==================== div_unit
div_unit/sizing.png
Scale: 2 px per um.
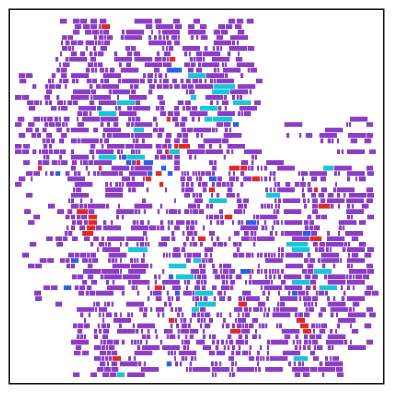

**src/rtl/div_pkg.sv**
```systemverilog
// Shared constants, state encoding and helpers for the multi-cycle divider.
package div_pkg;

  localparam int DIV_WIDTH = 32;
  localparam int DIV_ITER  = 32;

  // Quotient reported when the divisor is zero (all ones, in both modes).
  localparam logic [DIV_WIDTH-1:0] DIV0_QUO = 32'hFFFFFFFF;

  typedef enum logic [1:0] {
    IDLE = 2'd0,
    CALC = 2'd1,
    FIX  = 2'd2
  } div_state_t;

  // Magnitude of a possibly negative operand; the most negative value
  // comes back as unsigned 2^31, which the datapath handles naturally.
  function automatic logic [DIV_WIDTH-1:0] divMag(input logic isNeg,
                                                  input logic [DIV_WIDTH-1:0] value);
    divMag = isNeg ? (~value + 32'd1) : value;
  endfunction

endpackage

```
**src/rtl/div_step.sv**
```systemverilog
// One restoring-division iteration: shift in the next dividend bit and
// subtract the divisor when the shifted remainder is large enough.
module div_step
  import div_pkg::*;
(
  input  logic [DIV_WIDTH:0]   i_rem,
  input  logic                 i_bit,
  input  logic [DIV_WIDTH-1:0] i_divisor,
  output logic [DIV_WIDTH:0]   o_rem,
  output logic                 o_qbit
);

  logic [DIV_WIDTH+1:0] w_shift;
  logic [DIV_WIDTH:0]   w_trial;
  logic                 w_ge;

  // Shift, trial-subtract and restore in one combinational pass.
  always_comb begin
    w_shift = {i_rem, i_bit};
    w_ge    = (w_shift >= {2'b00, i_divisor});
    w_trial = w_shift[DIV_WIDTH:0] - {1'b0, i_divisor};
    o_qbit  = w_ge;
    o_rem   = w_ge ? w_trial : w_shift[DIV_WIDTH:0];
  end

endmodule

```
**src/rtl/div_unit.sv**
```systemverilog
// Multi-cycle radix-2 restoring divider with START/BUSY/DONE handshake,
// signed and unsigned modes, and registered quotient/remainder outputs.
module div_unit
  import div_pkg::*;
(
  input  logic                 i_clk,
  input  logic                 i_rst_n,
  input  logic                 i_start,
  input  logic                 i_signed,
  input  logic [DIV_WIDTH-1:0] i_arg0,
  input  logic [DIV_WIDTH-1:0] i_arg1,
  output logic [DIV_WIDTH-1:0] o_quo,
  output logic [DIV_WIDTH-1:0] o_rem,
  output logic                 o_busy,
  output logic                 o_done,
  output logic                 o_div0
);

  div_state_t r_state;
  div_state_t w_next_state;

  logic [4:0]           r_count;
  logic [DIV_WIDTH:0]   r_prem;
  logic [DIV_WIDTH-1:0] r_dvd;
  logic [DIV_WIDTH-1:0] r_dsr;
  logic                 r_neg_q;
  logic                 r_neg_r;
  logic [DIV_WIDTH-1:0] r_quo;
  logic [DIV_WIDTH-1:0] r_rem;
  logic                 r_div0;
  logic                 r_done;

  logic                 w_a_neg;
  logic                 w_b_neg;
  logic [DIV_WIDTH-1:0] w_a_mag;
  logic [DIV_WIDTH-1:0] w_b_mag;
  logic [DIV_WIDTH:0]   w_step_rem;
  logic                 w_step_qbit;
  logic                 w_last_iter;

  assign w_a_neg     = i_signed & i_arg0[DIV_WIDTH-1];
  assign w_b_neg     = i_signed & i_arg1[DIV_WIDTH-1];
  assign w_a_mag     = divMag(w_a_neg, i_arg0);
  assign w_b_mag     = divMag(w_b_neg, i_arg1);
  assign w_last_iter = (r_count == 5'(DIV_ITER - 1));

  div_step u_step (
    .i_rem     (r_prem),
    .i_bit     (r_dvd[DIV_WIDTH-1]),
    .i_divisor (r_dsr),
    .o_rem     (w_step_rem),
    .o_qbit    (w_step_qbit)
  );

  // State register.
  always_ff @(posedge i_clk or negedge i_rst_n) begin
    if (!i_rst_n) r_state <= IDLE;
    else          r_state <= w_next_state;
  end

  // Next-state logic: accept a request, iterate DIV_ITER times, then fix up.
  always_comb begin
    w_next_state = r_state;
    case (r_state)
      IDLE:    if (i_start)     w_next_state = CALC;
      CALC:    if (w_last_iter) w_next_state = FIX;
      FIX:                      w_next_state = IDLE;
      default:                  w_next_state = IDLE;
    endcase
  end

  // Output logic: busy covers every non-idle state, including FIX.
  always_comb begin
    o_busy = (r_state != IDLE);
  end

  // Datapath: operand capture, per-cycle iteration and sign-corrected results.
  always_ff @(posedge i_clk or negedge i_rst_n) begin
    if (!i_rst_n) begin
      r_count <= '0;
      r_prem  <= '0;
      r_dvd   <= '0;
      r_dsr   <= '0;
      r_neg_q <= 1'b0;
      r_neg_r <= 1'b0;
      r_quo   <= '0;
      r_rem   <= '0;
      r_div0  <= 1'b0;
      r_done  <= 1'b0;
    end else begin
      r_done <= 1'b0;
      case (r_state)
        IDLE: begin
          if (i_start) begin
            r_count <= '0;
            r_prem  <= '0;
            r_dvd   <= w_a_mag;
            r_dsr   <= w_b_mag;
            r_neg_q <= i_signed & (i_arg0[DIV_WIDTH-1] ^ i_arg1[DIV_WIDTH-1])
                       & (i_arg1 != '0);
            r_neg_r <= w_a_neg;
          end
        end
        CALC: begin
          r_prem  <= w_step_rem;
          r_dvd   <= {r_dvd[DIV_WIDTH-2:0], w_step_qbit};
          r_count <= r_count + 5'd1;
        end
        FIX: begin
          if (r_dsr == '0) r_quo <= DIV0_QUO;
          else             r_quo <= r_neg_q ? (~r_dvd + 32'd1) : r_dvd;
          r_rem  <= r_neg_r ? (~r_prem[DIV_WIDTH-1:0] + 32'd1) : r_prem[DIV_WIDTH-1:0];
          r_div0 <= (r_dsr == '0);
          r_done <= 1'b1;
        end
        default: ;
      endcase
    end
  end

  assign o_quo  = r_quo;
  assign o_rem  = r_rem;
  assign o_div0 = r_div0;
  assign o_done = r_done;

endmodule
```
**config.mk**
```make
export PLATFORM = sky130hd
export DESIGN_NAME = div_unit
export DESIGN_NICKNAME = d
export VERILOG_FILES = /design/src/rtl/div_pkg.sv /design/src/rtl/div_step.sv /design/src/rtl/div_unit.sv
export SDC_FILE = /design/constraint.sdc
export NUM_CORES = 1
export LEC_CHECK = 0
export CAP_MARGIN = 30
export CORE_MARGIN = 2
export CORE_UTILIZATION = 35
export DETAILED_ROUTE_END_ITERATION = 7
export SKIP_CTS_REPAIR_TIMING = 1
export SLEW_MARGIN = 20
export SYNTH_ARGS = -nofsm -noshare
export SYNTH_HDL_FRONTEND = slang
export SYNTH_HIERARCHICAL = 1
export SYNTH_SLANG_ARGS = --single-unit
```
**constraint.sdc**
```tcl
create_clock -name i_clk -period 7.7 [get_ports i_clk]
set_input_delay 1.925 -clock i_clk [delete_from_list [all_inputs] [get_ports i_clk]]
set_output_delay 1.925 -clock i_clk [all_outputs]
set_load 0.01 [all_outputs]
```
==================== addsub_share_arbiter
$ cat src/rtl/addsub_pkg.sv
// Shared constants and types for the shared add/sub arbiter slice.
package addsub_pkg;

  localparam int DEF_WIDTH = 4;

  localparam logic REQ0   = 1'b0;
  localparam logic REQ1   = 1'b1;
  localparam logic OP_ADD = 1'b0;
  localparam logic OP_SUB = 1'b1;

  typedef enum logic {
    ST_EMPTY = 1'b0,
    ST_FULL  = 1'b1
  } ostage_e;

endpackage

$ cat src/rtl/four_bit_adder_subtractor.sv
// 4-bit add/subtract datapath; subtraction adds the two's complement of b, carry-in fixed at 0.
module four_bit_adder_subtractor
  import addsub_pkg::*;
(
  input  logic [3:0] a,
  input  logic [3:0] b,
  input  logic       sub,
  output logic [3:0] sum,
  output logic       cout
);

  logic [3:0] b_eff;
  logic       cin;

  assign cin   = 1'b0;
  // ~b + 1 wraps to 0 for b == 0, so a - 0 reports no carry.
  assign b_eff = (sub == OP_SUB) ? (~b + 4'd1) : b;
  assign {cout, sum} = {1'b0, a} + {1'b0, b_eff} + {4'd0, cin};

endmodule

$ cat src/rtl/rr_arb2.sv
// Two-way round-robin arbiter; the pointer names the requester that wins a tie.
module rr_arb2
  import addsub_pkg::*;
(
  input  logic       clk,
  input  logic       rst,
  input  logic [1:0] req,
  input  logic       en,
  output logic [1:0] gnt
);

  logic ptr_q, ptr_d;

  always_comb begin
    gnt = 2'b00;
    if (en) begin
      unique case (req)
        2'b01:   gnt = 2'b01;
        2'b10:   gnt = 2'b10;
        2'b11:   gnt = (ptr_q == REQ1) ? 2'b10 : 2'b01;
        default: gnt = 2'b00;
      endcase
    end
  end

  always_comb begin
    ptr_d = ptr_q;
    if (gnt[REQ0])      ptr_d = REQ1;
    else if (gnt[REQ1]) ptr_d = REQ0;
  end

  always_ff @(posedge clk) begin
    if (rst) ptr_q <= REQ0;
    else     ptr_q <= ptr_d;
  end

endmodule

$ cat src/rtl/addsub_share_arbiter.sv
// Shares one four_bit_adder_subtractor between two valid/ready requesters with a
// single-entry registered result stage and a consumed-result counter.
//
//   state    | meaning
//   ST_EMPTY | no result held, res_valid=0
//   ST_FULL  | result held, res_valid=1, waiting for res_ready
module addsub_share_arbiter
  import addsub_pkg::*;
#(
  parameter int WIDTH = DEF_WIDTH,
  parameter int CNT_W = 8
) (
  input  logic             clk,
  input  logic             rst,
  input  logic             req0_valid,
  output logic             req0_ready,
  input  logic [WIDTH-1:0] req0_a,
  input  logic [WIDTH-1:0] req0_b,
  input  logic             req0_sub,
  input  logic             req1_valid,
  output logic             req1_ready,
  input  logic [WIDTH-1:0] req1_a,
  input  logic [WIDTH-1:0] req1_b,
  input  logic             req1_sub,
  output logic             res_valid,
  input  logic             res_ready,
  output logic [WIDTH-1:0] res_data,
  output logic             res_cout,
  output logic             res_id,
  output logic [CNT_W-1:0] op_count
);

  ostage_e          state_q;
  logic [WIDTH-1:0] data_q, data_d;
  logic             cout_q, cout_d;
  logic             id_q, id_d;
  logic [CNT_W-1:0] cnt_q, cnt_d;

  logic             can_accept;
  logic [1:0]       gnt;
  logic             any_gnt;
  logic [WIDTH-1:0] op_a, op_b;
  logic             op_sub;
  logic [WIDTH-1:0] dp_sum;
  logic             dp_cout;

  assign can_accept = (state_q == ST_EMPTY) | res_ready;

  rr_arb2 u_arb (
    .clk (clk),
    .rst (rst),
    .req ({req1_valid, req0_valid}),
    .en  (can_accept & ~rst),
    .gnt (gnt)
  );

  assign any_gnt    = |gnt;
  assign req0_ready = gnt[REQ0];
  assign req1_ready = gnt[REQ1];

  assign op_a   = gnt[REQ1] ? req1_a   : req0_a;
  assign op_b   = gnt[REQ1] ? req1_b   : req0_b;
  assign op_sub = gnt[REQ1] ? req1_sub : req0_sub;

  four_bit_adder_subtractor u_dp (
    .a    (op_a),
    .b    (op_b),
    .sub  (op_sub),
    .sum  (dp_sum),
    .cout (dp_cout)
  );

  always_comb begin
    data_d = data_q;
    cout_d = cout_q;
    id_d   = id_q;
    cnt_d  = cnt_q;
    if (any_gnt) begin
      data_d = dp_sum;
      cout_d = dp_cout;
      id_d   = gnt[REQ1] ? REQ1 : REQ0;
    end
    if ((state_q == ST_FULL) && res_ready) cnt_d = cnt_q + CNT_W'(1);
  end

  always_ff @(posedge clk) begin
    if (rst) begin
      state_q <= ST_EMPTY;
      data_q  <= '0;
      cout_q  <= 1'b0;
      id_q    <= REQ0;
      cnt_q   <= '0;
    end else begin
      data_q <= data_d;
      cout_q <= cout_d;
      id_q   <= id_d;
      cnt_q  <= cnt_d;
      // a grant always refills the stage, even while the old result drains
      if (any_gnt)        state_q <= ST_FULL;
      else if (res_ready) state_q <= ST_EMPTY;
    end
  end

  assign res_valid = (state_q == ST_FULL);
  assign res_data  = data_q;
  assign res_cout  = cout_q;
  assign res_id    = id_q;
  assign op_count  = cnt_q;

endmodule

$ cat config.mk
export PLATFORM = sky130hd
export DESIGN_NAME = addsub_share_arbiter
export DESIGN_NICKNAME = d
export VERILOG_FILES = /design/src/rtl/addsub_pkg.sv /design/src/rtl/four_bit_adder_subtractor.sv /design/src/rtl/rr_arb2.sv /design/src/rtl/addsub_share_arbiter.sv
export SDC_FILE = /design/constraint.sdc
export NUM_CORES = 1
export LEC_CHECK = 0
export ABC_AREA = 0
export CORE_MARGIN = 2
export CORE_UTILIZATION = 45
export DETAILED_ROUTE_END_ITERATION = 8
export PLACE_DENSITY = 0.86
export SLEW_MARGIN = 20
export SYNTH_ARGS = -nofsm -noshare
export SYNTH_HDL_FRONTEND = slang
export SYNTH_HIERARCHICAL = 1
export SYNTH_SLANG_ARGS = --single-unit
$ cat constraint.sdc
create_clock -name clk -period 10.05 [get_ports clk]
set_input_delay 1.005 -clock clk [delete_from_list [all_inputs] [get_ports clk]]
set_output_delay 1.005 -clock clk [all_outputs]
set_load 0.005 [all_outputs]
==================== rs_issue_scheduler
===== config.mk =====
export PLATFORM = sky130hd
export DESIGN_NAME = rs_issue_scheduler
export DESIGN_NICKNAME = d
export VERILOG_FILES = /design/src/rtl/rs_issue_scheduler.sv
export SDC_FILE = /design/constraint.sdc
export NUM_CORES = 1
export LEC_CHECK = 0
export ABC_AREA = 0
export CORE_ASPECT_RATIO = 1.4
export CORE_UTILIZATION = 45
export DETAILED_ROUTE_END_ITERATION = 8
export PLACE_DENSITY = 0.64
export SETUP_SLACK_MARGIN = 0.1
export SLEW_MARGIN = 20
export SYNTH_ARGS = -nofsm -noshare
export SYNTH_HDL_FRONTEND = slang
export SYNTH_SLANG_ARGS = --single-unit
export TNS_END_PERCENT = 30

===== constraint.sdc =====
create_clock -name clock -period 6.06 [get_ports clock]
set_input_delay 0.606 -clock clock [delete_from_list [all_inputs] [get_ports clock]]
set_output_delay 0.606 -clock clock [all_outputs]
set_load 0.005 [all_outputs]

===== src/rtl/rs_issue_scheduler.sv =====
// Reservation-station issue scheduler: holds dispatched instructions until both source
// operands are woken by the CDB, then offers the oldest ready entry to the functional unit.
module rs_issue_scheduler #(
    parameter int unsigned NUM_ENTRIES         = 4,
    parameter int unsigned REG_FILE_ADDR_WIDTH = 7,
    localparam int unsigned SLOT_W             = $clog2(NUM_ENTRIES)
) (
    input  logic                           clock,
    input  logic                           reset,
    input  logic                           flush,

    input  logic                           dispatch_valid,
    output logic                           dispatch_ready,
    input  logic [31:0]                    dispatch_instr,
    input  logic [REG_FILE_ADDR_WIDTH-1:0] dispatch_rd,
    input  logic                           dispatch_rs1_ready,
    input  logic                           dispatch_rs2_ready,
    input  logic [REG_FILE_ADDR_WIDTH-1:0] dispatch_rs1,
    input  logic [REG_FILE_ADDR_WIDTH-1:0] dispatch_rs2,

    input  logic                           cdb_valid,
    input  logic [REG_FILE_ADDR_WIDTH-1:0] cdb_tag,

    output logic                           issue_valid,
    input  logic                           issue_ready,
    output logic [31:0]                    issue_instr,
    output logic [REG_FILE_ADDR_WIDTH-1:0] issue_rd,
    output logic [SLOT_W-1:0]              issue_slot,

    output logic [SLOT_W:0]                occupancy
);

    localparam int unsigned N  = NUM_ENTRIES;
    localparam int unsigned AW = REG_FILE_ADDR_WIDTH;

    logic [N-1:0] valid_q, valid_d;
    logic [N-1:0] rs1_rdy_q, rs1_rdy_d;
    logic [N-1:0] rs2_rdy_q, rs2_rdy_d;
    // older_q[i][j] = entry i was dispatched before entry j; a pairwise matrix never wraps.
    logic [N-1:0][N-1:0] older_q, older_d;

    logic [31:0]   instr_q [N];
    logic [AW-1:0] rd_q    [N];
    logic [AW-1:0] rs1_q   [N];
    logic [AW-1:0] rs2_q   [N];

    logic [N-1:0]      ready_vec;
    logic [N-1:0]      oldest_vec;
    logic [SLOT_W-1:0] disp_idx;
    logic [SLOT_W-1:0] issue_idx;
    logic              disp_fire;
    logic              issue_fire;

    always_comb begin
        disp_idx       = '0;
        dispatch_ready = 1'b0;
        for (int i = N - 1; i >= 0; i--) begin
            if (!valid_q[i]) begin
                disp_idx       = SLOT_W'(i);
                dispatch_ready = 1'b1;
            end
        end
    end

    always_comb begin
        ready_vec  = valid_q & rs1_rdy_q & rs2_rdy_q;
        oldest_vec = ready_vec;
        for (int i = 0; i < N; i++) begin
            for (int j = 0; j < N; j++) begin
                if (j != i && ready_vec[j] && older_q[j][i]) begin
                    oldest_vec[i] = 1'b0;
                end
            end
        end
        issue_idx   = '0;
        issue_valid = 1'b0;
        for (int i = N - 1; i >= 0; i--) begin
            if (oldest_vec[i]) begin
                issue_idx   = SLOT_W'(i);
                issue_valid = 1'b1;
            end
        end
    end

    assign issue_instr = issue_valid ? instr_q[issue_idx] : '0;
    assign issue_rd    = issue_valid ? rd_q[issue_idx] : '0;
    assign issue_slot  = issue_idx;

    always_comb begin
        occupancy = '0;
        for (int i = 0; i < N; i++) begin
            occupancy = occupancy + (SLOT_W + 1)'(valid_q[i]);
        end
    end

    assign disp_fire  = dispatch_valid && dispatch_ready;
    assign issue_fire = issue_valid && issue_ready;

    always_comb begin
        valid_d   = valid_q;
        rs1_rdy_d = rs1_rdy_q;
        rs2_rdy_d = rs2_rdy_q;
        older_d   = older_q;
        if (cdb_valid) begin
            for (int i = 0; i < N; i++) begin
                if (valid_q[i] && rs1_q[i] == cdb_tag) rs1_rdy_d[i] = 1'b1;
                if (valid_q[i] && rs2_q[i] == cdb_tag) rs2_rdy_d[i] = 1'b1;
            end
        end
        if (issue_fire) begin
            valid_d[issue_idx] = 1'b0;
        end
        if (disp_fire) begin
            valid_d[disp_idx]   = 1'b1;
            rs1_rdy_d[disp_idx] = dispatch_rs1_ready || (cdb_valid && dispatch_rs1 == cdb_tag);
            rs2_rdy_d[disp_idx] = dispatch_rs2_ready || (cdb_valid && dispatch_rs2 == cdb_tag);
            // New entry is younger than every other entry, valid or not.
            older_d[disp_idx] = '0;
            for (int i = 0; i < N; i++) begin
                older_d[i][disp_idx] = (SLOT_W'(i) != disp_idx);
            end
        end
        if (flush) begin
            valid_d = '0;
        end
    end

    always_ff @(posedge clock) begin
        if (reset) begin
            valid_q   <= '0;
            rs1_rdy_q <= '0;
            rs2_rdy_q <= '0;
            older_q   <= '0;
        end else begin
            valid_q   <= valid_d;
            rs1_rdy_q <= rs1_rdy_d;
            rs2_rdy_q <= rs2_rdy_d;
            older_q   <= older_d;
        end
    end

    // Payload needs no reset: it is only observed through valid entries.
    always_ff @(posedge clock) begin
        if (disp_fire) begin
            instr_q[disp_idx] <= dispatch_instr;
            rd_q[disp_idx]    <= dispatch_rd;
            rs1_q[disp_idx]   <= dispatch_rs1;
            rs2_q[disp_idx]   <= dispatch_rs2;
        end
    end

endmodule


rs_issue_scheduler/sizing.png
Scale: 2 px per um.
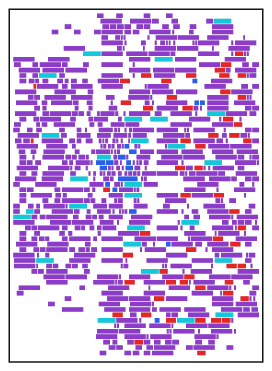
Cyan shows x6 and larger, cells 27, share 3.6%. Purple shows x1 and smaller, cells 653, share 87%. Red shows x2, cells 56, share 7.4%. Blue shows x3 and x4, cells 17, share 2.3%.
Finished Cell Area: 11,700 um2
final setup margin: 1.78 ns
area growth from synthesis to final layout: 21.1%

==> out/results.ini, rs_issue_scheduler <==
[job]
cap_violations = 0
warning_count = 26

[final_layout]
clk_share_pct = 5.96
sh_seq_area_pct = 58.4
num-multi-input-gates = 342
n_clock_buffer = 32
num-fill-cells = 1725
nNonClkInverters = 10

[pwr]
p_int_w = 0.00263
ir_drop_mv = 0.266
comb_cell_power_w = 0.000145
pwr-share-comb_pct = 4.4
power_leader = registers
power.total_w = 0.00329
clkPwrFrac_pct = 40.2
power.share.sequential_pct = 55.4

[clock_tree]
cts_setup_buffers = 0
cts_buffers = 24
cts.repair.resized = 0
cts.clk_slew.worst_paths_ns = 0.06
root_buffer = clkbuf_16
cts_tree = done

[setup_path]
crit_arrival_ns = 3.68
reg2reg_depth = 5
cp_max_fo = 22
cp-endpoint = issue_rd[5]
cp-startpoint = valid_q[3]
slowest_stage = nor2_4

[timing]
hold_viol_final = 0
hold_ws_ns = 0.487
max_freq_mhz = 233
maxSlewHeadroom_pct = 32.9
fin_crit_sh_pct = 70.7

[min_path]
hold_path.class = flop to flop

[die]
die.size.y_um = 176
tapCellCount = 260
dieArea_um2 = 22100

[yosys]
fp_nets = 699
ys_area_um2 = 9680
top_cells_by_area = edfxtp_1 66%, a221oi_2 5.9%, xor2_1 5.2%
largest_area_cell = edfxtp_1
synth_cells = 628
ys_cells = 628

[run_status]
status = finished, final reports clean

[route]
drtIter0Drc = 405
vias_per_cell = 5.61
route.final.wire_length_um = 21200
drtPass1Iterations = 5

[placement]
place.detailed.hpwl_um = 12900
io_buffers = 113

[grt]
grt_pass1_wl_um = 32700

==> rs_issue_scheduler: worst min-delay path, cell delays in order (launching register included) <==
cell and delay, ns:
dfxtp_1 0.30, o21ai_0 0.07, a21oi_1 0.07
==> rs_issue_scheduler: state kept, by name (all words and copies together), names as in the netlist, named ones only <==
signal,count
valid_q,4
older_q,4
rs1_q,28
rs1_rdy_q,4
rd_q,28
rs2_q,28
rs2_rdy_q,4
instr_q,128
==> rs_issue_scheduler: cells in the final DEF, fill, tap and decap left out, drive strengths merged <==
cell	n
edfxtp	212
clkdlybuf4s50	113
nor2	59
xor2	58
nand2	48
a221oi	39
o31ai	39
clkbuf	32
dfxtp	24
nor4	16
a211oi	16
xnor2	12
inv	11
nor3	10
buf	10
clkinv	9
nand4	8
a21oi	7
nand3	6
o21ai	5
and3	4
and4	3
a41oi	2
a31oi	2
ha	2
and2	1
a32oi	1
a2111oi	1
nor2b	1
or3	1
fa	1
==> rs_issue_scheduler: per-layer routing <==
layer | routed length [um] | track usage, % | part of all wire, %
met1 | 8500 | 23.3 | 40
met2 | 11300 | 35.9 | 53
met3 | 1100 | 3.17 | 5.2
met4 | 337 | 4.27 | 1.6
met5 | 0 | 0 | 0
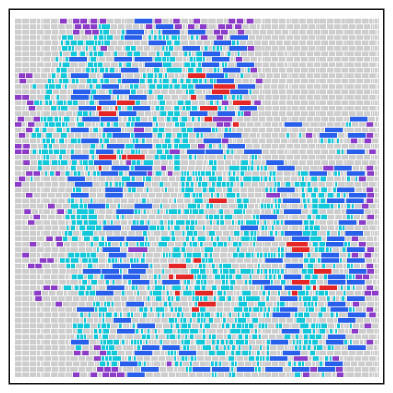
div_unit/class_map.png
Scale: 2 px per um. Fill, decap, tap and diode cells in grey.
Red shows clock drivers and dummy loads, cells 32. Purple shows remaining buffers and delay cells, cells 147. Blue shows registers, cells 172. Cyan shows remaining logic cells, cells 1,157.
Row Count: 66
sequential share of cell area: 30.7%
Core ar.: 32,700 um2

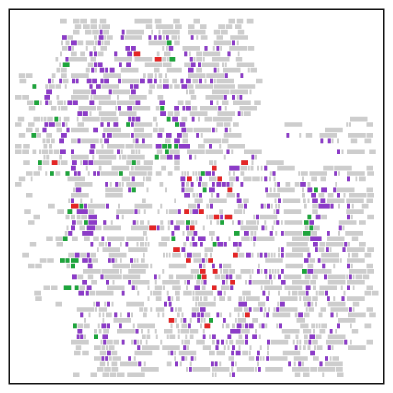
div_unit/gates.png
Scale: 2 px per um.
Purple shows aoi and oai cells, cells 405, where all over the die. Red shows non-inverting ao/oa cells, cells 27. Green shows and/or cells, cells 49.
Non-Filler Instances: 1,950
fraction of area in multi-input gates: 48.7%
dominant logic cell type in the layout: nand2_1

About div_unit/sizing.png:
Purple shows x1 and smaller, cells 1,421, share 94%. Cyan shows x6 and larger, cells 31, share 2.1%. Blue shows x3 and x4, cells 20, share 1.3%. Red shows x2, cells 36, share 2.4%.

==> out/results.ini, div_unit <==
[run_status]
status = finished, final reports clean

[final_layout]
comb_area_um2 = 6820
clk_share_pct = 4.21
post_route_cells_drive_above_1_share_pct = 5.77
num-fill-cells = 3301
largest_class = combinational gates
top_register = r_prem
fin_util_pct = 42.8
largest_reg_flops = 33
n_clock_buffer = 18
finalNetCount = 1602

[yosys]
async_flop_share_pct = 100
edf_count = 0
syn_area_um2 = 11700
ys_area_um2 = 11700
synth_area_per_cell_um2 = 8.29

[min_path]
min_from = o_rem[24]
hold_path.class = flop to flop

[setup_path]
cp-endpoint = r_dvd[28]
crit_arrival_ns = 4.41

[pwr]
pwr-share-comb_pct = 56.8
ir_drop_mv = 0.203
power.total_w = 0.00605
pwr_density_cell_nw_per_um2 = 432
swShare_pct = 47.4

[timing]
layout_setup_ws_ns = 3.59
hold_viol_final = 0
hold_ws_ns = 0.476
fin_crit_sh_pct = 53.4

[route]
drtIter0Drc = 883
drtPass1Iterations = 5
route.final.wire_length_um = 32200

[die]
die.size.y_um = 186
die_w_um = 186
fp_util_pct = 35.6

[clock_tree]
root_buffer = clkbuf_16
cts_max_path_buffers = 2
clock_sinks = 172

[grt]
grt_pass1_wl_um = 53500
grt_pass1_vias = 9886

[job]
cap_violations = 0
warning_count = 27

[placement]
placed_cell_area_um2 = 13300
gp_congestion = 0.886
io_buffers = 134

==> div_unit: per-layer routing <==
metal / wire length, um / global-route usage, % / part of all wire (%)
met1: 17200 / 29.3 / 53
met5: 0 / 0 / 0
met3: 1360 / 2.65 / 4.2
met2: 13300 / 27.1 / 41
met4: 283 / 4.00 / 0.88
==> div_unit: cells by family (layout without fill, tap and decap cells) <==
logic type	after synthesis	count (layout)
compound gates	432	432
flops	172	172
simple gates	482	482
xor+xnor	134	134
fa+ha+maj	39	39
buf+inv	134	236
mux	13	13
==> div_unit: worst max-delay path: stages <==
cell and delay, ns:
clkdlybuf4s50_1 0.53, inv_1 0.14, ha_1 0.21, nor3b_1 0.44, nand4_1 0.39, o41ai_1 0.51, xor2_1 0.18, o21ai_0 0.08
==> div_unit: power by group through the flow <==
stage	Sequential, W	Clock [W]	Combinational, W
2_1_floorplan	0.00157	0	0.00261
3_3_place_gp	0.00176	0	0.00330
3_5_place_dp	0.00176	0	0.00334
4_1_cts	0.00175	0.000896	0.00336
5_1_grt	0.00180	0.000937	0.00389
6_report	0.00173	0.000877	0.00344
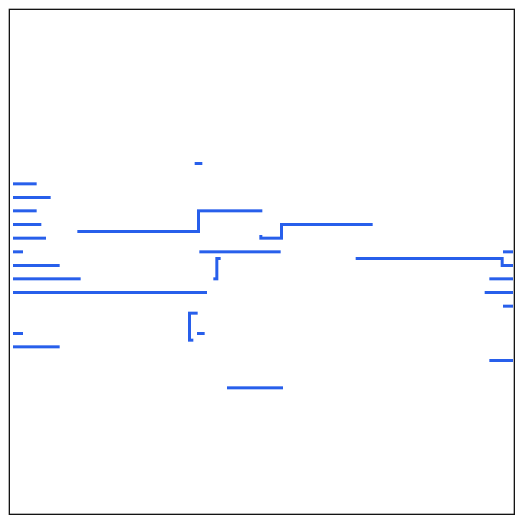
addsub_share_arbiter/m3.png
Scale: 10 px per um.
The longest straight run is 19.1 um. 22 nets have wire on it. The layer holds 5.3% of the routed length. The wires run mostly horizontal. The layer carries 125 um of wire.
overall via count from detail_route: 955
final wirelength: 2370 um
met3 Usage GRT: 5.65%

==> out/results.ini, addsub_share_arbiter <==
[yosys]
syn_area_um2 = 967
topCombFamilyByArea = AND-OR/OR-AND gates
muxShareOfSynthArea_pct = 11.6
yosys.stat.seqShare_pct = 33.1
synthXorXnorAreaFrac_pct = 5.43
synth_top_area_share_pct = 33.1
synthAdderAreaFrac_pct = 9.83

[setup_path]
r2r_slack_ns = 6.67
cp-startpoint = rst
reg2reg_depth = 15

[job]
cap_violations = 0
warning_count = 26

[die]
fp_util_pct = 48.3

[final_layout]
post_route_cells_drive_above_1_share_pct = 12.7
lay_top_cells = 39 x clkdlybuf4s50_1, 16 x dfxtp_1, 15 x a21oi_1, 12 x nand2_1, 10 x mux2_2
lay_top_count = clkdlybuf4s50_1

[pwr]
pwr_density_cell_nw_per_um2 = 108
swShare_pct = 27.8
p_clk_w = 0.0000327

[route]
top_layer = met4
drtPass1Iterations = 4
drc = 0
drtAntennaViolNets = 0

[clock_tree]
cts.repair.resized = 0
ctsHoldBuffers = 0
insertion_delay_ns = 0.29

[grt]
busiest_layer = met2
grt-ovfl-total = 0
antenna_found_initial = 0

[timing]
hold_viol_final = 0
slew_viol_final = 0
max_freq_mhz = 229
finalCriticalPeriod_ns = 4.37

[run_status]
status = finished, final reports clean

## addsub_share_arbiter: area by class of cell
type                       instances  area (um2)
inverter                           5        18.8
tap                               27        33.8
multi-input combinational         86         604
sequential                        16         320
timing repair buffer              40         398
clock buffer                       3        22.5
fill                             158         604
## addsub_share_arbiter: sequential cells by signal, indices dropped and copies added (netlist names)
name,cells
res_valid,1
u_arb/ptr_q,1
res_cout,1
op_count,8
res_data,4
res_id,1
## addsub_share_arbiter: kinds of logic after synthesis
family / count (synthesis)
muxes: 10
adders and majority gates: 7
buffers and inverters: 10
and+or+nand+nor: 32
xor gates and xnor gates: 6
AOI/OAI and AO/OA: 31
DFF: 16
## addsub_share_arbiter: synth_stat cells
cell type	number
xor2_1	3
clkbuf_1	3
nor2b_1	2
mux2_2	10
nor2_1	6
or3_1	1
o31ai_1	2
a21o_1	3
nand3_2	1
a311oi_1	1
nand4_1	2
fa_1	1
xnor2_1	3
nand2b_1	1
buf_4	1
a21oi_1	15
buf_2	1
or3_2	1
o21ai_0	8
o31ai_2	1
a21oi_2	1
inv_1	5
or4_1	2
ha_1	6
or2b_2	1
dfxtp_1	16
nand3_1	3
nand2_1	12

==================== ysyx_22041412_axi_rd
ysyx_22041412_axi_rd/sizing.png
Scale: 2 px per um.
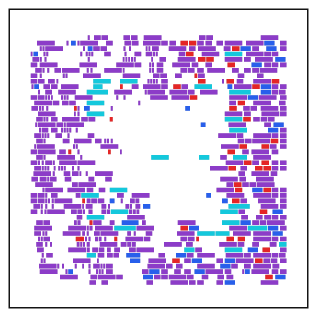

--- config.mk ---
export PLATFORM = sky130hd
export DESIGN_NAME = ysyx_22041412_axi_rd
export DESIGN_NICKNAME = d
export VERILOG_FILES = /design/src/rtl/ysyx_22041412_axi_rd_pkg.sv /design/src/rtl/ysyx_22041412_axi_rd.sv
export SDC_FILE = /design/constraint.sdc
export NUM_CORES = 1
export LEC_CHECK = 0
export CAP_MARGIN = 20
export CELL_PAD_IN_SITES_DETAIL_PLACEMENT = 0
export CELL_PAD_IN_SITES_GLOBAL_PLACEMENT = 1
export CORE_MARGIN = 10
export CORE_UTILIZATION = 30
export DETAILED_ROUTE_END_ITERATION = 16
export GPL_TIMING_DRIVEN = 0
export HOLD_SLACK_MARGIN = 0.15
export PLACE_DENSITY = 0.79
export SKIP_LAST_GASP = 1
export SYNTH_ARGS = -nofsm -noshare
export SYNTH_HDL_FRONTEND = slang
export SYNTH_SLANG_ARGS = --single-unit
--- constraint.sdc ---
create_clock -name clk -period 2.8 [get_ports clk]
set_input_delay 0.42 -clock clk [delete_from_list [all_inputs] [get_ports clk]]
set_output_delay 0.42 -clock clk [all_outputs]
set_load 0.02 [all_outputs]
--- src/rtl/ysyx_22041412_axi_rd_pkg.sv ---
// Shared definitions for the AXI4 read-channel master: FSM states, burst/response codes
// and ARSIZE encodings.
package ysyx_22041412_axi_rd_pkg;

    typedef enum logic [2:0] {
        ST_IDLE,
        ST_ADDR,
        ST_DATA,
        ST_DRAIN,
        ST_DONE
    } rd_state_t;

    localparam logic [1:0] BURST_INCR  = 2'b01;

    localparam logic [1:0] RESP_OKAY   = 2'b00;
    localparam logic [1:0] RESP_EXOKAY = 2'b01;
    localparam logic [1:0] RESP_SLVERR = 2'b10;
    localparam logic [1:0] RESP_DECERR = 2'b11;

    localparam logic [2:0] BUST_1 = 3'd0;
    localparam logic [2:0] BUST_2 = 3'd1;
    localparam logic [2:0] BUST_4 = 3'd2;
    localparam logic [2:0] BUST_8 = 3'd3;

endpackage

--- src/rtl/ysyx_22041412_axi_rd.sv ---
// AXI4 read master: one AR handshake plus an INCR R burst per arbiter request,
// with per-beat delivery pulses and silent draining of withdrawn requests.
module ysyx_22041412_axi_rd
    import ysyx_22041412_axi_rd_pkg::*;
#(
    parameter int AXI_DATA_WIDTH = 64,
    parameter int AXI_ADDR_WIDTH = 32,
    parameter int AXI_ID_WIDTH   = 4
) (
    input  logic                      clk,
    input  logic                      rst,
    input  logic                      r_valid_i,
    input  logic [AXI_ADDR_WIDTH-1:0] r_addr_i,
    input  logic [2:0]                r_size_i,
    input  logic [7:0]                r_len_i,
    output logic                      r_ready_o,
    output logic [AXI_DATA_WIDTH-1:0] data_read_o,
    output logic                      r_last_i,
    output logic                      rd_err_o,
    input  logic                      axi_ar_ready_i,
    output logic                      axi_ar_valid_o,
    output logic [AXI_ADDR_WIDTH-1:0] axi_ar_addr_o,
    output logic [AXI_ID_WIDTH-1:0]   axi_ar_id_o,
    output logic [7:0]                axi_ar_len_o,
    output logic [2:0]                axi_ar_size_o,
    output logic [1:0]                axi_ar_burst_o,
    output logic                      axi_r_ready_o,
    input  logic                      axi_r_valid_i,
    input  logic [1:0]                axi_r_resp_i,
    input  logic [AXI_DATA_WIDTH-1:0] axi_r_data_i,
    input  logic                      axi_r_last_i
);

    rd_state_t                 state, state_next;
    logic [AXI_ADDR_WIDTH-1:0] addr_q;
    logic [2:0]                size_q;
    logic [7:0]                len_q;
    logic [7:0]                cnt_q;
    logic                      beat;
    logic                      final_beat;

    assign axi_ar_addr_o  = addr_q;
    assign axi_ar_len_o   = len_q;
    assign axi_ar_size_o  = size_q;
    assign axi_ar_id_o    = '0;
    assign axi_ar_burst_o = BURST_INCR;

    // Burst end comes from our own beat count; axi_r_last_i is only cross-checked.
    assign final_beat = (cnt_q == len_q);
    assign beat       = axi_r_valid_i && axi_r_ready_o;

    always_ff @(posedge clk or negedge rst) begin
        if (!rst) begin
            state <= ST_IDLE;
        end else begin
            state <= state_next;
        end
    end

    always_comb begin
        state_next     = state;
        axi_ar_valid_o = 1'b0;
        axi_r_ready_o  = 1'b0;
        case (state)
            ST_IDLE: begin
                if (r_valid_i) state_next = ST_ADDR;
            end
            ST_ADDR: begin
                axi_ar_valid_o = 1'b1;
                if (axi_ar_ready_i) state_next = r_valid_i ? ST_DATA : ST_DRAIN;
            end
            ST_DATA: begin
                axi_r_ready_o = 1'b1;
                if (axi_r_valid_i && final_beat) state_next = ST_DONE;
                else if (!r_valid_i)             state_next = ST_DRAIN;
            end
            ST_DRAIN: begin
                axi_r_ready_o = 1'b1;
                if (axi_r_valid_i && final_beat) state_next = ST_IDLE;
            end
            ST_DONE: begin
                state_next = ST_IDLE;
            end
            default: state_next = ST_IDLE;
        endcase
    end

    always_ff @(posedge clk or negedge rst) begin
        if (!rst) begin
            addr_q      <= '0;
            size_q      <= '0;
            len_q       <= '0;
            cnt_q       <= '0;
            rd_err_o    <= 1'b0;
            r_ready_o   <= 1'b0;
            r_last_i    <= 1'b0;
            data_read_o <= '0;
        end else begin
            r_ready_o <= 1'b0;
            r_last_i  <= 1'b0;
            if (state == ST_IDLE && r_valid_i) begin
                addr_q   <= r_addr_i;
                size_q   <= r_size_i;
                len_q    <= r_len_i;
                cnt_q    <= '0;
                rd_err_o <= 1'b0;
            end
            if (beat) begin
                cnt_q <= cnt_q + 8'd1;
                if (axi_r_resp_i[1] || (axi_r_last_i != final_beat)) rd_err_o <= 1'b1;
                if (state == ST_DATA) begin
                    data_read_o <= axi_r_data_i;
                    r_ready_o   <= 1'b1;
                    r_last_i    <= final_beat;
                end
            end
        end
    end

endmodule

==================== ov7670_sccb_config
**config.mk**
```make
export PLATFORM = sky130hd
export DESIGN_NAME = ov7670_sccb_config
export DESIGN_NICKNAME = d
export VERILOG_FILES = /design/src/rtl/ov7670_sccb_config.sv
export SDC_FILE = /design/constraint.sdc
export NUM_CORES = 1
export LEC_CHECK = 0
export CAP_MARGIN = 10
export CORE_UTILIZATION = 55
export DETAILED_ROUTE_END_ITERATION = 10
export PLACE_DENSITY = 0.83
export SETUP_SLACK_MARGIN = 0.15
export SLEW_MARGIN = 0
export SYNTH_ARGS = -nofsm -noshare
export SYNTH_HDL_FRONTEND = slang
export SYNTH_SLANG_ARGS = --single-unit
export TNS_END_PERCENT = 1
```
**constraint.sdc**
```tcl
create_clock -name i_clk -period 3.9 [get_ports i_clk]
set_clock_uncertainty 0.15 [all_clocks]
set_input_delay 0.78 -clock i_clk [delete_from_list [all_inputs] [get_ports i_clk]]
set_output_delay 0.78 -clock i_clk [all_outputs]
set_load 0.05 [all_outputs]
```
**src/rtl/ov7670_sccb_config.sv**
```systemverilog
// rtl/ov7670_sccb_config.sv - OV7670 power-up register table sequencer over SCCB
module ov7670_sccb_config #(
  parameter int CLK_DIV        = 63,
  parameter int POWERUP_CYCLES = 25_000_000,
  parameter int DELAY_CYCLES   = 250_000
) (
  input  logic        i_clk,
  input  logic        i_rst,
  input  logic        i_start,
  output logic [7:0]  o_rom_addr,
  input  logic [15:0] i_rom_data,
  output logic        o_sioc,
  output logic        o_siod_out,
  output logic        o_siod_oe,
  output logic        o_busy,
  output logic        o_cam_done
);

  localparam int WAIT_MAX = (POWERUP_CYCLES > DELAY_CYCLES) ? POWERUP_CYCLES : DELAY_CYCLES;
  localparam int WW = $clog2(WAIT_MAX + 1);
  localparam int QW = $clog2(CLK_DIV + 1);
  localparam logic [WW-1:0] PWR_LAST = WW'(POWERUP_CYCLES - 1);
  localparam logic [WW-1:0] DLY_LAST = WW'(DELAY_CYCLES - 1);
  localparam logic [QW-1:0] Q_LAST   = QW'(CLK_DIV - 1);
  localparam logic [7:0]    SCCB_ID  = 8'h42;

  typedef enum logic [3:0] {
    S_IDLE, S_PWRUP, S_FETCH, S_FETCH_WAIT, S_DECODE, S_DELAY,
    S_START, S_BITS, S_STOP, S_GAP, S_DONE
  } state_t;

  state_t          state;
  logic [WW-1:0]   wait_cnt;
  logic [QW-1:0]   q_cnt;
  logic [1:0]      q_ph;
  logic [4:0]      slot;
  logic [26:0]     shreg;
  logic            q_tick;

  assign q_tick = (q_cnt == Q_LAST);

  // The ninth slot of each phase is the slave ACK; the line is released there.
  function automatic logic slot_is_ack(input logic [4:0] s);
    return (s == 5'd8) || (s == 5'd17) || (s == 5'd26);
  endfunction

  always_ff @(posedge i_clk or posedge i_rst) begin
    if (i_rst) begin
      state      <= S_PWRUP;
      wait_cnt   <= '0;
      q_cnt      <= '0;
      q_ph       <= '0;
      slot       <= '0;
      shreg      <= '0;
      o_rom_addr <= '0;
      o_sioc     <= 1'b1;
      o_siod_out <= 1'b1;
      o_siod_oe  <= 1'b0;
      o_busy     <= 1'b0;
      o_cam_done <= 1'b0;
    end else begin
      case (state)
        S_PWRUP: begin
          o_busy <= 1'b1;
          if (wait_cnt == PWR_LAST) begin
            wait_cnt <= '0;
            state    <= S_FETCH;
          end else begin
            wait_cnt <= wait_cnt + WW'(1);
          end
        end
        S_FETCH:      state <= S_FETCH_WAIT;
        S_FETCH_WAIT: state <= S_DECODE;
        S_DECODE: begin
          if (i_rom_data == 16'hFFFF) begin
            state      <= S_DONE;
            o_busy     <= 1'b0;
            o_cam_done <= 1'b1;
          end else if (i_rom_data == 16'hFFF0) begin
            state    <= S_DELAY;
            wait_cnt <= '0;
          end else begin
            state      <= S_START;
            shreg      <= {SCCB_ID, 1'b0, i_rom_data[15:8], 1'b0, i_rom_data[7:0], 1'b0};
            q_cnt      <= '0;
            q_ph       <= '0;
            o_sioc     <= 1'b1;
            o_siod_oe  <= 1'b1;
            o_siod_out <= 1'b1;
          end
        end
        S_DELAY: begin
          if (wait_cnt == DLY_LAST) begin
            wait_cnt <= '0;
            if (o_rom_addr == 8'hFF) begin
              state      <= S_DONE;
              o_busy     <= 1'b0;
              o_cam_done <= 1'b1;
            end else begin
              o_rom_addr <= o_rom_addr + 8'd1;
              state      <= S_FETCH;
            end
          end else begin
            wait_cnt <= wait_cnt + WW'(1);
          end
        end
        S_START: begin
          q_cnt <= q_tick ? '0 : q_cnt + QW'(1);
          if (q_tick) begin
            if (q_ph == 2'd0) begin
              q_ph       <= 2'd1;
              o_siod_out <= 1'b0;
            end else begin
              state      <= S_BITS;
              q_ph       <= 2'd0;
              slot       <= '0;
              o_sioc     <= 1'b0;
              o_siod_oe  <= 1'b1;
              o_siod_out <= shreg[26];
            end
          end
        end
        S_BITS: begin
          q_cnt <= q_tick ? '0 : q_cnt + QW'(1);
          if (q_tick) begin
            q_ph <= q_ph + 2'd1;
            if (q_ph == 2'd1) begin
              o_sioc <= 1'b1;
            end else if (q_ph == 2'd3) begin
              o_sioc <= 1'b0;
              if (slot == 5'd26) begin
                state      <= S_STOP;
                o_siod_oe  <= 1'b1;
                o_siod_out <= 1'b0;
              end else begin
                slot       <= slot + 5'd1;
                shreg      <= {shreg[25:0], 1'b0};
                o_siod_oe  <= !slot_is_ack(slot + 5'd1);
                o_siod_out <= shreg[25];
              end
            end
          end
        end
        S_STOP: begin
          q_cnt <= q_tick ? '0 : q_cnt + QW'(1);
          if (q_tick) begin
            if (q_ph == 2'd0) begin
              q_ph   <= 2'd1;
              o_sioc <= 1'b1;
            end else if (q_ph == 2'd1) begin
              q_ph       <= 2'd2;
              o_siod_out <= 1'b1;
            end else begin
              state     <= S_GAP;
              q_ph      <= 2'd0;
              o_siod_oe <= 1'b0;
            end
          end
        end
        S_GAP: begin
          q_cnt <= q_tick ? '0 : q_cnt + QW'(1);
          if (q_tick) begin
            if (q_ph == 2'd3) begin
              q_ph <= 2'd0;
              // Entry 255 is the last slot of the table; never wrap back to 0.
              if (o_rom_addr == 8'hFF) begin
                state      <= S_DONE;
                o_busy     <= 1'b0;
                o_cam_done <= 1'b1;
              end else begin
                o_rom_addr <= o_rom_addr + 8'd1;
                state      <= S_FETCH;
              end
            end else begin
              q_ph <= q_ph + 2'd1;
            end
          end
        end
        S_DONE: begin
          if (i_start) begin
            o_cam_done <= 1'b0;
            o_busy     <= 1'b1;
            o_rom_addr <= '0;
            state      <= S_FETCH;
          end
        end
        default: state <= S_IDLE;
      endcase
    end
  end

endmodule

```
ov7670_sccb_config/congestion_map.png
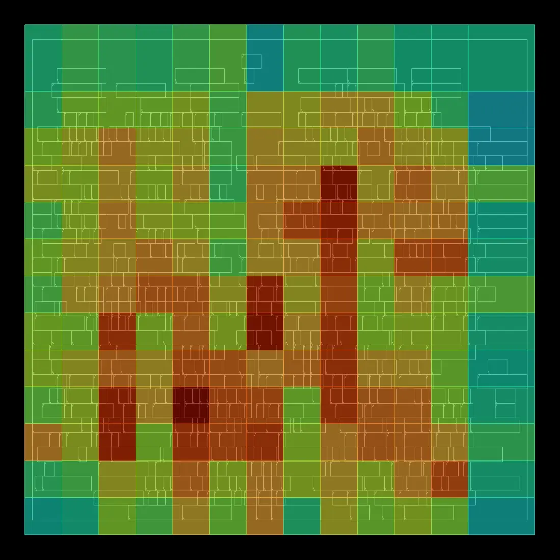
DR WL/cell: 15.5 um
GR Util met2: 40.6%

==> out/results.ini, ov7670_sccb_config <==
[run_status]
status = finished, final reports clean

[die]
rows = 33

[job]
cap_violations = 0

[final_layout]
num-fill-cells = 681
seq_cells = 81
top_register = shreg
post_route_cells_drive_above_1_share_pct = 7.97
final_cell_area_um2 = 5380

[yosys]
ys_cells = 548
common_cells = 78 x dfrtp_1, 72 x nand2_1, 51 x nor2_1, 42 x o21ai_0, 32 x nand3_1

[timing]
layout_setup_ws_ns = 0.732

[placement]
io_buffers = 31

[pwr]
pwr_density_cell_nw_per_um2 = 272
p_seq_w = 0.000839

[grt]
grt_pass1_vias = 3984

[clock_tree]
clock_sinks = 81

## ov7670_sccb_config: worst max-delay path, cell delays in order
cell,delay (ns)
clkdlybuf4s50_1,0.45
or4_1,0.64
nor4_4,0.35
a21oi_1,0.36
nor4_1,0.45
xnor2_1,0.16
nor2_1,0.05
## ov7670_sccb_config: final timing paths
kind | slack (ns) | to | startpoint | depth (start not counted)
hold reg to reg | 0.33 | q_cnt[5] | q_cnt[5] | 1
hold / removal | 0.33 | q_cnt[5] | q_cnt[5] | 1
min in group asynchronous | 0.67 | shreg[19] | i_rst | 2
setup / recovery | 0.73 | wait_cnt[22] | i_rom_data[3] | 7
setup reg to reg | 0.98 | state[3] | wait_cnt[9] | 6
max in group asynchronous | 2.21 | state[0] | i_rst | 3
## ov7670_sccb_config: kinds of logic after synthesis
family,Yosys count
adders and majority gates,13
buffers and inverters,48
DFF,81
muxes,4
AOI/OAI and AO/OA,134
and+or+nand+nor,252
xor gates and xnor gates,16
## ov7670_sccb_config: per-layer routing
layer	global-route usage, %	routed length (um)	vias up
li1	-	-	2048
met1	35.7	4860	2020
met2	40.6	5010	128
met3	4.47	559	17
met4	9.85	148	0
met5	0	0	-
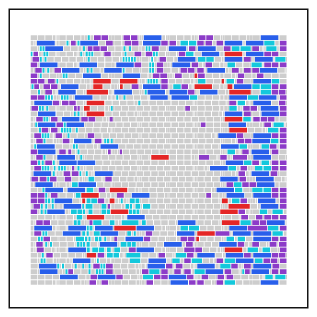
ysyx_22041412_axi_rd/class_map.png
Scale: 2 px per um. Fill, decap, tap and diode cells in grey.
Blue shows registers, cells 121. Purple shows remaining buffers and delay cells, cells 250. Cyan shows remaining logic cells, cells 260. Red shows clock drivers and dummy loads, cells 32.
Core ar.: 16,100 um2
Finished Cell Area: 8160 um2
Row Count: 46
sequential share of cell area: 37.1%
end-of-flow core utilization: 50.8%

About ysyx_22041412_axi_rd/sizing.png:
Red shows x2, cells 48, share 7.2%. Cyan shows x6 and larger, cells 29, share 4.4%. Purple shows x1 and smaller, cells 543, share 82%. Blue shows x3 and x4, cells 43, share 6.5%.
number of non-clock buffers in the layout: 250
area growth from synthesis to final layout: 64.7%
final setup margin: 0.488 ns

==> out/results.ini, ysyx_22041412_axi_rd <==
[route]
drc = 0
wl_met1_um = 6420
drtIter0Drc = 93
avgRoutedWirePerCell_um = 17.3

[timing]
finalSetupViolCount = 0
fin_skew_ns = 0.00642
rsz0062_at_grt = false
finalCriticalPeriod_ns = 2.31
max_freq_mhz = 433
slew_viol_final = 0
hold_ws_ns = 0.441

[setup_path]
worst_r2r_endpoint = axi_ar_addr_o[12]
critPathLaunchType = flop
slowest_stage = clkdlybuf4s50_1
r2r_slack_ns = 1.11
cp-startpoint = state[1]
cp_max_fo = 5
cp_cell_sequence = nor2_1 > and2_1 > clkdlybuf4s50_1
slowest_delay_ns = 0.62
end_kind = output pin
crit_family = buffers and inverters

[yosys]
edf_count = 0
synth_flops = 121
top_cells_by_area = dfrtp_1 61%, nand2_1 10%, mux2_2 8.4%
common_cells = 136 x nand2_1, 121 x dfrtp_1, 37 x mux2_2, 27 x mux2_4, 9 x buf_4
largest_area_cell = dfrtp_1
syn_area_um2 = 4950

[final_layout]
post_route_cells_drive_above_1_share_pct = 18.1
comb_area_um2 = 1750
seqCellArea_um2 = 3030
finalNetCount = 766
stdcell_count = 879
lay_top_cells = 224 x clkdlybuf4s50_1, 136 x nand2_1, 121 x dfrtp_1, 37 x mux2_2, 27 x mux2_4
num-fill-cells = 1376
nNonClkInverters = 1

[pwr]
pwr_density_cell_nw_per_um2 = 1180
clkPwrFrac_pct = 24.0

[placement]
place.detailed.hpwl_um = 11700

[die]
die_w_um = 148
die.size.y_um = 148

[clock_tree]
cts.clk_slew.worst_paths_ns = 0.06
insertion_delay_ns = 0.41
clock_sinks = 121
cts_tree = done
cts.repair.resized = 0
root_buffer = clkbuf_16

[run_status]
status = finished, final reports clean

[grt]
grtUsageTotal_pct = 13.7

-- ysyx_22041412_axi_rd: sequential cells by signal (all words and copies together) (netlist names) --
name           flops
axi_ar_addr_o     32
axi_ar_len_o       8
axi_ar_size_o      3
cnt_q              8
data_read_o       64
r_last_i           1
r_ready_o          1
rd_err_o           1
state              3
-- ysyx_22041412_axi_rd: repair_timing --
item                                   in CTS  in global routing
setup buffers                               0                  0
setup endpoints to repair                   0                  0
hold buffers                                1                  0
endpoints found under the hold margin      27                  0
-- ysyx_22041412_axi_rd: power by group through the flow --
stage                     Clock [W]  Sequential [W]  Combinational [W]
after floorplan                   0         0.00398            0.00125
after global placement            0         0.00304            0.00428
after detailed placement          0         0.00309            0.00434
after CTS                   0.00238         0.00307            0.00436
after global routing        0.00247         0.00317            0.00457
final                       0.00232         0.00306            0.00428
-- ysyx_22041412_axi_rd: kinds of logic after synthesis --
logic type | count (synthesis) | share of synthesized area (%)
muxes | 66 | 17.0
AOI/OAI and AO/OA | 14 | 1.79
DFF | 121 | 61.1
adders and majority gates | 1 | 0.253
other | 2 | 0.152
buffers and inverters | 24 | 3.76
and+or+nand+nor | 164 | 14.5
xor gates and xnor gates | 8 | 1.41

==> layout pictures side by side <==
Met3 routing.
Plate I
Scale: 4 px per um.
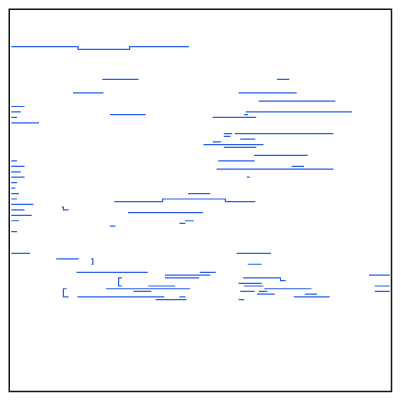
Plate II
Scale: 3 px per um.
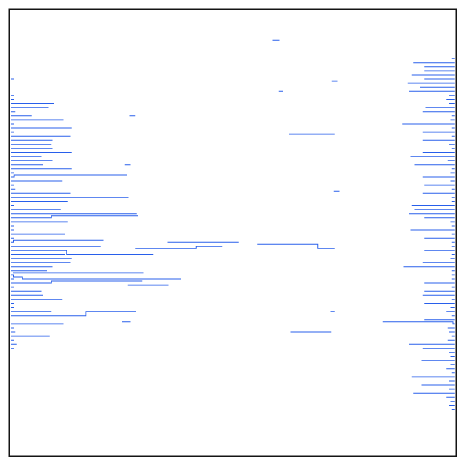
Of these, largest die: Plate II
| picture | from |
|---|---|
| Plate II | ysyx_22041412_axi_rd |
| Plate I | ov7670_sccb_config |


==================== mul_hilo_ctrl
File: config.mk
export PLATFORM = sky130hd
export DESIGN_NAME = mul_hilo_ctrl
export DESIGN_NICKNAME = d
export VERILOG_FILES = /design/src/rtl/mul_hilo_ctrl.sv
export SDC_FILE = /design/constraint.sdc
export NUM_CORES = 1
export LEC_CHECK = 0
export CAP_MARGIN = 20
export CORE_UTILIZATION = 44
export CTS_CLUSTER_SIZE = 24
export DETAILED_ROUTE_END_ITERATION = 8
export PLACE_DENSITY = 0.95
export SETUP_SLACK_MARGIN = 0.2
export SLEW_MARGIN = 10
export SYNTH_ARGS = -nofsm -noshare
export SYNTH_HDL_FRONTEND = slang
export SYNTH_SLANG_ARGS = --single-unit
File: constraint.sdc
create_clock -name clk -period 7 [get_ports clk]
set_input_delay 1.4 -clock clk [delete_from_list [all_inputs] [get_ports clk]]
set_output_delay 1.4 -clock clk [all_outputs]
set_load 0.01 [all_outputs]
File: src/rtl/mul_hilo_ctrl.sv
// Operand latch, settle-window sequencer and HI/LO result registers that sit
// around a combinational 32x32 signed multiplier.
module mul_hilo_ctrl #(
    parameter int unsigned SETTLE = 2
) (
    input  logic        clk,
    input  logic        clr,
    input  logic        start,
    input  logic [31:0] a_in,
    input  logic [31:0] b_in,
    output logic [31:0] op_x,
    output logic [31:0] op_y,
    input  logic [63:0] prod_in,
    input  logic        mthi,
    input  logic        mtlo,
    input  logic [31:0] wr_data,
    output logic [31:0] hi,
    output logic [31:0] lo,
    output logic        busy,
    output logic        done,
    output logic [1:0]  dbg_state
);

    // Handshake: start is accepted on any edge where busy=0 and is dropped
    // (never queued) while busy=1; done pulses for exactly one cycle when
    // HI/LO hold the new product.
    typedef enum logic [1:0] {
        S_IDLE   = 2'd0,
        S_SETTLE = 2'd1,
        S_DONE   = 2'd2
    } state_t;

    localparam logic [3:0] CNT_INIT = 4'(SETTLE - 1);

    state_t      r_state;
    state_t      w_next;
    logic [3:0]  r_cnt;
    logic [31:0] r_op_x;
    logic [31:0] r_op_y;
    logic [31:0] r_hi;
    logic [31:0] r_lo;
    logic        w_load;
    logic        w_capture;

    always_ff @(posedge clk or posedge clr) begin
        if (clr) begin
            r_state <= S_IDLE;
        end else begin
            r_state <= w_next;
        end
    end

    always_comb begin
        w_next    = r_state;
        w_load    = 1'b0;
        w_capture = 1'b0;
        case (r_state)
            S_IDLE, S_DONE: begin
                if (start) begin
                    w_load = 1'b1;
                    w_next = S_SETTLE;
                end else begin
                    w_next = S_IDLE;
                end
            end
            S_SETTLE: begin
                if (r_cnt == 4'd0) begin
                    w_capture = 1'b1;
                    w_next    = S_DONE;
                end
            end
            default: w_next = S_IDLE;
        endcase
    end

    always_ff @(posedge clk or posedge clr) begin
        if (clr) begin
            r_cnt  <= 4'd0;
            r_op_x <= 32'd0;
            r_op_y <= 32'd0;
            r_hi   <= 32'd0;
            r_lo   <= 32'd0;
        end else begin
            if (w_load) begin
                r_cnt  <= CNT_INIT;
                r_op_x <= a_in;
                r_op_y <= b_in;
            end else if (r_state == S_SETTLE && r_cnt != 4'd0) begin
                r_cnt <= r_cnt - 4'd1;
            end
            // Product capture takes priority; a same-edge mthi/mtlo is lost.
            if (w_capture) begin
                r_hi <= prod_in[63:32];
                r_lo <= prod_in[31:0];
            end else begin
                if (mthi) r_hi <= wr_data;
                if (mtlo) r_lo <= wr_data;
            end
        end
    end

    assign op_x      = r_op_x;
    assign op_y      = r_op_y;
    assign hi        = r_hi;
    assign lo        = r_lo;
    assign busy      = (r_state == S_SETTLE);
    assign done      = (r_state == S_DONE);
    assign dbg_state = r_state;

endmodule

==================== conv2_relu_pool_flat
File: src/rtl/conv2_relu_pool_if.sv
// Stream bus between the conv2 calculation block and the bias/ReLU/max-pool
// stage: a qualified input pixel stream and a qualified pooled output stream.
interface conv2_relu_pool_if #(
  parameter int DW = 14
);
  logic                 valid_i;
  logic signed [DW-1:0] data_i;
  logic                 valid_o;
  logic signed [DW-1:0] data_o;
  logic                 frame_done_o;

  // Upstream/test side: drives pixels, observes pooled samples
  modport master (
    output valid_i, data_i,
    input  valid_o, data_o, frame_done_o
  );

  // Pool stage side: consumes pixels, produces pooled samples
  modport slave (
    input  valid_i, data_i,
    output valid_o, data_o, frame_done_o
  );
endinterface

File: src/rtl/conv2_relu_pool.sv
// conv2_relu_pool: adds a per-channel bias to the conv2 result stream, applies
// ReLU, then performs a 2x2 stride-2 max-pool over an IMG_W x IMG_H map.
// Even rows store their pair-maxima in a half-width row buffer; odd rows
// combine with it and emit one pooled sample per window, two cycles after the
// window's bottom-right pixel.
// Optional build macro CONV2_POOL_SAT_EN: saturate the biased sum to the DW-bit
// signed range instead of wrapping it.
module conv2_relu_pool #(
  parameter int                   DW    = 14,
  parameter int                   IMG_W = 8,
  parameter int                   IMG_H = 8,
  parameter logic signed [DW-1:0] BIAS  = '0
) (
  input  logic             clk_i,
  input  logic             rst_i,
  conv2_relu_pool_if.slave bus_if
);

  localparam int CW = $clog2(IMG_W);
  localparam int RW = $clog2(IMG_H);
  localparam int BW = (IMG_W > 2) ? $clog2(IMG_W / 2) : 1;
  localparam logic [CW-1:0] COL_LAST = CW'(IMG_W - 1);
  localparam logic [RW-1:0] ROW_LAST = RW'(IMG_H - 1);

  typedef enum logic {
    EVEN_ROW = 1'b0,
    ODD_ROW  = 1'b1
  } state_t;

  function automatic logic signed [DW-1:0] smax(input logic signed [DW-1:0] a,
                                                input logic signed [DW-1:0] b);
    return (a > b) ? a : b;
  endfunction

  // Reduce the DW+1 bit biased sum to DW bits and clamp negatives to zero.
  function automatic logic signed [DW-1:0] narrow_relu(input logic [DW:0] s);
    logic signed [DW-1:0] n;
`ifdef CONV2_POOL_SAT_EN
    if (s[DW] != s[DW-1]) begin
      n = s[DW] ? {1'b1, {(DW-1){1'b0}}} : {1'b0, {(DW-1){1'b1}}};
    end else begin
      n = s[DW-1:0];
    end
`else
    n = s[DW-1:0];
`endif
    return n[DW-1] ? {DW{1'b0}} : n;
  endfunction

  state_t               state_q, state_d;
  logic [CW-1:0]        col_q, col_d;
  logic [RW-1:0]        row_q, row_d;

  logic                 v1_q;
  logic signed [DW-1:0] r1_q;
  logic [CW-1:0]        col1_q;
  logic [RW-1:0]        row1_q;
  state_t               st1_q;

  logic signed [DW-1:0] h_q;
  logic                 valid_q;
  logic signed [DW-1:0] data_q;
  logic                 done_q;
  logic signed [DW-1:0] rowbuf_q [IMG_W/2];

  logic [DW:0]          sum_s;
  logic [BW-1:0]        idx_s;
  logic signed [DW-1:0] m_s;
  logic signed [DW-1:0] pool_s;

  assign sum_s  = {bus_if.data_i[DW-1], bus_if.data_i} + {BIAS[DW-1], BIAS};
  assign idx_s  = BW'(col1_q >> 1);
  assign m_s    = smax(h_q, r1_q);
  assign pool_s = smax(rowbuf_q[idx_s], m_s);

  assign bus_if.valid_o      = valid_q;
  assign bus_if.data_o       = data_q;
  assign bus_if.frame_done_o = done_q;

  // Row-parity state and raster position register for incoming pixels
  always_ff @(posedge clk_i) begin
    if (rst_i) begin
      state_q <= EVEN_ROW;
      col_q   <= '0;
      row_q   <= '0;
    end else begin
      state_q <= state_d;
      col_q   <= col_d;
      row_q   <= row_d;
    end
  end

  // Next raster position; row parity toggles at the end of every row
  always_comb begin
    state_d = state_q;
    col_d   = col_q;
    row_d   = row_q;
    if (bus_if.valid_i) begin
      if (col_q == COL_LAST) begin
        col_d = '0;
        row_d = (row_q == ROW_LAST) ? {RW{1'b0}} : row_q + {{(RW-1){1'b0}}, 1'b1};
        case (state_q)
          EVEN_ROW: state_d = ODD_ROW;
          ODD_ROW:  state_d = EVEN_ROW;
          default:  state_d = EVEN_ROW;
        endcase
      end else begin
        col_d = col_q + {{(CW-1){1'b0}}, 1'b1};
      end
    end else begin
      state_d = state_q;
    end
  end

  // Bias + ReLU stage; the pixel's position and row parity travel alongside
  always_ff @(posedge clk_i) begin
    if (rst_i) begin
      v1_q   <= 1'b0;
      r1_q   <= '0;
      col1_q <= '0;
      row1_q <= '0;
      st1_q  <= EVEN_ROW;
    end else begin
      v1_q <= bus_if.valid_i;
      if (bus_if.valid_i) begin
        r1_q   <= narrow_relu(sum_s);
        col1_q <= col_q;
        row1_q <= row_q;
        st1_q  <= state_q;
      end
    end
  end

  // Horizontal pair hold and pooled output register
  always_ff @(posedge clk_i) begin
    if (rst_i) begin
      h_q     <= '0;
      valid_q <= 1'b0;
      data_q  <= '0;
      done_q  <= 1'b0;
    end else begin
      valid_q <= 1'b0;
      done_q  <= 1'b0;
      if (v1_q) begin
        if (!col1_q[0]) begin
          h_q <= r1_q;
        end else if (st1_q == ODD_ROW) begin
          valid_q <= 1'b1;
          data_q  <= pool_s;
          done_q  <= (row1_q == ROW_LAST) && (col1_q == COL_LAST);
        end
      end
    end
  end

  // Even-row pair maxima; every entry is written before the odd row reads it
  always_ff @(posedge clk_i) begin
    if (v1_q && col1_q[0] && (st1_q == EVEN_ROW)) begin
      rowbuf_q[idx_s] <= m_s;
    end
  end

endmodule
File: src/flat_wrapper.sv
// flat-port wrapper written by rule: the top's interface ports become plain ports
module conv2_relu_pool_flat 
#(
  parameter int                   DW    = 14,
  parameter int                   IMG_W = 8,
  parameter int                   IMG_H = 8,
  parameter logic signed [DW-1:0] BIAS  = '0
)
  (clk_i, rst_i, bus_if_valid_i, bus_if_data_i, bus_if_valid_o, bus_if_data_o, bus_if_frame_done_o);
  conv2_relu_pool_if #(.DW(DW)) bus_if_i ();
  input  logic clk_i;
  input  logic rst_i;
  input wire logic [$bits(bus_if_i.valid_i)-1:0] bus_if_valid_i;
  input wire logic [$bits(bus_if_i.data_i)-1:0] bus_if_data_i;
  output wire logic [$bits(bus_if_i.valid_o)-1:0] bus_if_valid_o;
  output wire logic [$bits(bus_if_i.data_o)-1:0] bus_if_data_o;
  output wire logic [$bits(bus_if_i.frame_done_o)-1:0] bus_if_frame_done_o;
  assign bus_if_i.valid_i = bus_if_valid_i;
  assign bus_if_i.data_i = bus_if_data_i;
  assign bus_if_valid_o = bus_if_i.valid_o;
  assign bus_if_data_o = bus_if_i.data_o;
  assign bus_if_frame_done_o = bus_if_i.frame_done_o;
  conv2_relu_pool #(.DW(DW), .IMG_W(IMG_W), .IMG_H(IMG_H), .BIAS(BIAS)) u_core (.clk_i(clk_i), .rst_i(rst_i), .bus_if(bus_if_i));
endmodule
File: config.mk
export PLATFORM = sky130hd
export DESIGN_NAME = conv2_relu_pool_flat
export DESIGN_NICKNAME = d
export VERILOG_FILES = /design/src/rtl/conv2_relu_pool_if.sv /design/src/rtl/conv2_relu_pool.sv /design/src/flat_wrapper.sv
export SDC_FILE = /design/constraint.sdc
export NUM_CORES = 1
export LEC_CHECK = 0
export CORE_MARGIN = 4
export CORE_UTILIZATION = 58
export DETAILED_ROUTE_END_ITERATION = 12
export GPL_TIMING_DRIVEN = 0
export PLACE_DENSITY = 0.85
export SYNTH_ARGS = -nofsm -noshare
export SYNTH_HDL_FRONTEND = slang
export SYNTH_SLANG_ARGS = --single-unit
File: constraint.sdc
create_clock -name clk_i -period 5.7 [get_ports clk_i]
set_input_delay 1.14 -clock clk_i [delete_from_list [all_inputs] [get_ports clk_i]]
set_output_delay 1.14 -clock clk_i [all_outputs]
set_load 0.1 [all_outputs]

==> screenshots <==
Cells coloured by class.
(a)
Scale: 3 px per um. Fill, decap, tap and diode cells in grey.
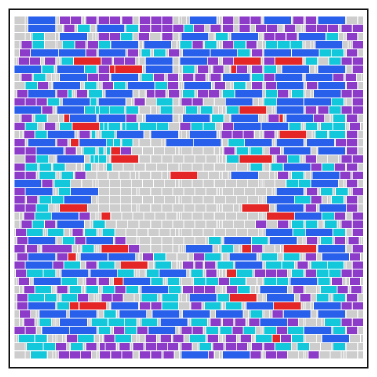
(b)
Scale: 4 px per um. Fill, decap, tap and diode cells in grey.
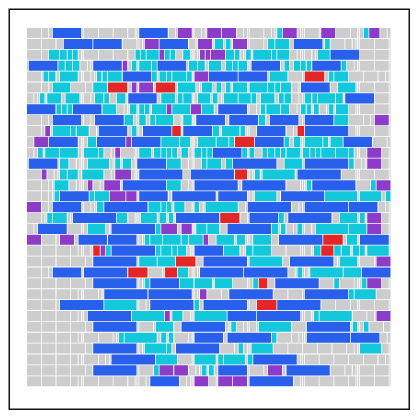
(a) is mul_hilo_ctrl.
(b) is conv2_relu_pool_flat.

conv2_relu_pool_flat/gates.png
Scale: 4 px per um.
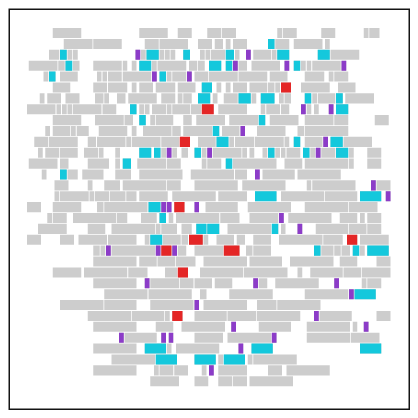
Purple shows inv cells, cells 39. Red shows non-inverting ao/oa cells, cells 10. Cyan shows aoi and oai cells, cells 55.

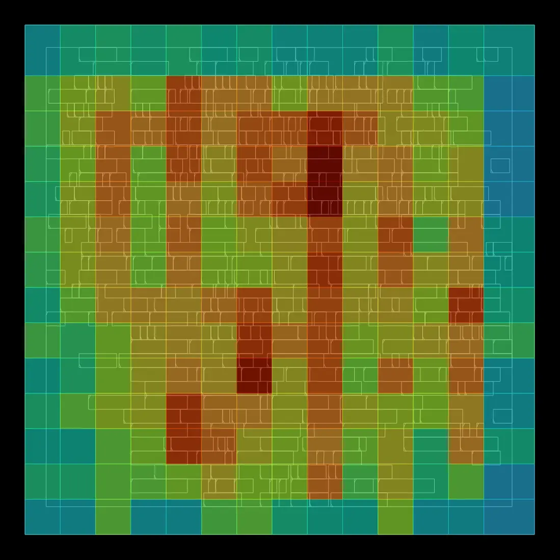
conv2_relu_pool_flat/congestion_map.png
Tot GR Track Use: 22.2%
GR Util met2: 39.0%
DR WL/cell: 18.2 um
most used routing layer: met2
end-of-flow core utilization: 67.7%

==> out/results.ini, conv2_relu_pool_flat <==
[pwr]
pwr-share-comb_pct = 9.5
power.share.sequential_pct = 59.9
power_leader = registers

[die]
tapCellCount = 105
design.core.area_um2 = 8180
die_w_um = 99.6
die.size.y_um = 99.6

[route]
top_layer = met4
drtAntennaViolNets = 0

[clock_tree]
cts_buffers = 9
root_buffer = clkbuf_8

[final_layout]
n_clock_buffer = 10
seqCellArea_um2 = 2720

[grt]
antenna_found_initial = 0

[yosys]
syn_area_um2 = 4870
ys_dominant_reg_cell = dfxtp_1
ys_area_um2 = 4870

[timing]
max_freq_mhz = 218
hold_viol_final = 0
finalSetupViolCount = 0

[setup_path]
worstSetupPathType = flop to flop
crit_arrival_ns = 4.82

[run_status]
status = finished, final reports clean

[placement]
io_buffers = 30

## conv2_relu_pool_flat: per-stage QoR
step / power, W / instances / setup WS [ns] / utilization, % / area, um2
after global placement: 0.000986 / 543 / 1.23 / 64.8 / 5300
final: 0.00140 / 563 / 1.11 / 67.7 / 5540
after CTS: 0.00141 / 563 / 1.12 / 67.7 / 5540
after detailed placement: 0.000991 / 547 / 1.14 / 65.6 / 5360
after global routing: 0.00146 / 563 / 0.844 / 67.7 / 5540
after floorplan: 0.000951 / 408 / 1.72 / - / 4870
## conv2_relu_pool_flat: path summary, 6_finish.rpt
check | to | slack (ns) | cells past startpoint | start
worst max-delay path | u_core.bus_if.data_o[10] | 1.11 | 16 | u_core.r1_q[11]
worst min-delay path | u_core.h_q[0] | 0.48 | 2 | u_core.h_q[0]
worst max register to register | u_core.bus_if.data_o[10] | 1.11 | 16 | u_core.r1_q[11]
worst min register to register | u_core.h_q[0] | 0.48 | 2 | u_core.h_q[0]
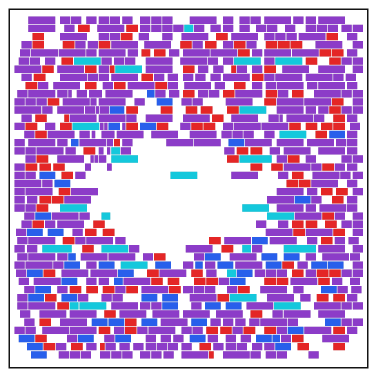
mul_hilo_ctrl/sizing.png
Scale: 3 px per um.
Blue shows x3 and x4, cells 57, share 8.3%. Purple shows x1 and smaller, cells 449, share 66%. Red shows x2, cells 151, share 22%. Cyan shows x6 and larger, cells 26, share 3.8%.

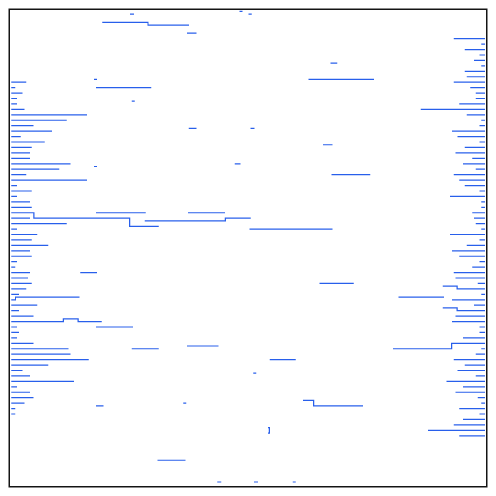
mul_hilo_ctrl/m3.png
Scale: 4 px per um.
The longest straight run is 23.9 um. The wires run mostly horizontal. The layer holds 6.0% of the routed length. 149 nets have wire on it. The layer carries 994 um of wire.
met3 Usage GRT: 5.51%
overall via count from detail_route: 4,291
final wirelength: 16,700 um

==> out/results.ini, mul_hilo_ctrl <==
[pwr]
power_leader = combinational cells
pwr_density_cell_nw_per_um2 = 421
pwr-share-comb_pct = 45.5
clkPwrFrac_pct = 21.4
swShare_pct = 30.0

[grt]
grtUsageTotal_pct = 23.9
grt_pass1_wl_um = 25700
antenna_found_initial = 0

[yosys]
top_cells_by_area = dfrtp_1 56%, mux2_2 27%, mux2_4 12%
ys_area_um2 = 6030
fp_nets = 542
async_flop_share_pct = 100
topCombFamilyByArea = multiplexers
syn_area_um2 = 6030
ys_dominant_reg_cell = dfrtp_1

[run_status]
status = finished, final reports clean

[placement]
io_buffers = 296

[final_layout]
seq_cells = 134
buf_share_pct = 31.0
largest_class = flip-flops and latches
sh_seq_area_pct = 34.6
n_all_buffers = 299
clk_share_pct = 5.99
post_route_cells_drive_above_1_share_pct = 34.3
seqCellArea_um2 = 3350
finalNetCount = 837
comb_area_um2 = 2500

[timing]
slew_viol_final = 0
hold_viol_final = 0
finalCriticalPeriod_ns = 3.10

[setup_path]
reg2reg_depth = 6
crit_arrival_ns = 1.70
worstSetupPathType = flop to output pin
critPathRequiredTime_ns = 5.60
worst_r2r_endpoint = hi[25]
reg2reg_from = r_cnt[0]

[clock_tree]
htree_levels = 4
cts.repair.resized = 0
insertion_delay_ns = 0.41

[route]
drc = 0
drtAntennaViolNets = 0
drtPass1Iterations = 4
drtIter0Drc = 226
avgRoutedWirePerCell_um = 19.4

[die]
dieArea_um2 = 14200

-- mul_hilo_ctrl: routing by layer --
metal | GRT usage (%) | share of wire, %
met1 | 26.5 | 38
met2 | 43.4 | 54
met3 | 5.51 | 6.0
met4 | 10.4 | 2.6
met5 | 0 | 0
-- mul_hilo_ctrl: layout by cell type, fill, tap and decap left out --
| cell type | count |
|---|---|
| clkdlybuf4s50_1 | 294 |
| mux2_2 | 144 |
| dfrtp_1 | 134 |
| mux2_4 | 49 |
| clkbuf_16 | 17 |
| inv_6 | 6 |
| inv_1 | 5 |
| nand2_1 | 4 |
| clkinv_2 | 3 |
| clkinvlp_4 | 3 |
| mux2i_1 | 2 |
| o21ai_0 | 2 |
| ha_1 | 2 |
| bufinv_16 | 2 |
| buf_2 | 2 |
| buf_4 | 2 |
| nand2b_4 | 1 |
| nand2b_1 | 1 |
| or3_4 | 1 |
| nand2b_2 | 1 |
| nor2b_1 | 1 |
| or2_2 | 1 |
| nor4_1 | 1 |
| nand4b_1 | 1 |
| a21boi_0 | 1 |
| clkinv_4 | 1 |
| clkbuf_1 | 1 |
| buf_16 | 1 |

==================== axi4_lite_cmd_queue
$ cat src/rtl/axi4_lite_cmd_queue.sv
// axi4_lite_cmd_queue
// Host-side command FIFO feeding a single-outstanding AXI4-lite master.
// Commands {write, addr, wdata} are queued, popped one at a time into an
// issue register, started with a one-cycle read_s/write_s strobe, and
// reported once with rsp_valid/rsp_resp when the master signals txn_done.
//
// Optional feature macro: AXI_CMD_TIMEOUT_EN
//   When defined, a WAIT-state counter aborts a transaction after TIMEOUT
//   cycles without txn_done and reports rsp_resp = 2'b11.
//   When undefined, WAIT holds until txn_done and no counter exists.

// Protocol checker kept apart from the datapath; bound inside the top.
module axi4_lite_cmd_queue_chk #(
  parameter int DEPTH = 4
) (
  input logic                   ACLK,
  input logic                   ARESET,
  input logic                   read_s,
  input logic                   write_s,
  input logic                   rsp_valid,
  input logic                   cmd_ready,
  input logic [$clog2(DEPTH):0] level
);

  localparam int LW = $clog2(DEPTH) + 1;
  localparam logic [LW-1:0] LVL_FULL = LW'(DEPTH);

  a_issue_onehot : assert property (@(posedge ACLK) disable iff (ARESET)
    !(read_s && write_s));

  a_issue_pulse : assert property (@(posedge ACLK) disable iff (ARESET)
    (read_s || write_s) |=> !(read_s || write_s));

  a_rsp_pulse : assert property (@(posedge ACLK) disable iff (ARESET)
    rsp_valid |=> !rsp_valid);

  a_level_max : assert property (@(posedge ACLK) disable iff (ARESET)
    level <= LVL_FULL);

  a_ready_level : assert property (@(posedge ACLK) disable iff (ARESET)
    cmd_ready == (level != LVL_FULL));

endmodule

module axi4_lite_cmd_queue #(
  parameter int DATA_WIDTH = 32,
  parameter int ADDRESS    = 32,
  parameter int DEPTH      = 4,
  parameter int TIMEOUT    = 255
) (
  input  logic                   ACLK,
  input  logic                   ARESET,
  input  logic                   cmd_valid,
  output logic                   cmd_ready,
  input  logic                   cmd_write,
  input  logic [ADDRESS-1:0]     cmd_addr,
  input  logic [DATA_WIDTH-1:0]  cmd_wdata,
  output logic                   read_s,
  output logic                   write_s,
  output logic [ADDRESS-1:0]     address,
  output logic [DATA_WIDTH-1:0]  W_data,
  input  logic                   txn_done,
  input  logic [1:0]             txn_resp,
  output logic                   rsp_valid,
  output logic [1:0]             rsp_resp,
  output logic [$clog2(DEPTH):0] level
);

  localparam int PW = $clog2(DEPTH);
  localparam int LW = PW + 1;
  localparam int EW = 1 + ADDRESS + DATA_WIDTH;

  localparam logic [LW-1:0] LVL_FULL  = LW'(DEPTH);
  localparam logic [LW-1:0] LVL_EMPTY = {LW{1'b0}};

  localparam logic [1:0] ST_IDLE   = 2'd0;
  localparam logic [1:0] ST_ISSUE  = 2'd1;
  localparam logic [1:0] ST_WAIT   = 2'd2;
  localparam logic [1:0] ST_REPORT = 2'd3;

  // Reject configurations the pointer arithmetic cannot handle.
  if (DEPTH < 2 || (DEPTH & (DEPTH - 1)) != 0 || TIMEOUT < 1) begin : g_bad_param
    $error("axi4_lite_cmd_queue: DEPTH must be a power of 2 >= 2 and TIMEOUT >= 1");
  end

  // FIFO storage and bookkeeping
  logic [EW-1:0]         mem_q [DEPTH];
  logic [PW-1:0]         wr_ptr_q, wr_ptr_d;
  logic [PW-1:0]         rd_ptr_q, rd_ptr_d;
  logic [LW-1:0]         level_q, level_d;

  // Control FSM and the registered issue/report outputs
  logic [1:0]            state_q, state_d;
  logic                  rd_s_q, rd_s_d;
  logic                  wr_s_q, wr_s_d;
  logic [ADDRESS-1:0]    addr_q, addr_d;
  logic [DATA_WIDTH-1:0] wdata_q, wdata_d;
  logic                  rsp_valid_q, rsp_valid_d;
  logic [1:0]            rsp_resp_q, rsp_resp_d;

  logic                  push_s;
  logic                  pop_s;
  logic [EW-1:0]         head_s;
  logic                  head_write_s;
  logic [ADDRESS-1:0]    head_addr_s;
  logic [DATA_WIDTH-1:0] head_wdata_s;

  assign cmd_ready = (level_q != LVL_FULL);
  assign push_s    = cmd_valid && cmd_ready;
  // The only pop point is the IDLE->ISSUE edge, so one command is in flight at most.
  assign pop_s     = (state_q == ST_IDLE) && (level_q != LVL_EMPTY);

  assign head_s       = mem_q[rd_ptr_q];
  assign head_write_s = head_s[EW-1];
  assign head_addr_s  = head_s[EW-2 -: ADDRESS];
  assign head_wdata_s = head_s[DATA_WIDTH-1:0];

`ifdef AXI_CMD_TIMEOUT_EN
  localparam int TW = (TIMEOUT > 1) ? $clog2(TIMEOUT) : 1;
  localparam logic [TW-1:0] TMO_LAST     = TW'(TIMEOUT - 1);
  localparam logic [1:0]    RESP_TIMEOUT = 2'b11;

  logic [TW-1:0] tmo_q, tmo_d;
  logic          tmo_expired_s;

  // Count consecutive WAIT cycles; restart from zero on every entry to WAIT.
  always_comb begin
    if (state_q == ST_WAIT) begin
      tmo_d = tmo_q + TW'(1);
    end else begin
      tmo_d = {TW{1'b0}};
    end
  end

  // Expired once the final permitted WAIT cycle is reached without txn_done.
  assign tmo_expired_s = (tmo_q == TMO_LAST);

  // Timeout counter register.
  always_ff @(posedge ACLK) begin
    if (ARESET) begin
      tmo_q <= {TW{1'b0}};
    end else begin
      tmo_q <= tmo_d;
    end
  end
`endif

  // Next pointers and occupancy; a simultaneous push and pop leaves level unchanged.
  always_comb begin
    if (push_s) begin
      wr_ptr_d = wr_ptr_q + PW'(1);
    end else begin
      wr_ptr_d = wr_ptr_q;
    end
    if (pop_s) begin
      rd_ptr_d = rd_ptr_q + PW'(1);
    end else begin
      rd_ptr_d = rd_ptr_q;
    end
    case ({push_s, pop_s})
      2'b10:   level_d = level_q + LW'(1);
      2'b01:   level_d = level_q - LW'(1);
      default: level_d = level_q;
    endcase
  end

  // FSM next state plus the issue register and response capture.
  always_comb begin
    state_d     = state_q;
    rd_s_d      = 1'b0;
    wr_s_d      = 1'b0;
    addr_d      = addr_q;
    wdata_d     = wdata_q;
    rsp_valid_d = 1'b0;
    rsp_resp_d  = rsp_resp_q;
    case (state_q)
      ST_IDLE: begin
        if (pop_s) begin
          state_d = ST_ISSUE;
          wr_s_d  = head_write_s;
          rd_s_d  = ~head_write_s;
          addr_d  = head_addr_s;
          if (head_write_s) begin
            wdata_d = head_wdata_s;
          end else begin
            wdata_d = {DATA_WIDTH{1'b0}};
          end
        end else begin
          state_d = ST_IDLE;
        end
      end
      ST_ISSUE: begin
        state_d = ST_WAIT;
      end
      ST_WAIT: begin
        if (txn_done) begin
          state_d     = ST_REPORT;
          rsp_valid_d = 1'b1;
          rsp_resp_d  = txn_resp;
        end
`ifdef AXI_CMD_TIMEOUT_EN
        else if (tmo_expired_s) begin
          state_d     = ST_REPORT;
          rsp_valid_d = 1'b1;
          rsp_resp_d  = RESP_TIMEOUT;
        end
`endif
        else begin
          state_d = ST_WAIT;
        end
      end
      ST_REPORT: begin
        state_d = ST_IDLE;
      end
      default: begin
        state_d = ST_IDLE;
      end
    endcase
  end

  // FIFO payload write; contents need no reset because level gates every read.
  always_ff @(posedge ACLK) begin
    if (push_s && !ARESET) begin
      mem_q[wr_ptr_q] <= {cmd_write, cmd_addr, cmd_wdata};
    end
  end

  // Control, pointer and output registers with synchronous reset.
  always_ff @(posedge ACLK) begin
    if (ARESET) begin
      wr_ptr_q    <= {PW{1'b0}};
      rd_ptr_q    <= {PW{1'b0}};
      level_q     <= {LW{1'b0}};
      state_q     <= ST_IDLE;
      rd_s_q      <= 1'b0;
      wr_s_q      <= 1'b0;
      addr_q      <= {ADDRESS{1'b0}};
      wdata_q     <= {DATA_WIDTH{1'b0}};
      rsp_valid_q <= 1'b0;
      rsp_resp_q  <= 2'b00;
    end else begin
      wr_ptr_q    <= wr_ptr_d;
      rd_ptr_q    <= rd_ptr_d;
      level_q     <= level_d;
      state_q     <= state_d;
      rd_s_q      <= rd_s_d;
      wr_s_q      <= wr_s_d;
      addr_q      <= addr_d;
      wdata_q     <= wdata_d;
      rsp_valid_q <= rsp_valid_d;
      rsp_resp_q  <= rsp_resp_d;
    end
  end

  assign read_s    = rd_s_q;
  assign write_s   = wr_s_q;
  assign address   = addr_q;
  assign W_data    = wdata_q;
  assign rsp_valid = rsp_valid_q;
  assign rsp_resp  = rsp_resp_q;
  assign level     = level_q;

  axi4_lite_cmd_queue_chk #(
    .DEPTH (DEPTH)
  ) u_chk (
    .ACLK      (ACLK),
    .ARESET    (ARESET),
    .read_s    (rd_s_q),
    .write_s   (wr_s_q),
    .rsp_valid (rsp_valid_q),
    .cmd_ready (cmd_ready),
    .level     (level_q)
  );

endmodule

$ cat config.mk
export PLATFORM = sky130hd
export DESIGN_NAME = axi4_lite_cmd_queue
export DESIGN_NICKNAME = d
export VERILOG_FILES = /design/src/rtl/axi4_lite_cmd_queue.sv
export SDC_FILE = /design/constraint.sdc
export NUM_CORES = 1
export LEC_CHECK = 0
export CORE_ASPECT_RATIO = 0.9
export CORE_MARGIN = 5
export CORE_UTILIZATION = 35
export CTS_CLUSTER_DIAMETER = 200
export DETAILED_ROUTE_END_ITERATION = 8
export HOLD_SLACK_MARGIN = 0.1
export RECOVER_POWER = 50
export SLEW_MARGIN = 5
export SYNTH_ARGS = -nofsm -noshare
export SYNTH_HDL_FRONTEND = slang
export SYNTH_HIERARCHICAL = 1
export SYNTH_SLANG_ARGS = --single-unit
$ cat constraint.sdc
create_clock -name ACLK -period 3.6 [get_ports ACLK]
set_input_delay 0.72 -clock ACLK [delete_from_list [all_inputs] [get_ports ACLK]]
set_output_delay 0.72 -clock ACLK [all_outputs]
set_load 0.005 [all_outputs]
==================== macu_pe_db
### config.mk
export PLATFORM = sky130hd
export DESIGN_NAME = macu_pe_db
export DESIGN_NICKNAME = d
export VERILOG_FILES = /design/src/rtl/macu_pe_db.sv
export SDC_FILE = /design/constraint.sdc
export NUM_CORES = 1
export LEC_CHECK = 0
export ABC_AREA = 1
export CORE_ASPECT_RATIO = 0.75
export CORE_UTILIZATION = 61
export DETAILED_ROUTE_END_ITERATION = 10
export GPL_TIMING_DRIVEN = 0
export PLACE_DENSITY = 0.88
export SYNTH_ARGS = -nofsm -noshare
export SYNTH_HDL_FRONTEND = slang
export SYNTH_SLANG_ARGS = --single-unit
### constraint.sdc
create_clock -name clk -period 10.05 [get_ports clk]
set_input_delay 2.01 -clock clk [delete_from_list [all_inputs] [get_ports clk]]
set_output_delay 2.01 -clock clk [all_outputs]
set_load 0.01 [all_outputs]
### src/rtl/macu_pe_db.sv
// Weight-stationary systolic MAC processing element with a double-buffered
// weight (shadow/active), a daisy-chained weight load, valid tracking,
// east-bound activation forwarding, optional saturation with a sticky
// overflow flag, and a per-beat bypass of the product.
//
// Pipeline, taking edge k as the edge that samples xi:
//   k   : x_r <= xi, v1 <= xi_valid          (xo/xo_valid show these)
//   k+1 : p_r <= x_r * active, v2 <= v1
//   k+2 : co  <= f(ci + p_r) when v2, co_valid <= v2
// Handshake: there is no back-pressure. xi is qualified by xi_valid and co by
// co_valid. A beat is accepted on every edge where xi_valid is high, and the
// matching ci/bypass must be presented for the edge two cycles later.
module macu_pe_db #(
  parameter int DW  = 8,
  parameter int CW  = 24,
  parameter int OW  = 24,
  parameter int SAT = 1
) (
  input  logic          clk,
  input  logic          rst_n,
  input  logic [DW-1:0] xi,
  input  logic          xi_valid,
  output logic [DW-1:0] xo,
  output logic          xo_valid,
  input  logic [DW-1:0] wi,
  input  logic          w_load,
  output logic [DW-1:0] wo,
  input  logic          w_swap,
  input  logic          bypass,
  input  logic [CW-1:0] ci,
  output logic [OW-1:0] co,
  output logic          co_valid,
  output logic          ovf,
  input  logic          clr_ovf
);

  // Product width, exact sum width, and a working width that also covers OW.
  localparam int PW = 2 * DW;
  localparam int SW = ((CW > PW) ? CW : PW) + 1;
  localparam int XW = (SW > OW) ? SW : OW;

  logic signed [DW-1:0] x_r;
  logic signed [DW-1:0] shadow;
  logic signed [DW-1:0] active;
  logic signed [PW-1:0] p_r;
  logic                 v1;
  logic                 v2;

  logic signed [XW-1:0] ci_ext;
  logic signed [XW-1:0] p_ext;
  logic signed [XW-1:0] sum;
  logic [XW-OW:0]       sum_top;
  logic                 sum_fits;
  logic [OW-1:0]        sum_res;

  assign xo       = x_r;
  assign xo_valid = v1;
  assign wo       = shadow;

  // Input stage: capture the activation and its qualifier every edge.
  always_ff @(posedge clk or negedge rst_n) begin
    if (!rst_n) begin
      x_r <= '0;
      v1  <= 1'b0;
    end else begin
      x_r <= xi;
      v1  <= xi_valid;
    end
  end

  // Weight buffers: load fills shadow, swap copies the pre-edge shadow to active.
  always_ff @(posedge clk or negedge rst_n) begin
    if (!rst_n) begin
      shadow <= '0;
      active <= '0;
    end else begin
      if (w_load) shadow <= wi;
      if (w_swap) active <= shadow;
    end
  end

  // Product stage: multiplies with the weight active before this edge.
  always_ff @(posedge clk or negedge rst_n) begin
    if (!rst_n) begin
      p_r <= '0;
      v2  <= 1'b0;
    end else begin
      p_r <= x_r * active;
      v2  <= v1;
    end
  end

  // Sum: sign-extend both operands, detect OW range overflow, clamp or wrap.
  always_comb begin
    ci_ext   = {{(XW - CW){ci[CW-1]}}, ci};
    p_ext    = bypass ? '0 : {{(XW - PW){p_r[PW-1]}}, p_r};
    sum      = ci_ext + p_ext;
    sum_top  = sum[XW-1:OW-1];
    sum_fits = (&sum_top) | ~(|sum_top);
    if (SAT != 0 && !sum_fits) begin
      sum_res = sum[XW-1] ? {1'b1, {(OW - 1){1'b0}}} : {1'b0, {(OW - 1){1'b1}}};
    end else begin
      sum_res = sum[OW-1:0];
    end
  end

  // Output stage: update co only for valid beats; ovf is sticky, set beats clear.
  always_ff @(posedge clk or negedge rst_n) begin
    if (!rst_n) begin
      co       <= '0;
      co_valid <= 1'b0;
      ovf      <= 1'b0;
    end else begin
      if (v2) co <= sum_res;
      co_valid <= v2;
      if (v2 && !sum_fits) ovf <= 1'b1;
      else if (clr_ovf)    ovf <= 1'b0;
    end
  end

endmodule

axi4_lite_cmd_queue/m3.png
Scale: 2 px per um.
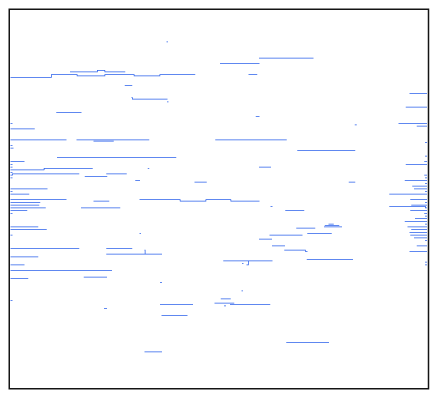
The wires run mostly horizontal. The longest straight run is 59.3 um. 85 nets have wire on it. The layer holds 5.3% of the routed length.

==> out/results.ini, axi4_lite_cmd_queue <==
[run_status]
status = finished, violations left
failed_checks = max-capacitance violations, max-slew violations

[final_layout]
seqCellArea_um2 = 9420
syn2layout_area_growth_pct = 24.5
n_all_buffers = 159
num-multi-input-gates = 307
comb_share_pct = 17.5
lay_top_cells = 260 x edfxtp_1, 128 x dlygate4sd3_1, 100 x nand2_1, 78 x dfxtp_1

[clock_tree]
cts.clk_slew.worst_paths_ns = 0.06

[route]
route.final.wire_length_um = 26200
vias_per_cell = 4.78
met2WireLength_um = 12300
avgRoutedWirePerCell_um = 19.3

[yosys]
largest_area_cell = edfxtp_1
synth_flops = 340
edf_count = 260

[grt]
grt_use_met3_pct = 3.38
antenna_found_initial = 6
grt-ovfl-total = 0
grtUsageTotal_pct = 13.2

[die]
rows = 65
tapCellCount = 469
design.core.area_um2 = 35100

[pwr]
power.share.sequential_pct = 44.9
p_int_w = 0.00798
p_seq_w = 0.00496
clkPwrFrac_pct = 32.4

[timing]
hold_viol_final = 0
hold_ws_ns = 0.447
slew_viol_final = 80

[job]
cap_violations = 1
warning_count = 30

[setup_path]
slowest_delay_ns = 0.48

[placement]
io_buffers = 143

axi4_lite_cmd_queue: path summary, 6_finish.rpt:
check | slack, ns | to | start | cells past startpoint
max | 0.92 | cmd_ready | level[2] | 3
max reg2reg | 1.13 | level[2] | state_q[0] | 10
min reg2reg | 0.45 | W_data[4] | W_data[4] | 2
min | 0.45 | W_data[4] | W_data[4] | 2
axi4_lite_cmd_queue: kinds of logic (layout without fill, tap and decap cells):
| group | count (synthesis) | count (layout) | share of synthesized area (%) |
|---|---|---|---|
| other | 0 | 1 | 0 |
| DFF | 340 | 340 | 75.5 |
| AOI/OAI and AO/OA | 77 | 77 | 3.54 |
| muxes | 65 | 65 | 11.9 |
| xor gates and xnor gates | 3 | 3 | 0.211 |
| buffers and inverters | 51 | 238 | 2.80 |
| adders and majority gates | 8 | 8 | 0.863 |
| and+or+nand+nor | 154 | 154 | 5.22 |
axi4_lite_cmd_queue: registers in the layout, indices dropped and copies added (netlist names), named ones only:
register and flops:
W_data 32, address 32, level 3, mem_q 260
rd_ptr_q 2, read_s 1, rsp_resp 2, rsp_valid 1
state_q 2, wr_ptr_q 2, write_s 1
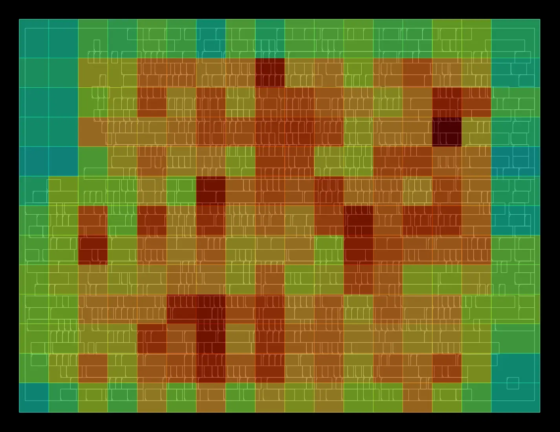
macu_pe_db/congestion_map.png
met3 Usage GRT: 6.34%
DR WL/cell: 14.1 um
most used routing layer: met2
Tot GR Track Use: 30.8%
end-of-flow core utilization: 76.4%

==> out/results.ini, macu_pe_db <==
[pwr]
p_seq_w = 0.000418
p_leak_nw = 4.38
p_int_w = 0.00123
power.share.sequential_pct = 18.2
ir_drop_mv = 0.353
clkPwrFrac_pct = 14.7

[run_status]
status = finished, final reports clean

[setup_path]
cp_max_fo = 10
r2r_slack_ns = 5.35
cp-endpoint = co[18]
critPathLaunchType = primary input
reg2reg_depth = 15
worst_r2r_endpoint = p_r[12]
cp.depth = 14

[route]
drtAntennaViolNets = 0
met2WireLength_um = 7200
vias_per_cell = 5.22
route.final.wire_length_um = 15500
drc = 0

[job]
warning_count = 26
cap_violations = 0

[final_layout]
stdcell_count = 1100
lay_top_cells = 213 x nand2_1, 196 x inv_1, 86 x clkdlybuf4s50_1, 79 x nor2_1, 68 x dfrtp_1
num-fill-cells = 710
finalNetCount = 1116
final_cell_area_um2 = 7920
syn2layout_area_growth_pct = 20.6

[min_path]
hold_path.class = flop to flop
hold-path-endpoint = co_valid

[die]
boundaryPins = 90
dieArea_um2 = 11200
rows = 32

[timing]
worst_pin_slew_ns = 0.860
slew_viol_final = 0

[yosys]
synth.distinct_cells = 29
ys_cells = 862
syn_area_um2 = 6570
yosys_warnings = 0
largest_area_cell = dfrtp_1
synth_cells = 862
ys_area_um2 = 6570
ys_sh_simple_pct = 21.0
synth_top_area_share_pct = 25.9
ys_sh_aoi_pct = 8.23

[grt]
grt_pass1_wl_um = 26600

[clock_tree]
cts_buffers = 9

-- macu_pe_db: registers in the layout, indices dropped and copies added, names as in the netlist --
register	cells
xo	8
xo_valid	1
p_r	16
active	8
wo	8
ovf	1
v2	1
co	24
co_valid	1
-- macu_pe_db: cell type report --
class | instances | area [um2] | area share, %
plain buffers | 27 | 128 | 1.61
clock inverters | 6 | 88.8 | 1.12
inverters | 197 | 739 | 9.34
well taps | 136 | 170 | 2.15
flip-flops and latches | 68 | 1700 | 21.5
clock buffers | 9 | 225 | 2.84
repair buffers | 87 | 868 | 11.0
multi-input cells | 570 | 4000 | 50.5
-- macu_pe_db: metal layers --
layer / GRT usage (%) / vias up
met2: 49.3 / 235
met4: 9.67 / 0
li1: - / 2779
met3: 6.34 / 28
met1: 42.0 / 2696
met5: 0 / -
-- macu_pe_db: per-stage QoR --
stage	util, %	hold slack [ns]	total power (W)
3_5_place_dp	73.3	0.383	0.00192
6_report	76.4	0.391	0.00229
4_1_cts	76.4	0.390	0.00229
3_3_place_gp	73.3	0.359	0.00186
5_1_grt	76.4	0.410	0.00253
2_1_floorplan	-	0.352	0.00153

==================== stream_accum_alu_flat
stream_accum_alu_flat/gates.png
Scale: 4 px per um.
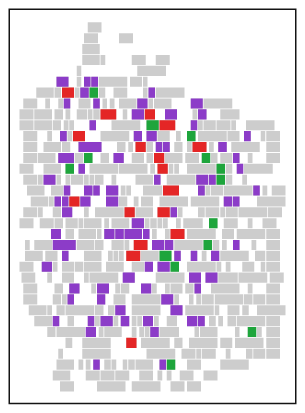

$ cat config.mk
export PLATFORM = sky130hd
export DESIGN_NAME = stream_accum_alu_flat
export DESIGN_NICKNAME = d
export VERILOG_FILES = /design/src/rtl/stream_accum_alu_if.sv /design/src/rtl/stream_accum_alu.sv /design/src/flat_wrapper.sv
export SDC_FILE = /design/constraint.sdc
export NUM_CORES = 1
export LEC_CHECK = 0
export CORE_ASPECT_RATIO = 1.4
export CORE_MARGIN = 2
export CORE_UTILIZATION = 50
export CTS_CLUSTER_DIAMETER = 150
export CTS_CLUSTER_SIZE = 20
export DETAILED_ROUTE_END_ITERATION = 7
export GPL_ROUTABILITY_DRIVEN = 0
export PLACE_DENSITY = 0.87
export SLEW_MARGIN = 20
export SYNTH_ARGS = -nofsm -noshare
export SYNTH_HDL_FRONTEND = slang
export SYNTH_SLANG_ARGS = --single-unit
$ cat constraint.sdc
create_clock -name clk -period 7.9 [get_ports clk]
set_input_delay 0.79 -clock clk [delete_from_list [all_inputs] [get_ports clk]]
set_output_delay 0.79 -clock clk [all_outputs]
set_load 0.02 [all_outputs]
$ cat src/rtl/stream_accum_alu_if.sv
// Valid/ready operand and result streams of the accumulator ALU.
// The master side drives operands and consumes results; the slave side is the ALU.
interface stream_accum_alu_if #(
  parameter int WIDTH     = 8,
  parameter int ACC_WIDTH = 16
);
  logic                 in_valid;
  logic                 in_ready;
  logic [WIDTH-1:0]     in_a;
  logic [WIDTH-1:0]     in_b;
  logic [1:0]           in_mode;
  logic                 out_valid;
  logic                 out_ready;
  logic [ACC_WIDTH-1:0] out_data;
  logic                 out_carry;

  modport master (
    output in_valid, in_a, in_b, in_mode, out_ready,
    input  in_ready, out_valid, out_data, out_carry
  );

  modport slave (
    input  in_valid, in_a, in_b, in_mode, out_ready,
    output in_ready, out_valid, out_data, out_carry
  );
endinterface

$ cat src/rtl/stream_accum_alu.sv
// Registered unsigned ALU/accumulator with a one-deep result register.
// Modes: ADD, SUB, ACC (running sum with wrap or saturate), LOAD (LOAD 0+0 clears).
module stream_accum_alu #(
  parameter int WIDTH     = 8,
  parameter int ACC_WIDTH = 16,  // must be >= WIDTH+1
  parameter bit SATURATE  = 1'b0,
  parameter int CNT_WIDTH = 8
) (
  input  logic                 clk,
  input  logic                 rst,
  stream_accum_alu_if.slave    bus,
  output logic                 ovf_sticky,
  output logic [CNT_WIDTH-1:0] sample_count
);

  typedef enum logic [1:0] {
    MODE_ADD  = 2'd0,
    MODE_SUB  = 2'd1,
    MODE_ACC  = 2'd2,
    MODE_LOAD = 2'd3
  } mode_e;

  typedef logic [ACC_WIDTH-1:0] acc_t;
  typedef logic [ACC_WIDTH:0]   acc_ext_t;

  acc_t                 acc;
  logic                 accept;
  logic [WIDTH:0]       add_sum;
  logic [WIDTH:0]       sub_diff;
  acc_ext_t             acc_sum;
  logic                 acc_ovf;
  acc_t                 res_data;
  logic                 res_carry;
  acc_t                 acc_next;
  logic                 sticky_next;
  logic [CNT_WIDTH-1:0] count_next;

  assign bus.in_ready = !bus.out_valid || bus.out_ready;
  assign accept       = bus.in_valid && bus.in_ready;

  // Both operand paths are one bit wider so the top bit is carry or borrow.
  assign add_sum  = {1'b0, bus.in_a} + {1'b0, bus.in_b};
  assign sub_diff = {1'b0, bus.in_a} - {1'b0, bus.in_b};
  assign acc_sum  = {1'b0, acc} + acc_ext_t'(add_sum);
  assign acc_ovf  = acc_sum[ACC_WIDTH];

  always_comb begin
    // NOTE: every output gets a default first so no path leaves a latch behind.
    res_data    = '0;
    res_carry   = 1'b0;
    acc_next    = acc;
    sticky_next = ovf_sticky;
    count_next  = sample_count;
    unique case (mode_e'(bus.in_mode))
      MODE_ADD: begin
        res_data  = acc_t'(add_sum);
        res_carry = add_sum[WIDTH];
      end
      MODE_SUB: begin
        res_data  = acc_t'(sub_diff[WIDTH-1:0]);
        res_carry = sub_diff[WIDTH];
      end
      MODE_ACC: begin
        acc_next    = (acc_ovf && SATURATE) ? '1 : acc_sum[ACC_WIDTH-1:0];
        res_data    = acc_next;
        res_carry   = acc_ovf;
        sticky_next = ovf_sticky | acc_ovf;
        count_next  = sample_count + 1'b1;
      end
      MODE_LOAD: begin
        acc_next    = acc_t'(add_sum);
        res_data    = acc_next;
        sticky_next = 1'b0;
        count_next  = '0;
      end
      default: ;
    endcase
  end

  always_ff @(posedge clk) begin
    // NOTE: non-blocking assignments keep every register sampling pre-edge values.
    if (rst) begin
      bus.out_valid <= 1'b0;
      bus.out_data  <= '0;
      bus.out_carry <= 1'b0;
      acc           <= '0;
      ovf_sticky    <= 1'b0;
      sample_count  <= '0;
    end else if (accept) begin
      bus.out_valid <= 1'b1;
      bus.out_data  <= res_data;
      bus.out_carry <= res_carry;
      acc           <= acc_next;
      ovf_sticky    <= sticky_next;
      sample_count  <= count_next;
    end else if (bus.out_ready) begin
      bus.out_valid <= 1'b0;
    end
  end

endmodule

$ cat src/flat_wrapper.sv
// flat-port wrapper written by rule: the top's interface ports become plain ports
module stream_accum_alu_flat 
#(
  parameter int WIDTH     = 8,
  parameter int ACC_WIDTH = 16,                       
  parameter bit SATURATE  = 1'b0,
  parameter int CNT_WIDTH = 8
)
  (clk, rst, ovf_sticky, sample_count, bus_in_valid, bus_in_a, bus_in_b, bus_in_mode, bus_out_ready, bus_in_ready, bus_out_valid, bus_out_data, bus_out_carry);
  stream_accum_alu_if #(.WIDTH(WIDTH), .ACC_WIDTH(ACC_WIDTH)) bus_i ();
  input  logic clk;
  input  logic rst;
  output logic ovf_sticky;
  output logic [CNT_WIDTH-1:0] sample_count;
  input wire logic [$bits(bus_i.in_valid)-1:0] bus_in_valid;
  input wire logic [$bits(bus_i.in_a)-1:0] bus_in_a;
  input wire logic [$bits(bus_i.in_b)-1:0] bus_in_b;
  input wire logic [$bits(bus_i.in_mode)-1:0] bus_in_mode;
  input wire logic [$bits(bus_i.out_ready)-1:0] bus_out_ready;
  output wire logic [$bits(bus_i.in_ready)-1:0] bus_in_ready;
  output wire logic [$bits(bus_i.out_valid)-1:0] bus_out_valid;
  output wire logic [$bits(bus_i.out_data)-1:0] bus_out_data;
  output wire logic [$bits(bus_i.out_carry)-1:0] bus_out_carry;
  assign bus_i.in_valid = bus_in_valid;
  assign bus_i.in_a = bus_in_a;
  assign bus_i.in_b = bus_in_b;
  assign bus_i.in_mode = bus_in_mode;
  assign bus_i.out_ready = bus_out_ready;
  assign bus_in_ready = bus_i.in_ready;
  assign bus_out_valid = bus_i.out_valid;
  assign bus_out_data = bus_i.out_data;
  assign bus_out_carry = bus_i.out_carry;
  stream_accum_alu #(.WIDTH(WIDTH), .ACC_WIDTH(ACC_WIDTH), .SATURATE(SATURATE), .CNT_WIDTH(CNT_WIDTH)) u_core (.clk(clk), .rst(rst), .bus(bus_i), .ovf_sticky(ovf_sticky), .sample_count(sample_count));
endmodule
==================== alu_cmd_sequencer_flat
**config.mk**
```make
export PLATFORM = sky130hd
export DESIGN_NAME = alu_cmd_sequencer_flat
export DESIGN_NICKNAME = d
export VERILOG_FILES = /design/src/rtl/alu_cmd_sequencer_if.sv /design/src/rtl/alu_cmd_sequencer.sv /design/src/flat_wrapper.sv
export SDC_FILE = /design/constraint.sdc
export NUM_CORES = 1
export LEC_CHECK = 0
export ABC_CLOCK_PERIOD_IN_PS = 3240
export CAP_MARGIN = 20
export CORE_ASPECT_RATIO = 0.9
export CORE_MARGIN = 2
export CORE_UTILIZATION = 50
export DETAILED_ROUTE_END_ITERATION = 10
export HOLD_SLACK_MARGIN = 0.05
export PLACE_DENSITY_LB_ADDON = 0.25
export SETUP_SLACK_MARGIN = 0.05
export SYNTH_ARGS = -nofsm -noshare
export SYNTH_HDL_FRONTEND = slang
export SYNTH_SLANG_ARGS = --single-unit
```
**constraint.sdc**
```tcl
create_clock -name clk -period 3.24 [get_ports clk]
set_clock_uncertainty 0.05 [all_clocks]
set_input_delay 0.81 -clock clk [delete_from_list [all_inputs] [get_ports clk]]
set_output_delay 0.81 -clock clk [all_outputs]
set_load 0.02 [all_outputs]
```
**src/rtl/alu_cmd_sequencer_if.sv**
```systemverilog
// Bundle of the request, ALU-drive and response signals of alu_cmd_sequencer.
//   cmd_*  : operation request (valid/ready) from the issue logic
//   alu_*  : registered operands/control to the external ALU, result back
//   rsp_*  : captured result with its tag (valid/ready) to the consumer
// Modports:
//   master : issue logic / consumer / ALU side
//   slave  : the sequencer itself
interface alu_cmd_sequencer_if #(
    parameter int TAG_W = 4
);
    logic             cmd_valid;
    logic             cmd_ready;
    logic [31:0]      cmd_a;
    logic [31:0]      cmd_b;
    logic [3:0]       cmd_ctrl;
    logic [TAG_W-1:0] cmd_tag;

    logic [31:0]      alu_a;
    logic [31:0]      alu_b;
    logic [3:0]       alu_ctrl;
    logic [31:0]      alu_y;

    logic             rsp_valid;
    logic             rsp_ready;
    logic [31:0]      rsp_data;
    logic             rsp_zero;
    logic [TAG_W-1:0] rsp_tag;

    modport master (
        output cmd_valid, cmd_a, cmd_b, cmd_ctrl, cmd_tag,
        input  cmd_ready,
        input  alu_a, alu_b, alu_ctrl,
        output alu_y,
        input  rsp_valid, rsp_data, rsp_zero, rsp_tag,
        output rsp_ready
    );

    modport slave (
        input  cmd_valid, cmd_a, cmd_b, cmd_ctrl, cmd_tag,
        output cmd_ready,
        output alu_a, alu_b, alu_ctrl,
        input  alu_y,
        output rsp_valid, rsp_data, rsp_zero, rsp_tag,
        input  rsp_ready
    );
endinterface

```
**src/rtl/alu_cmd_sequencer.sv**
```systemverilog
// Command-side driver for the 32-bit combinational ALU.
// Requests are buffered in a DEPTH-entry FIFO, issued one at a time as
// registered alu_a/alu_b/alu_ctrl, held for ALU_LAT cycles, then alu_y is
// captured and returned with the request tag. Responses stay in order.
// Ports:
//   clk, rst_n  : clock (rising edge), asynchronous active-low reset
//   bus         : alu_cmd_sequencer_if.slave (cmd_*, alu_*, rsp_*)
//   busy        : FSM not idle or FIFO non-empty
//   fifo_count  : current FIFO occupancy
module alu_cmd_sequencer #(
    parameter int DEPTH   = 4,
    parameter int ALU_LAT = 1,
    parameter int TAG_W   = 4
) (
    input  logic                         clk,
    input  logic                         rst_n,
    alu_cmd_sequencer_if.slave           bus,
    output logic                         busy,
    output logic [$clog2(DEPTH+1)-1:0]   fifo_count
);

    localparam int PTR_W = $clog2(DEPTH);
    localparam int CNT_W = $clog2(DEPTH+1);
    localparam int LAT_W = $clog2(ALU_LAT+1);
    localparam int ENT_W = 32 + 32 + 4 + TAG_W;

    typedef enum logic [1:0] {
        IDLE,
        EXEC,
        RESP
    } state_t;

    state_t           state_q, state_d;

    logic [ENT_W-1:0] mem_q [DEPTH];
    logic [PTR_W-1:0] wr_ptr_q, wr_ptr_d;
    logic [PTR_W-1:0] rd_ptr_q, rd_ptr_d;
    logic [CNT_W-1:0] count_q, count_d;

    logic [LAT_W-1:0] lat_q, lat_d;
    logic [31:0]      alu_a_q, alu_a_d;
    logic [31:0]      alu_b_q, alu_b_d;
    logic [3:0]       alu_ctrl_q, alu_ctrl_d;
    logic [TAG_W-1:0] issue_tag_q, issue_tag_d;

    logic             rsp_valid_q, rsp_valid_d;
    logic [31:0]      rsp_data_q, rsp_data_d;
    logic             rsp_zero_q, rsp_zero_d;
    logic [TAG_W-1:0] rsp_tag_q, rsp_tag_d;

    logic             full;
    logic             empty;
    logic             push;
    logic             pop;

    logic [31:0]      head_a;
    logic [31:0]      head_b;
    logic [3:0]       head_ctrl;
    logic [TAG_W-1:0] head_tag;

    // Flags come from the registered count, so a push is only visible to
    // the FSM one cycle later, and a full FIFO refuses pushes even when a
    // pop happens in the same cycle.
    assign full  = (count_q == CNT_W'(DEPTH));
    assign empty = (count_q == '0);
    assign push  = bus.cmd_valid && !full;

    assign {head_a, head_b, head_ctrl, head_tag} = mem_q[rd_ptr_q];

    // FIFO storage: write-only array, no reset needed since occupancy
    // is tracked by count_q.
    always_ff @(posedge clk) begin
        if (push) begin
            mem_q[wr_ptr_q] <= {bus.cmd_a, bus.cmd_b, bus.cmd_ctrl, bus.cmd_tag};
        end
    end

    always_comb begin
        wr_ptr_d = wr_ptr_q;
        rd_ptr_d = rd_ptr_q;
        count_d  = count_q;
        if (push) begin
            wr_ptr_d = wr_ptr_q + PTR_W'(1);
        end
        if (pop) begin
            rd_ptr_d = rd_ptr_q + PTR_W'(1);
        end
        case ({push, pop})
            2'b10:   count_d = count_q + CNT_W'(1);
            2'b01:   count_d = count_q - CNT_W'(1);
            default: count_d = count_q;
        endcase
    end

    // FSM state register
    always_ff @(posedge clk or negedge rst_n) begin
        if (!rst_n) begin
            state_q <= IDLE;
        end else begin
            state_q <= state_d;
        end
    end

    // FSM next-state logic
    always_comb begin
        state_d = state_q;
        case (state_q)
            IDLE: begin
                if (!empty) begin
                    state_d = EXEC;
                end
            end
            EXEC: begin
                if (lat_q == LAT_W'(1)) begin
                    state_d = RESP;
                end
            end
            RESP: begin
                if (bus.rsp_ready) begin
                    state_d = empty ? IDLE : EXEC;
                end
            end
            default: state_d = IDLE;
        endcase
    end

    // FSM output / datapath logic
    always_comb begin
        pop         = 1'b0;
        lat_d       = lat_q;
        alu_a_d     = alu_a_q;
        alu_b_d     = alu_b_q;
        alu_ctrl_d  = alu_ctrl_q;
        issue_tag_d = issue_tag_q;
        rsp_valid_d = rsp_valid_q;
        rsp_data_d  = rsp_data_q;
        rsp_zero_d  = rsp_zero_q;
        rsp_tag_d   = rsp_tag_q;

        case (state_q)
            IDLE: begin
                pop = !empty;
            end
            EXEC: begin
                lat_d = lat_q - LAT_W'(1);
                if (lat_q == LAT_W'(1)) begin
                    rsp_valid_d = 1'b1;
                    rsp_data_d  = bus.alu_y;
                    rsp_zero_d  = (bus.alu_y == 32'd0);
                    rsp_tag_d   = issue_tag_q;
                end
            end
            RESP: begin
                if (bus.rsp_ready) begin
                    rsp_valid_d = 1'b0;
                    // Chain straight into the next command without an
                    // IDLE bubble.
                    pop = !empty;
                end
            end
            default: begin
                pop = 1'b0;
            end
        endcase

        if (pop) begin
            alu_a_d     = head_a;
            alu_b_d     = head_b;
            alu_ctrl_d  = head_ctrl;
            issue_tag_d = head_tag;
            lat_d       = LAT_W'(ALU_LAT);
        end
    end

    always_ff @(posedge clk or negedge rst_n) begin
        if (!rst_n) begin
            wr_ptr_q    <= '0;
            rd_ptr_q    <= '0;
            count_q     <= '0;
            lat_q       <= '0;
            alu_a_q     <= '0;
            alu_b_q     <= '0;
            alu_ctrl_q  <= '0;
            issue_tag_q <= '0;
            rsp_valid_q <= 1'b0;
            rsp_data_q  <= '0;
            rsp_zero_q  <= 1'b0;
            rsp_tag_q   <= '0;
        end else begin
            wr_ptr_q    <= wr_ptr_d;
            rd_ptr_q    <= rd_ptr_d;
            count_q     <= count_d;
            lat_q       <= lat_d;
            alu_a_q     <= alu_a_d;
            alu_b_q     <= alu_b_d;
            alu_ctrl_q  <= alu_ctrl_d;
            issue_tag_q <= issue_tag_d;
            rsp_valid_q <= rsp_valid_d;
            rsp_data_q  <= rsp_data_d;
            rsp_zero_q  <= rsp_zero_d;
            rsp_tag_q   <= rsp_tag_d;
        end
    end

    assign bus.cmd_ready = !full;
    assign bus.alu_a     = alu_a_q;
    assign bus.alu_b     = alu_b_q;
    assign bus.alu_ctrl  = alu_ctrl_q;
    assign bus.rsp_valid = rsp_valid_q;
    assign bus.rsp_data  = rsp_data_q;
    assign bus.rsp_zero  = rsp_zero_q;
    assign bus.rsp_tag   = rsp_tag_q;
    assign busy          = (state_q != IDLE) || !empty;
    assign fifo_count    = count_q;

endmodule

```
**src/flat_wrapper.sv**
```systemverilog
// flat-port wrapper written by rule: the top's interface ports become plain ports
module alu_cmd_sequencer_flat 
#(
    parameter int DEPTH   = 4,
    parameter int ALU_LAT = 1,
    parameter int TAG_W   = 4
)
  (clk, rst_n, busy, fifo_count, bus_cmd_valid, bus_cmd_a, bus_cmd_b, bus_cmd_ctrl, bus_cmd_tag, bus_cmd_ready, bus_alu_a, bus_alu_b, bus_alu_ctrl, bus_alu_y, bus_rsp_valid, bus_rsp_data, bus_rsp_zero, bus_rsp_tag, bus_rsp_ready);
  alu_cmd_sequencer_if #(.TAG_W(TAG_W)) bus_i ();
  input  logic clk;
  input  logic rst_n;
  output logic busy;
  output logic [$clog2(DEPTH+1)-1:0] fifo_count;
  input wire logic [$bits(bus_i.cmd_valid)-1:0] bus_cmd_valid;
  input wire logic [$bits(bus_i.cmd_a)-1:0] bus_cmd_a;
  input wire logic [$bits(bus_i.cmd_b)-1:0] bus_cmd_b;
  input wire logic [$bits(bus_i.cmd_ctrl)-1:0] bus_cmd_ctrl;
  input wire logic [$bits(bus_i.cmd_tag)-1:0] bus_cmd_tag;
  output wire logic [$bits(bus_i.cmd_ready)-1:0] bus_cmd_ready;
  output wire logic [$bits(bus_i.alu_a)-1:0] bus_alu_a;
  output wire logic [$bits(bus_i.alu_b)-1:0] bus_alu_b;
  output wire logic [$bits(bus_i.alu_ctrl)-1:0] bus_alu_ctrl;
  input wire logic [$bits(bus_i.alu_y)-1:0] bus_alu_y;
  output wire logic [$bits(bus_i.rsp_valid)-1:0] bus_rsp_valid;
  output wire logic [$bits(bus_i.rsp_data)-1:0] bus_rsp_data;
  output wire logic [$bits(bus_i.rsp_zero)-1:0] bus_rsp_zero;
  output wire logic [$bits(bus_i.rsp_tag)-1:0] bus_rsp_tag;
  input wire logic [$bits(bus_i.rsp_ready)-1:0] bus_rsp_ready;
  assign bus_i.cmd_valid = bus_cmd_valid;
  assign bus_i.cmd_a = bus_cmd_a;
  assign bus_i.cmd_b = bus_cmd_b;
  assign bus_i.cmd_ctrl = bus_cmd_ctrl;
  assign bus_i.cmd_tag = bus_cmd_tag;
  assign bus_cmd_ready = bus_i.cmd_ready;
  assign bus_alu_a = bus_i.alu_a;
  assign bus_alu_b = bus_i.alu_b;
  assign bus_alu_ctrl = bus_i.alu_ctrl;
  assign bus_i.alu_y = bus_alu_y;
  assign bus_rsp_valid = bus_i.rsp_valid;
  assign bus_rsp_data = bus_i.rsp_data;
  assign bus_rsp_zero = bus_i.rsp_zero;
  assign bus_rsp_tag = bus_i.rsp_tag;
  assign bus_i.rsp_ready = bus_rsp_ready;
  alu_cmd_sequencer #(.DEPTH(DEPTH), .ALU_LAT(ALU_LAT), .TAG_W(TAG_W)) u_core (.clk(clk), .rst_n(rst_n), .bus(bus_i), .busy(busy), .fifo_count(fifo_count));
endmodule
```
alu_cmd_sequencer_flat/class_map.png
Scale: 2 px per um. Fill, decap, tap and diode cells in grey.
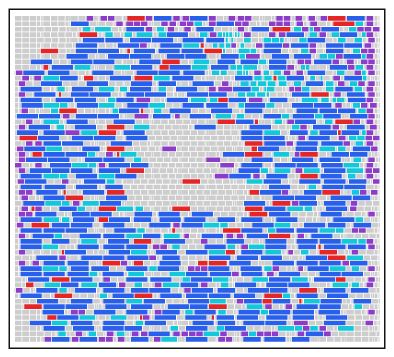
Cyan shows remaining logic cells, cells 233. Blue shows registers, cells 408. Red shows clock drivers and dummy loads, cells 77. Purple shows remaining buffers and delay cells, cells 237.
Finished Cell Area: 19,300 um2
Row Count: 60
Core ar.: 29,800 um2

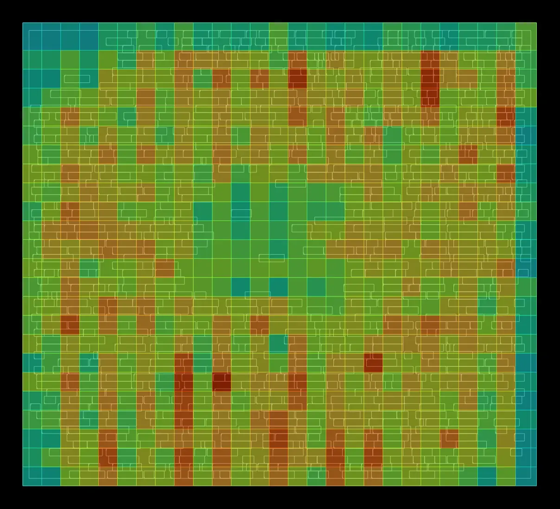
alu_cmd_sequencer_flat/congestion_map.png
end-of-flow core utilization: 64.8%
GR Util met2: 30.9%
M1 GR Usage: 23.7%
Tot GR Track Use: 17.9%

==> out/results.ini, alu_cmd_sequencer_flat <==
[final_layout]
seq_cells = 408
comb_area_um2 = 3240
post_route_cells_drive_above_1_share_pct = 29.2
largest_class = flip-flops and latches
n_clock_buffer = 63

[grt]
antenna_found_initial = 0

[clock_tree]
cts.repair.resized = 0
cts_buffers = 42

[pwr]
clkPwrFrac_pct = 24.7
pwr-share-comb_pct = 34.6
power.total_w = 0.0195

[yosys]
synth_area_per_cell_um2 = 22.5
common_cells = 288 x edfxtp_1, 120 x dfrtp_1, 109 x mux2_2, 72 x mux4_2, 10 x buf_2
synth_flops = 408
ys_sh_aoi_pct = 0.324

[die]
fp_util_pct = 50.6

[run_status]
status = finished, final reports clean

[timing]
hold_ws_ns = 0.209
fin_crit_sh_pct = 89.6

==> alu_cmd_sequencer_flat: layout by cell type, fill, tap and decap left out, types with 2 or more instances in the layout <==
master,count
clkinv_2,7
clkbuf_16,44
clkbuf_8,12
xnor2_1,3
clkinv_1,2
a21o_1,2
dfrtp_4,2
clkbuf_1,7
bufinv_16,2
dfrtp_1,118
inv_1,5
nor2_1,3
and3_4,4
nor4_1,8
buf_12,11
mux2_2,109
xor2_1,3
buf_4,8
clkdlybuf4s50_1,217
ha_1,5
o31ai_1,2
edfxtp_1,288
nand2_1,3
nand4_1,2
a21oi_1,2
mux4_2,72
==> alu_cmd_sequencer_flat: layer usage <==
| metal | up-vias | part of all wire (%) | wire (um) | track usage [%] |
|---|---|---|---|---|
| met5 | - | 0 | 0 | 0 |
| met4 | 0 | 1.7 | 487 | 4.49 |
| met3 | 40 | 5.3 | 1510 | 3.77 |
| met2 | 190 | 50 | 14200 | 30.9 |
| met1 | 3807 | 42 | 12000 | 23.7 |
| li1 | 3197 | - | - | - |
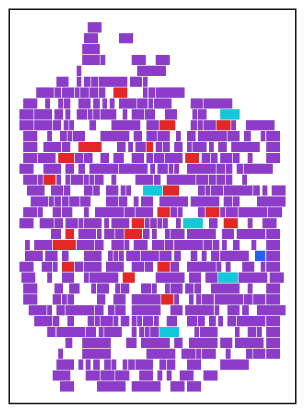
stream_accum_alu_flat/sizing.png
Scale: 4 px per um.
Purple shows x1 and smaller, cells 404, share 94%. Blue shows x3 and x4, cells 1, share 0.23%. Cyan shows x6 and larger, cells 5, share 1.2%. Red shows x2, cells 20, share 4.7%.
Finished Cell Area: 3740 um2
area growth from synthesis to final layout: 18.1%
final setup margin: 3.79 ns
number of non-clock buffers in the layout: 50

## Picture notes: stream_accum_alu_flat/gates.png
Purple shows aoi and oai cells, cells 85. Red shows non-inverting ao/oa cells, cells 17. Green shows and/or cells, cells 14.
dominant logic cell type in the layout: clkdlybuf4s50_1
fraction of area in multi-input gates: 56.7%
Non-Filler Instances: 502

==> out/results.ini, stream_accum_alu_flat <==
[final_layout]
num-multi-input-gates = 305
seq_cells = 43
nNonClkInverters = 24
clk_share_pct = 2.17
fin_util_pct = 60.6
post_route_cells_drive_above_1_share_pct = 6.05

[setup_path]
cp-endpoint = u_core.acc[11]
slowest_stage = a221o_2
r2r_slack_ns = 5.60
reg2reg_depth = 10
end_kind = flop
worst_r2r_endpoint = u_core.bus.out_data[14]
worstSetupPathType = primary input to flop
cp_max_fo = 6
cp.buffers_inverters = 1
cp-startpoint = bus_in_b[0]
critPathLaunchType = primary input

[timing]
hold_viol_final = 0
rsz0062_at_grt = false
finalCriticalPeriod_ns = 4.11
finalSetupViolCount = 0
slew_viol_final = 0
worst_pin_slew_ns = 0.861

[yosys]
ys_sh_simple_pct = 22.1
synth.distinct_cells = 60
synth_area_per_cell_um2 = 8.12
async_flop_share_pct = 0
synthXorXnorAreaFrac_pct = 7.19
synthAdderAreaFrac_pct = 14.5
synth_top_area_share_pct = 27.2
synth_flops = 43
synth_cells = 390
yosys.stat.seqShare_pct = 27.2
syn_area_um2 = 3170
top_cells_by_area = dfxtp_1 27%, ha_1 13%, nor2_1 5.6%

[route]
route.final.wire_length_um = 7490
drtIter0Drc = 204
drtAntennaViolNets = 0

[pwr]
p_int_w = 0.000375
p_leak_nw = 1.49
power.share.sequential_pct = 40.3
power_leader = registers
p_clk_w = 0.000139
p_switching_w = 0.000199

[clock_tree]
root_buffer = clkbuf_8
cts.repair.resized = 0
cts_max_path_buffers = 2
htree_levels = 2
cts.clk_slew.worst_paths_ns = 0.08
ctsHoldBuffers = 0
insertion_delay_ns = 0.30
cts_setup_buffers = 0

[grt]
grt_use_met3_pct = 3.82
grtUsageTotal_pct = 22.1
grt_pass1_vias = 2830

[job]
cap_violations = 0
warning_count = 39

[min_path]
hold_path.class = flop to flop

[die]
rows = 34
tapCellCount = 72
die.size.y_um = 98.2

[run_status]
status = finished, final reports clean

-- stream_accum_alu_flat: how the worst min path moves through the flow --
| stage | start | to | slack, ns | cells after the start |
|---|---|---|---|---|
| floorplan | u_core.acc[2] | u_core.acc[2] | 0.48 | 2 |
| global route | u_core.bus.out_data[12] | u_core.bus.out_data[12] | 0.48 | 2 |
| global placement | u_core.bus.out_data[12] | u_core.bus.out_data[12] | 0.44 | 2 |
| CTS | u_core.bus.out_data[10] | u_core.bus.out_data[10] | 0.46 | 2 |
| finish | u_core.bus.out_data[12] | u_core.bus.out_data[12] | 0.45 | 2 |
| detailed placement | u_core.bus.out_data[10] | u_core.bus.out_data[10] | 0.44 | 2 |
-- stream_accum_alu_flat: per-stage QoR --
stage	worst slack (ns)	area [um2]	hold slack [ns]	instances	total power [W]
finish	3.79	3740	0.454	502	0.000574
global route	3.60	3740	0.485	502	0.000604
CTS	3.81	3740	0.462	502	0.000574
global placement	3.65	3660	0.438	494	0.000430
floorplan	4.32	3170	0.480	390	0.000383
detailed placement	3.51	3660	0.443	494	0.000437

==> gallery <==
Met3 routing.
picture 1
Scale: 2 px per um.
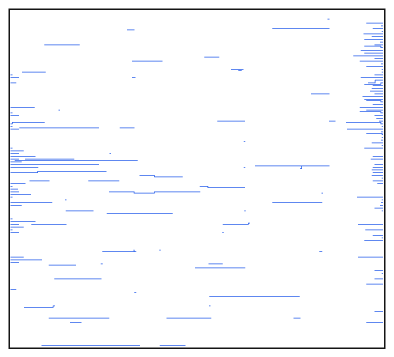
picture 2
Scale: 4 px per um.
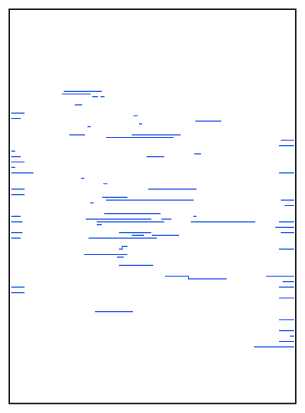
- stream_accum_alu_flat = picture 2
- alu_cmd_sequencer_flat = picture 1

Key to picture 2:
The longest straight run is 21.6 um. 57 nets have wire on it.



## Gallery

Cells by drive strength.
image #1
Scale: 4 px per um.
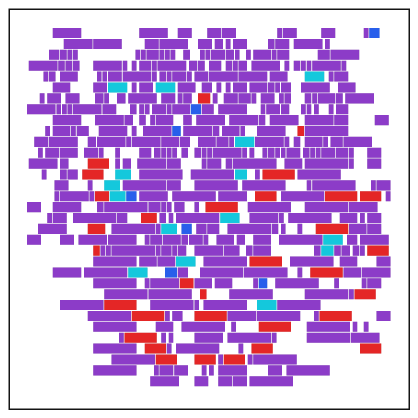
image #2
Scale: 4 px per um.
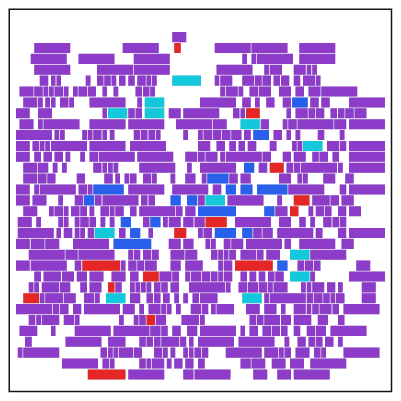
image #3
Scale: 3 px per um.
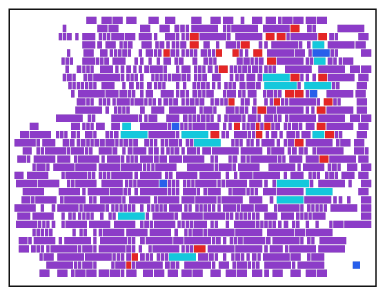
image #4
Scale: 2 px per um.
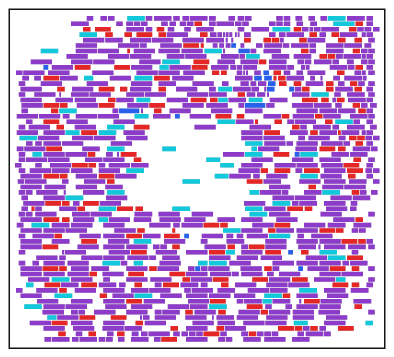
image #5
Scale: 8 px per um.
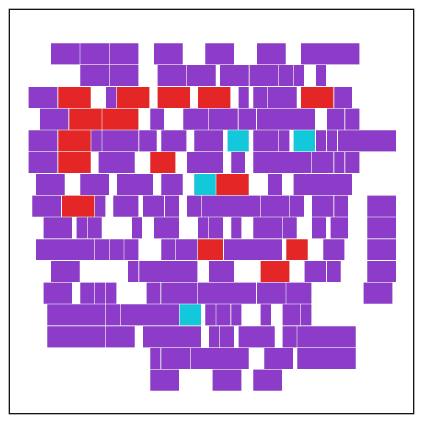
image #6
Scale: 2 px per um.
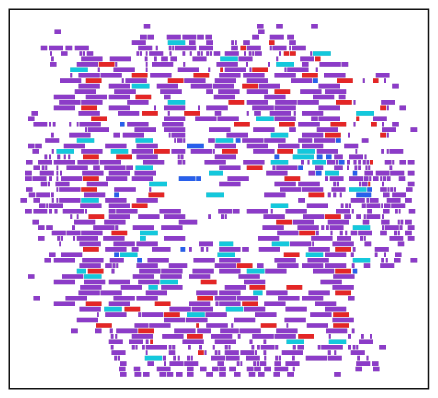
- largest die: image #6
- fewest cells: image #5
- addsub_share_arbiter = image #5
- ov7670_sccb_config = image #2
- alu_cmd_sequencer_flat = image #4
- conv2_relu_pool_flat = image #1
- macu_pe_db = image #3
- axi4_lite_cmd_queue = image #6

Key to image #2:
Red shows x2, cells 14, share 2.4%. Blue shows x3 and x4, cells 20, share 3.5%. Cyan shows x6 and larger, cells 12, share 2.1%. Purple shows x1 and smaller, cells 531, share 92%.


## Gallery

Logic cells by family.
shot_01.png
Scale: 2 px per um.
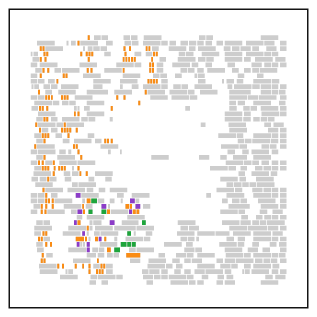
shot_02.png
Scale: 2 px per um.
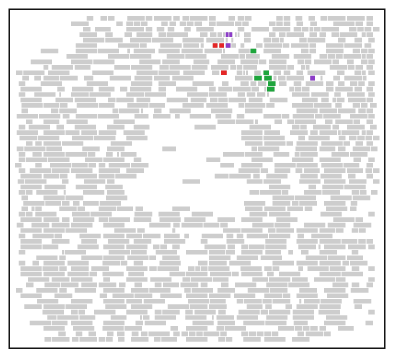
shot_03.png
Scale: 3 px per um.
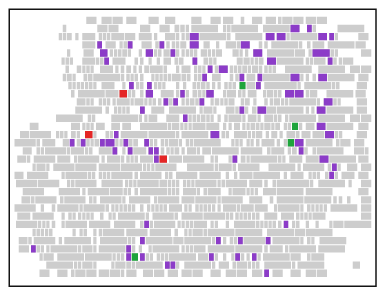
shot_04.png
Scale: 2 px per um.
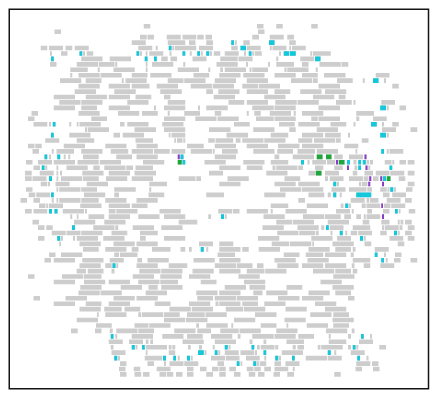
shot_05.png
Scale: 4 px per um.
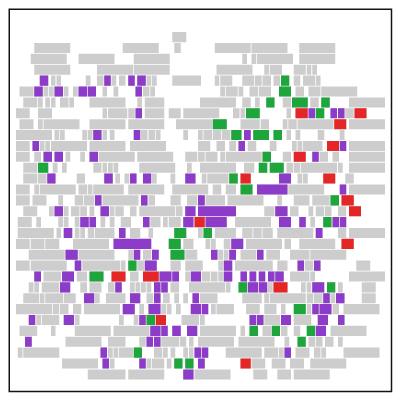
shot_06.png
Scale: 8 px per um.
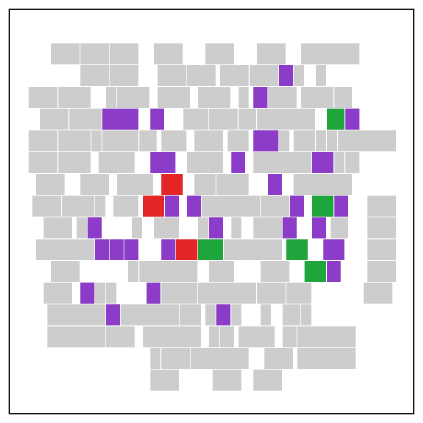
shot_04.png: axi4_lite_cmd_queue
shot_05.png: ov7670_sccb_config
shot_02.png: alu_cmd_sequencer_flat
shot_03.png: macu_pe_db
shot_06.png: addsub_share_arbiter
shot_01.png: ysyx_22041412_axi_rd
- largest die: shot_04.png
- fewest cells: shot_06.png

Key to shot_03.png:
Green shows and/or cells, cells 4. Purple shows aoi and oai cells, cells 82. Red shows non-inverting ao/oa cells, cells 3.

Power and IR drop assume default switching activity.
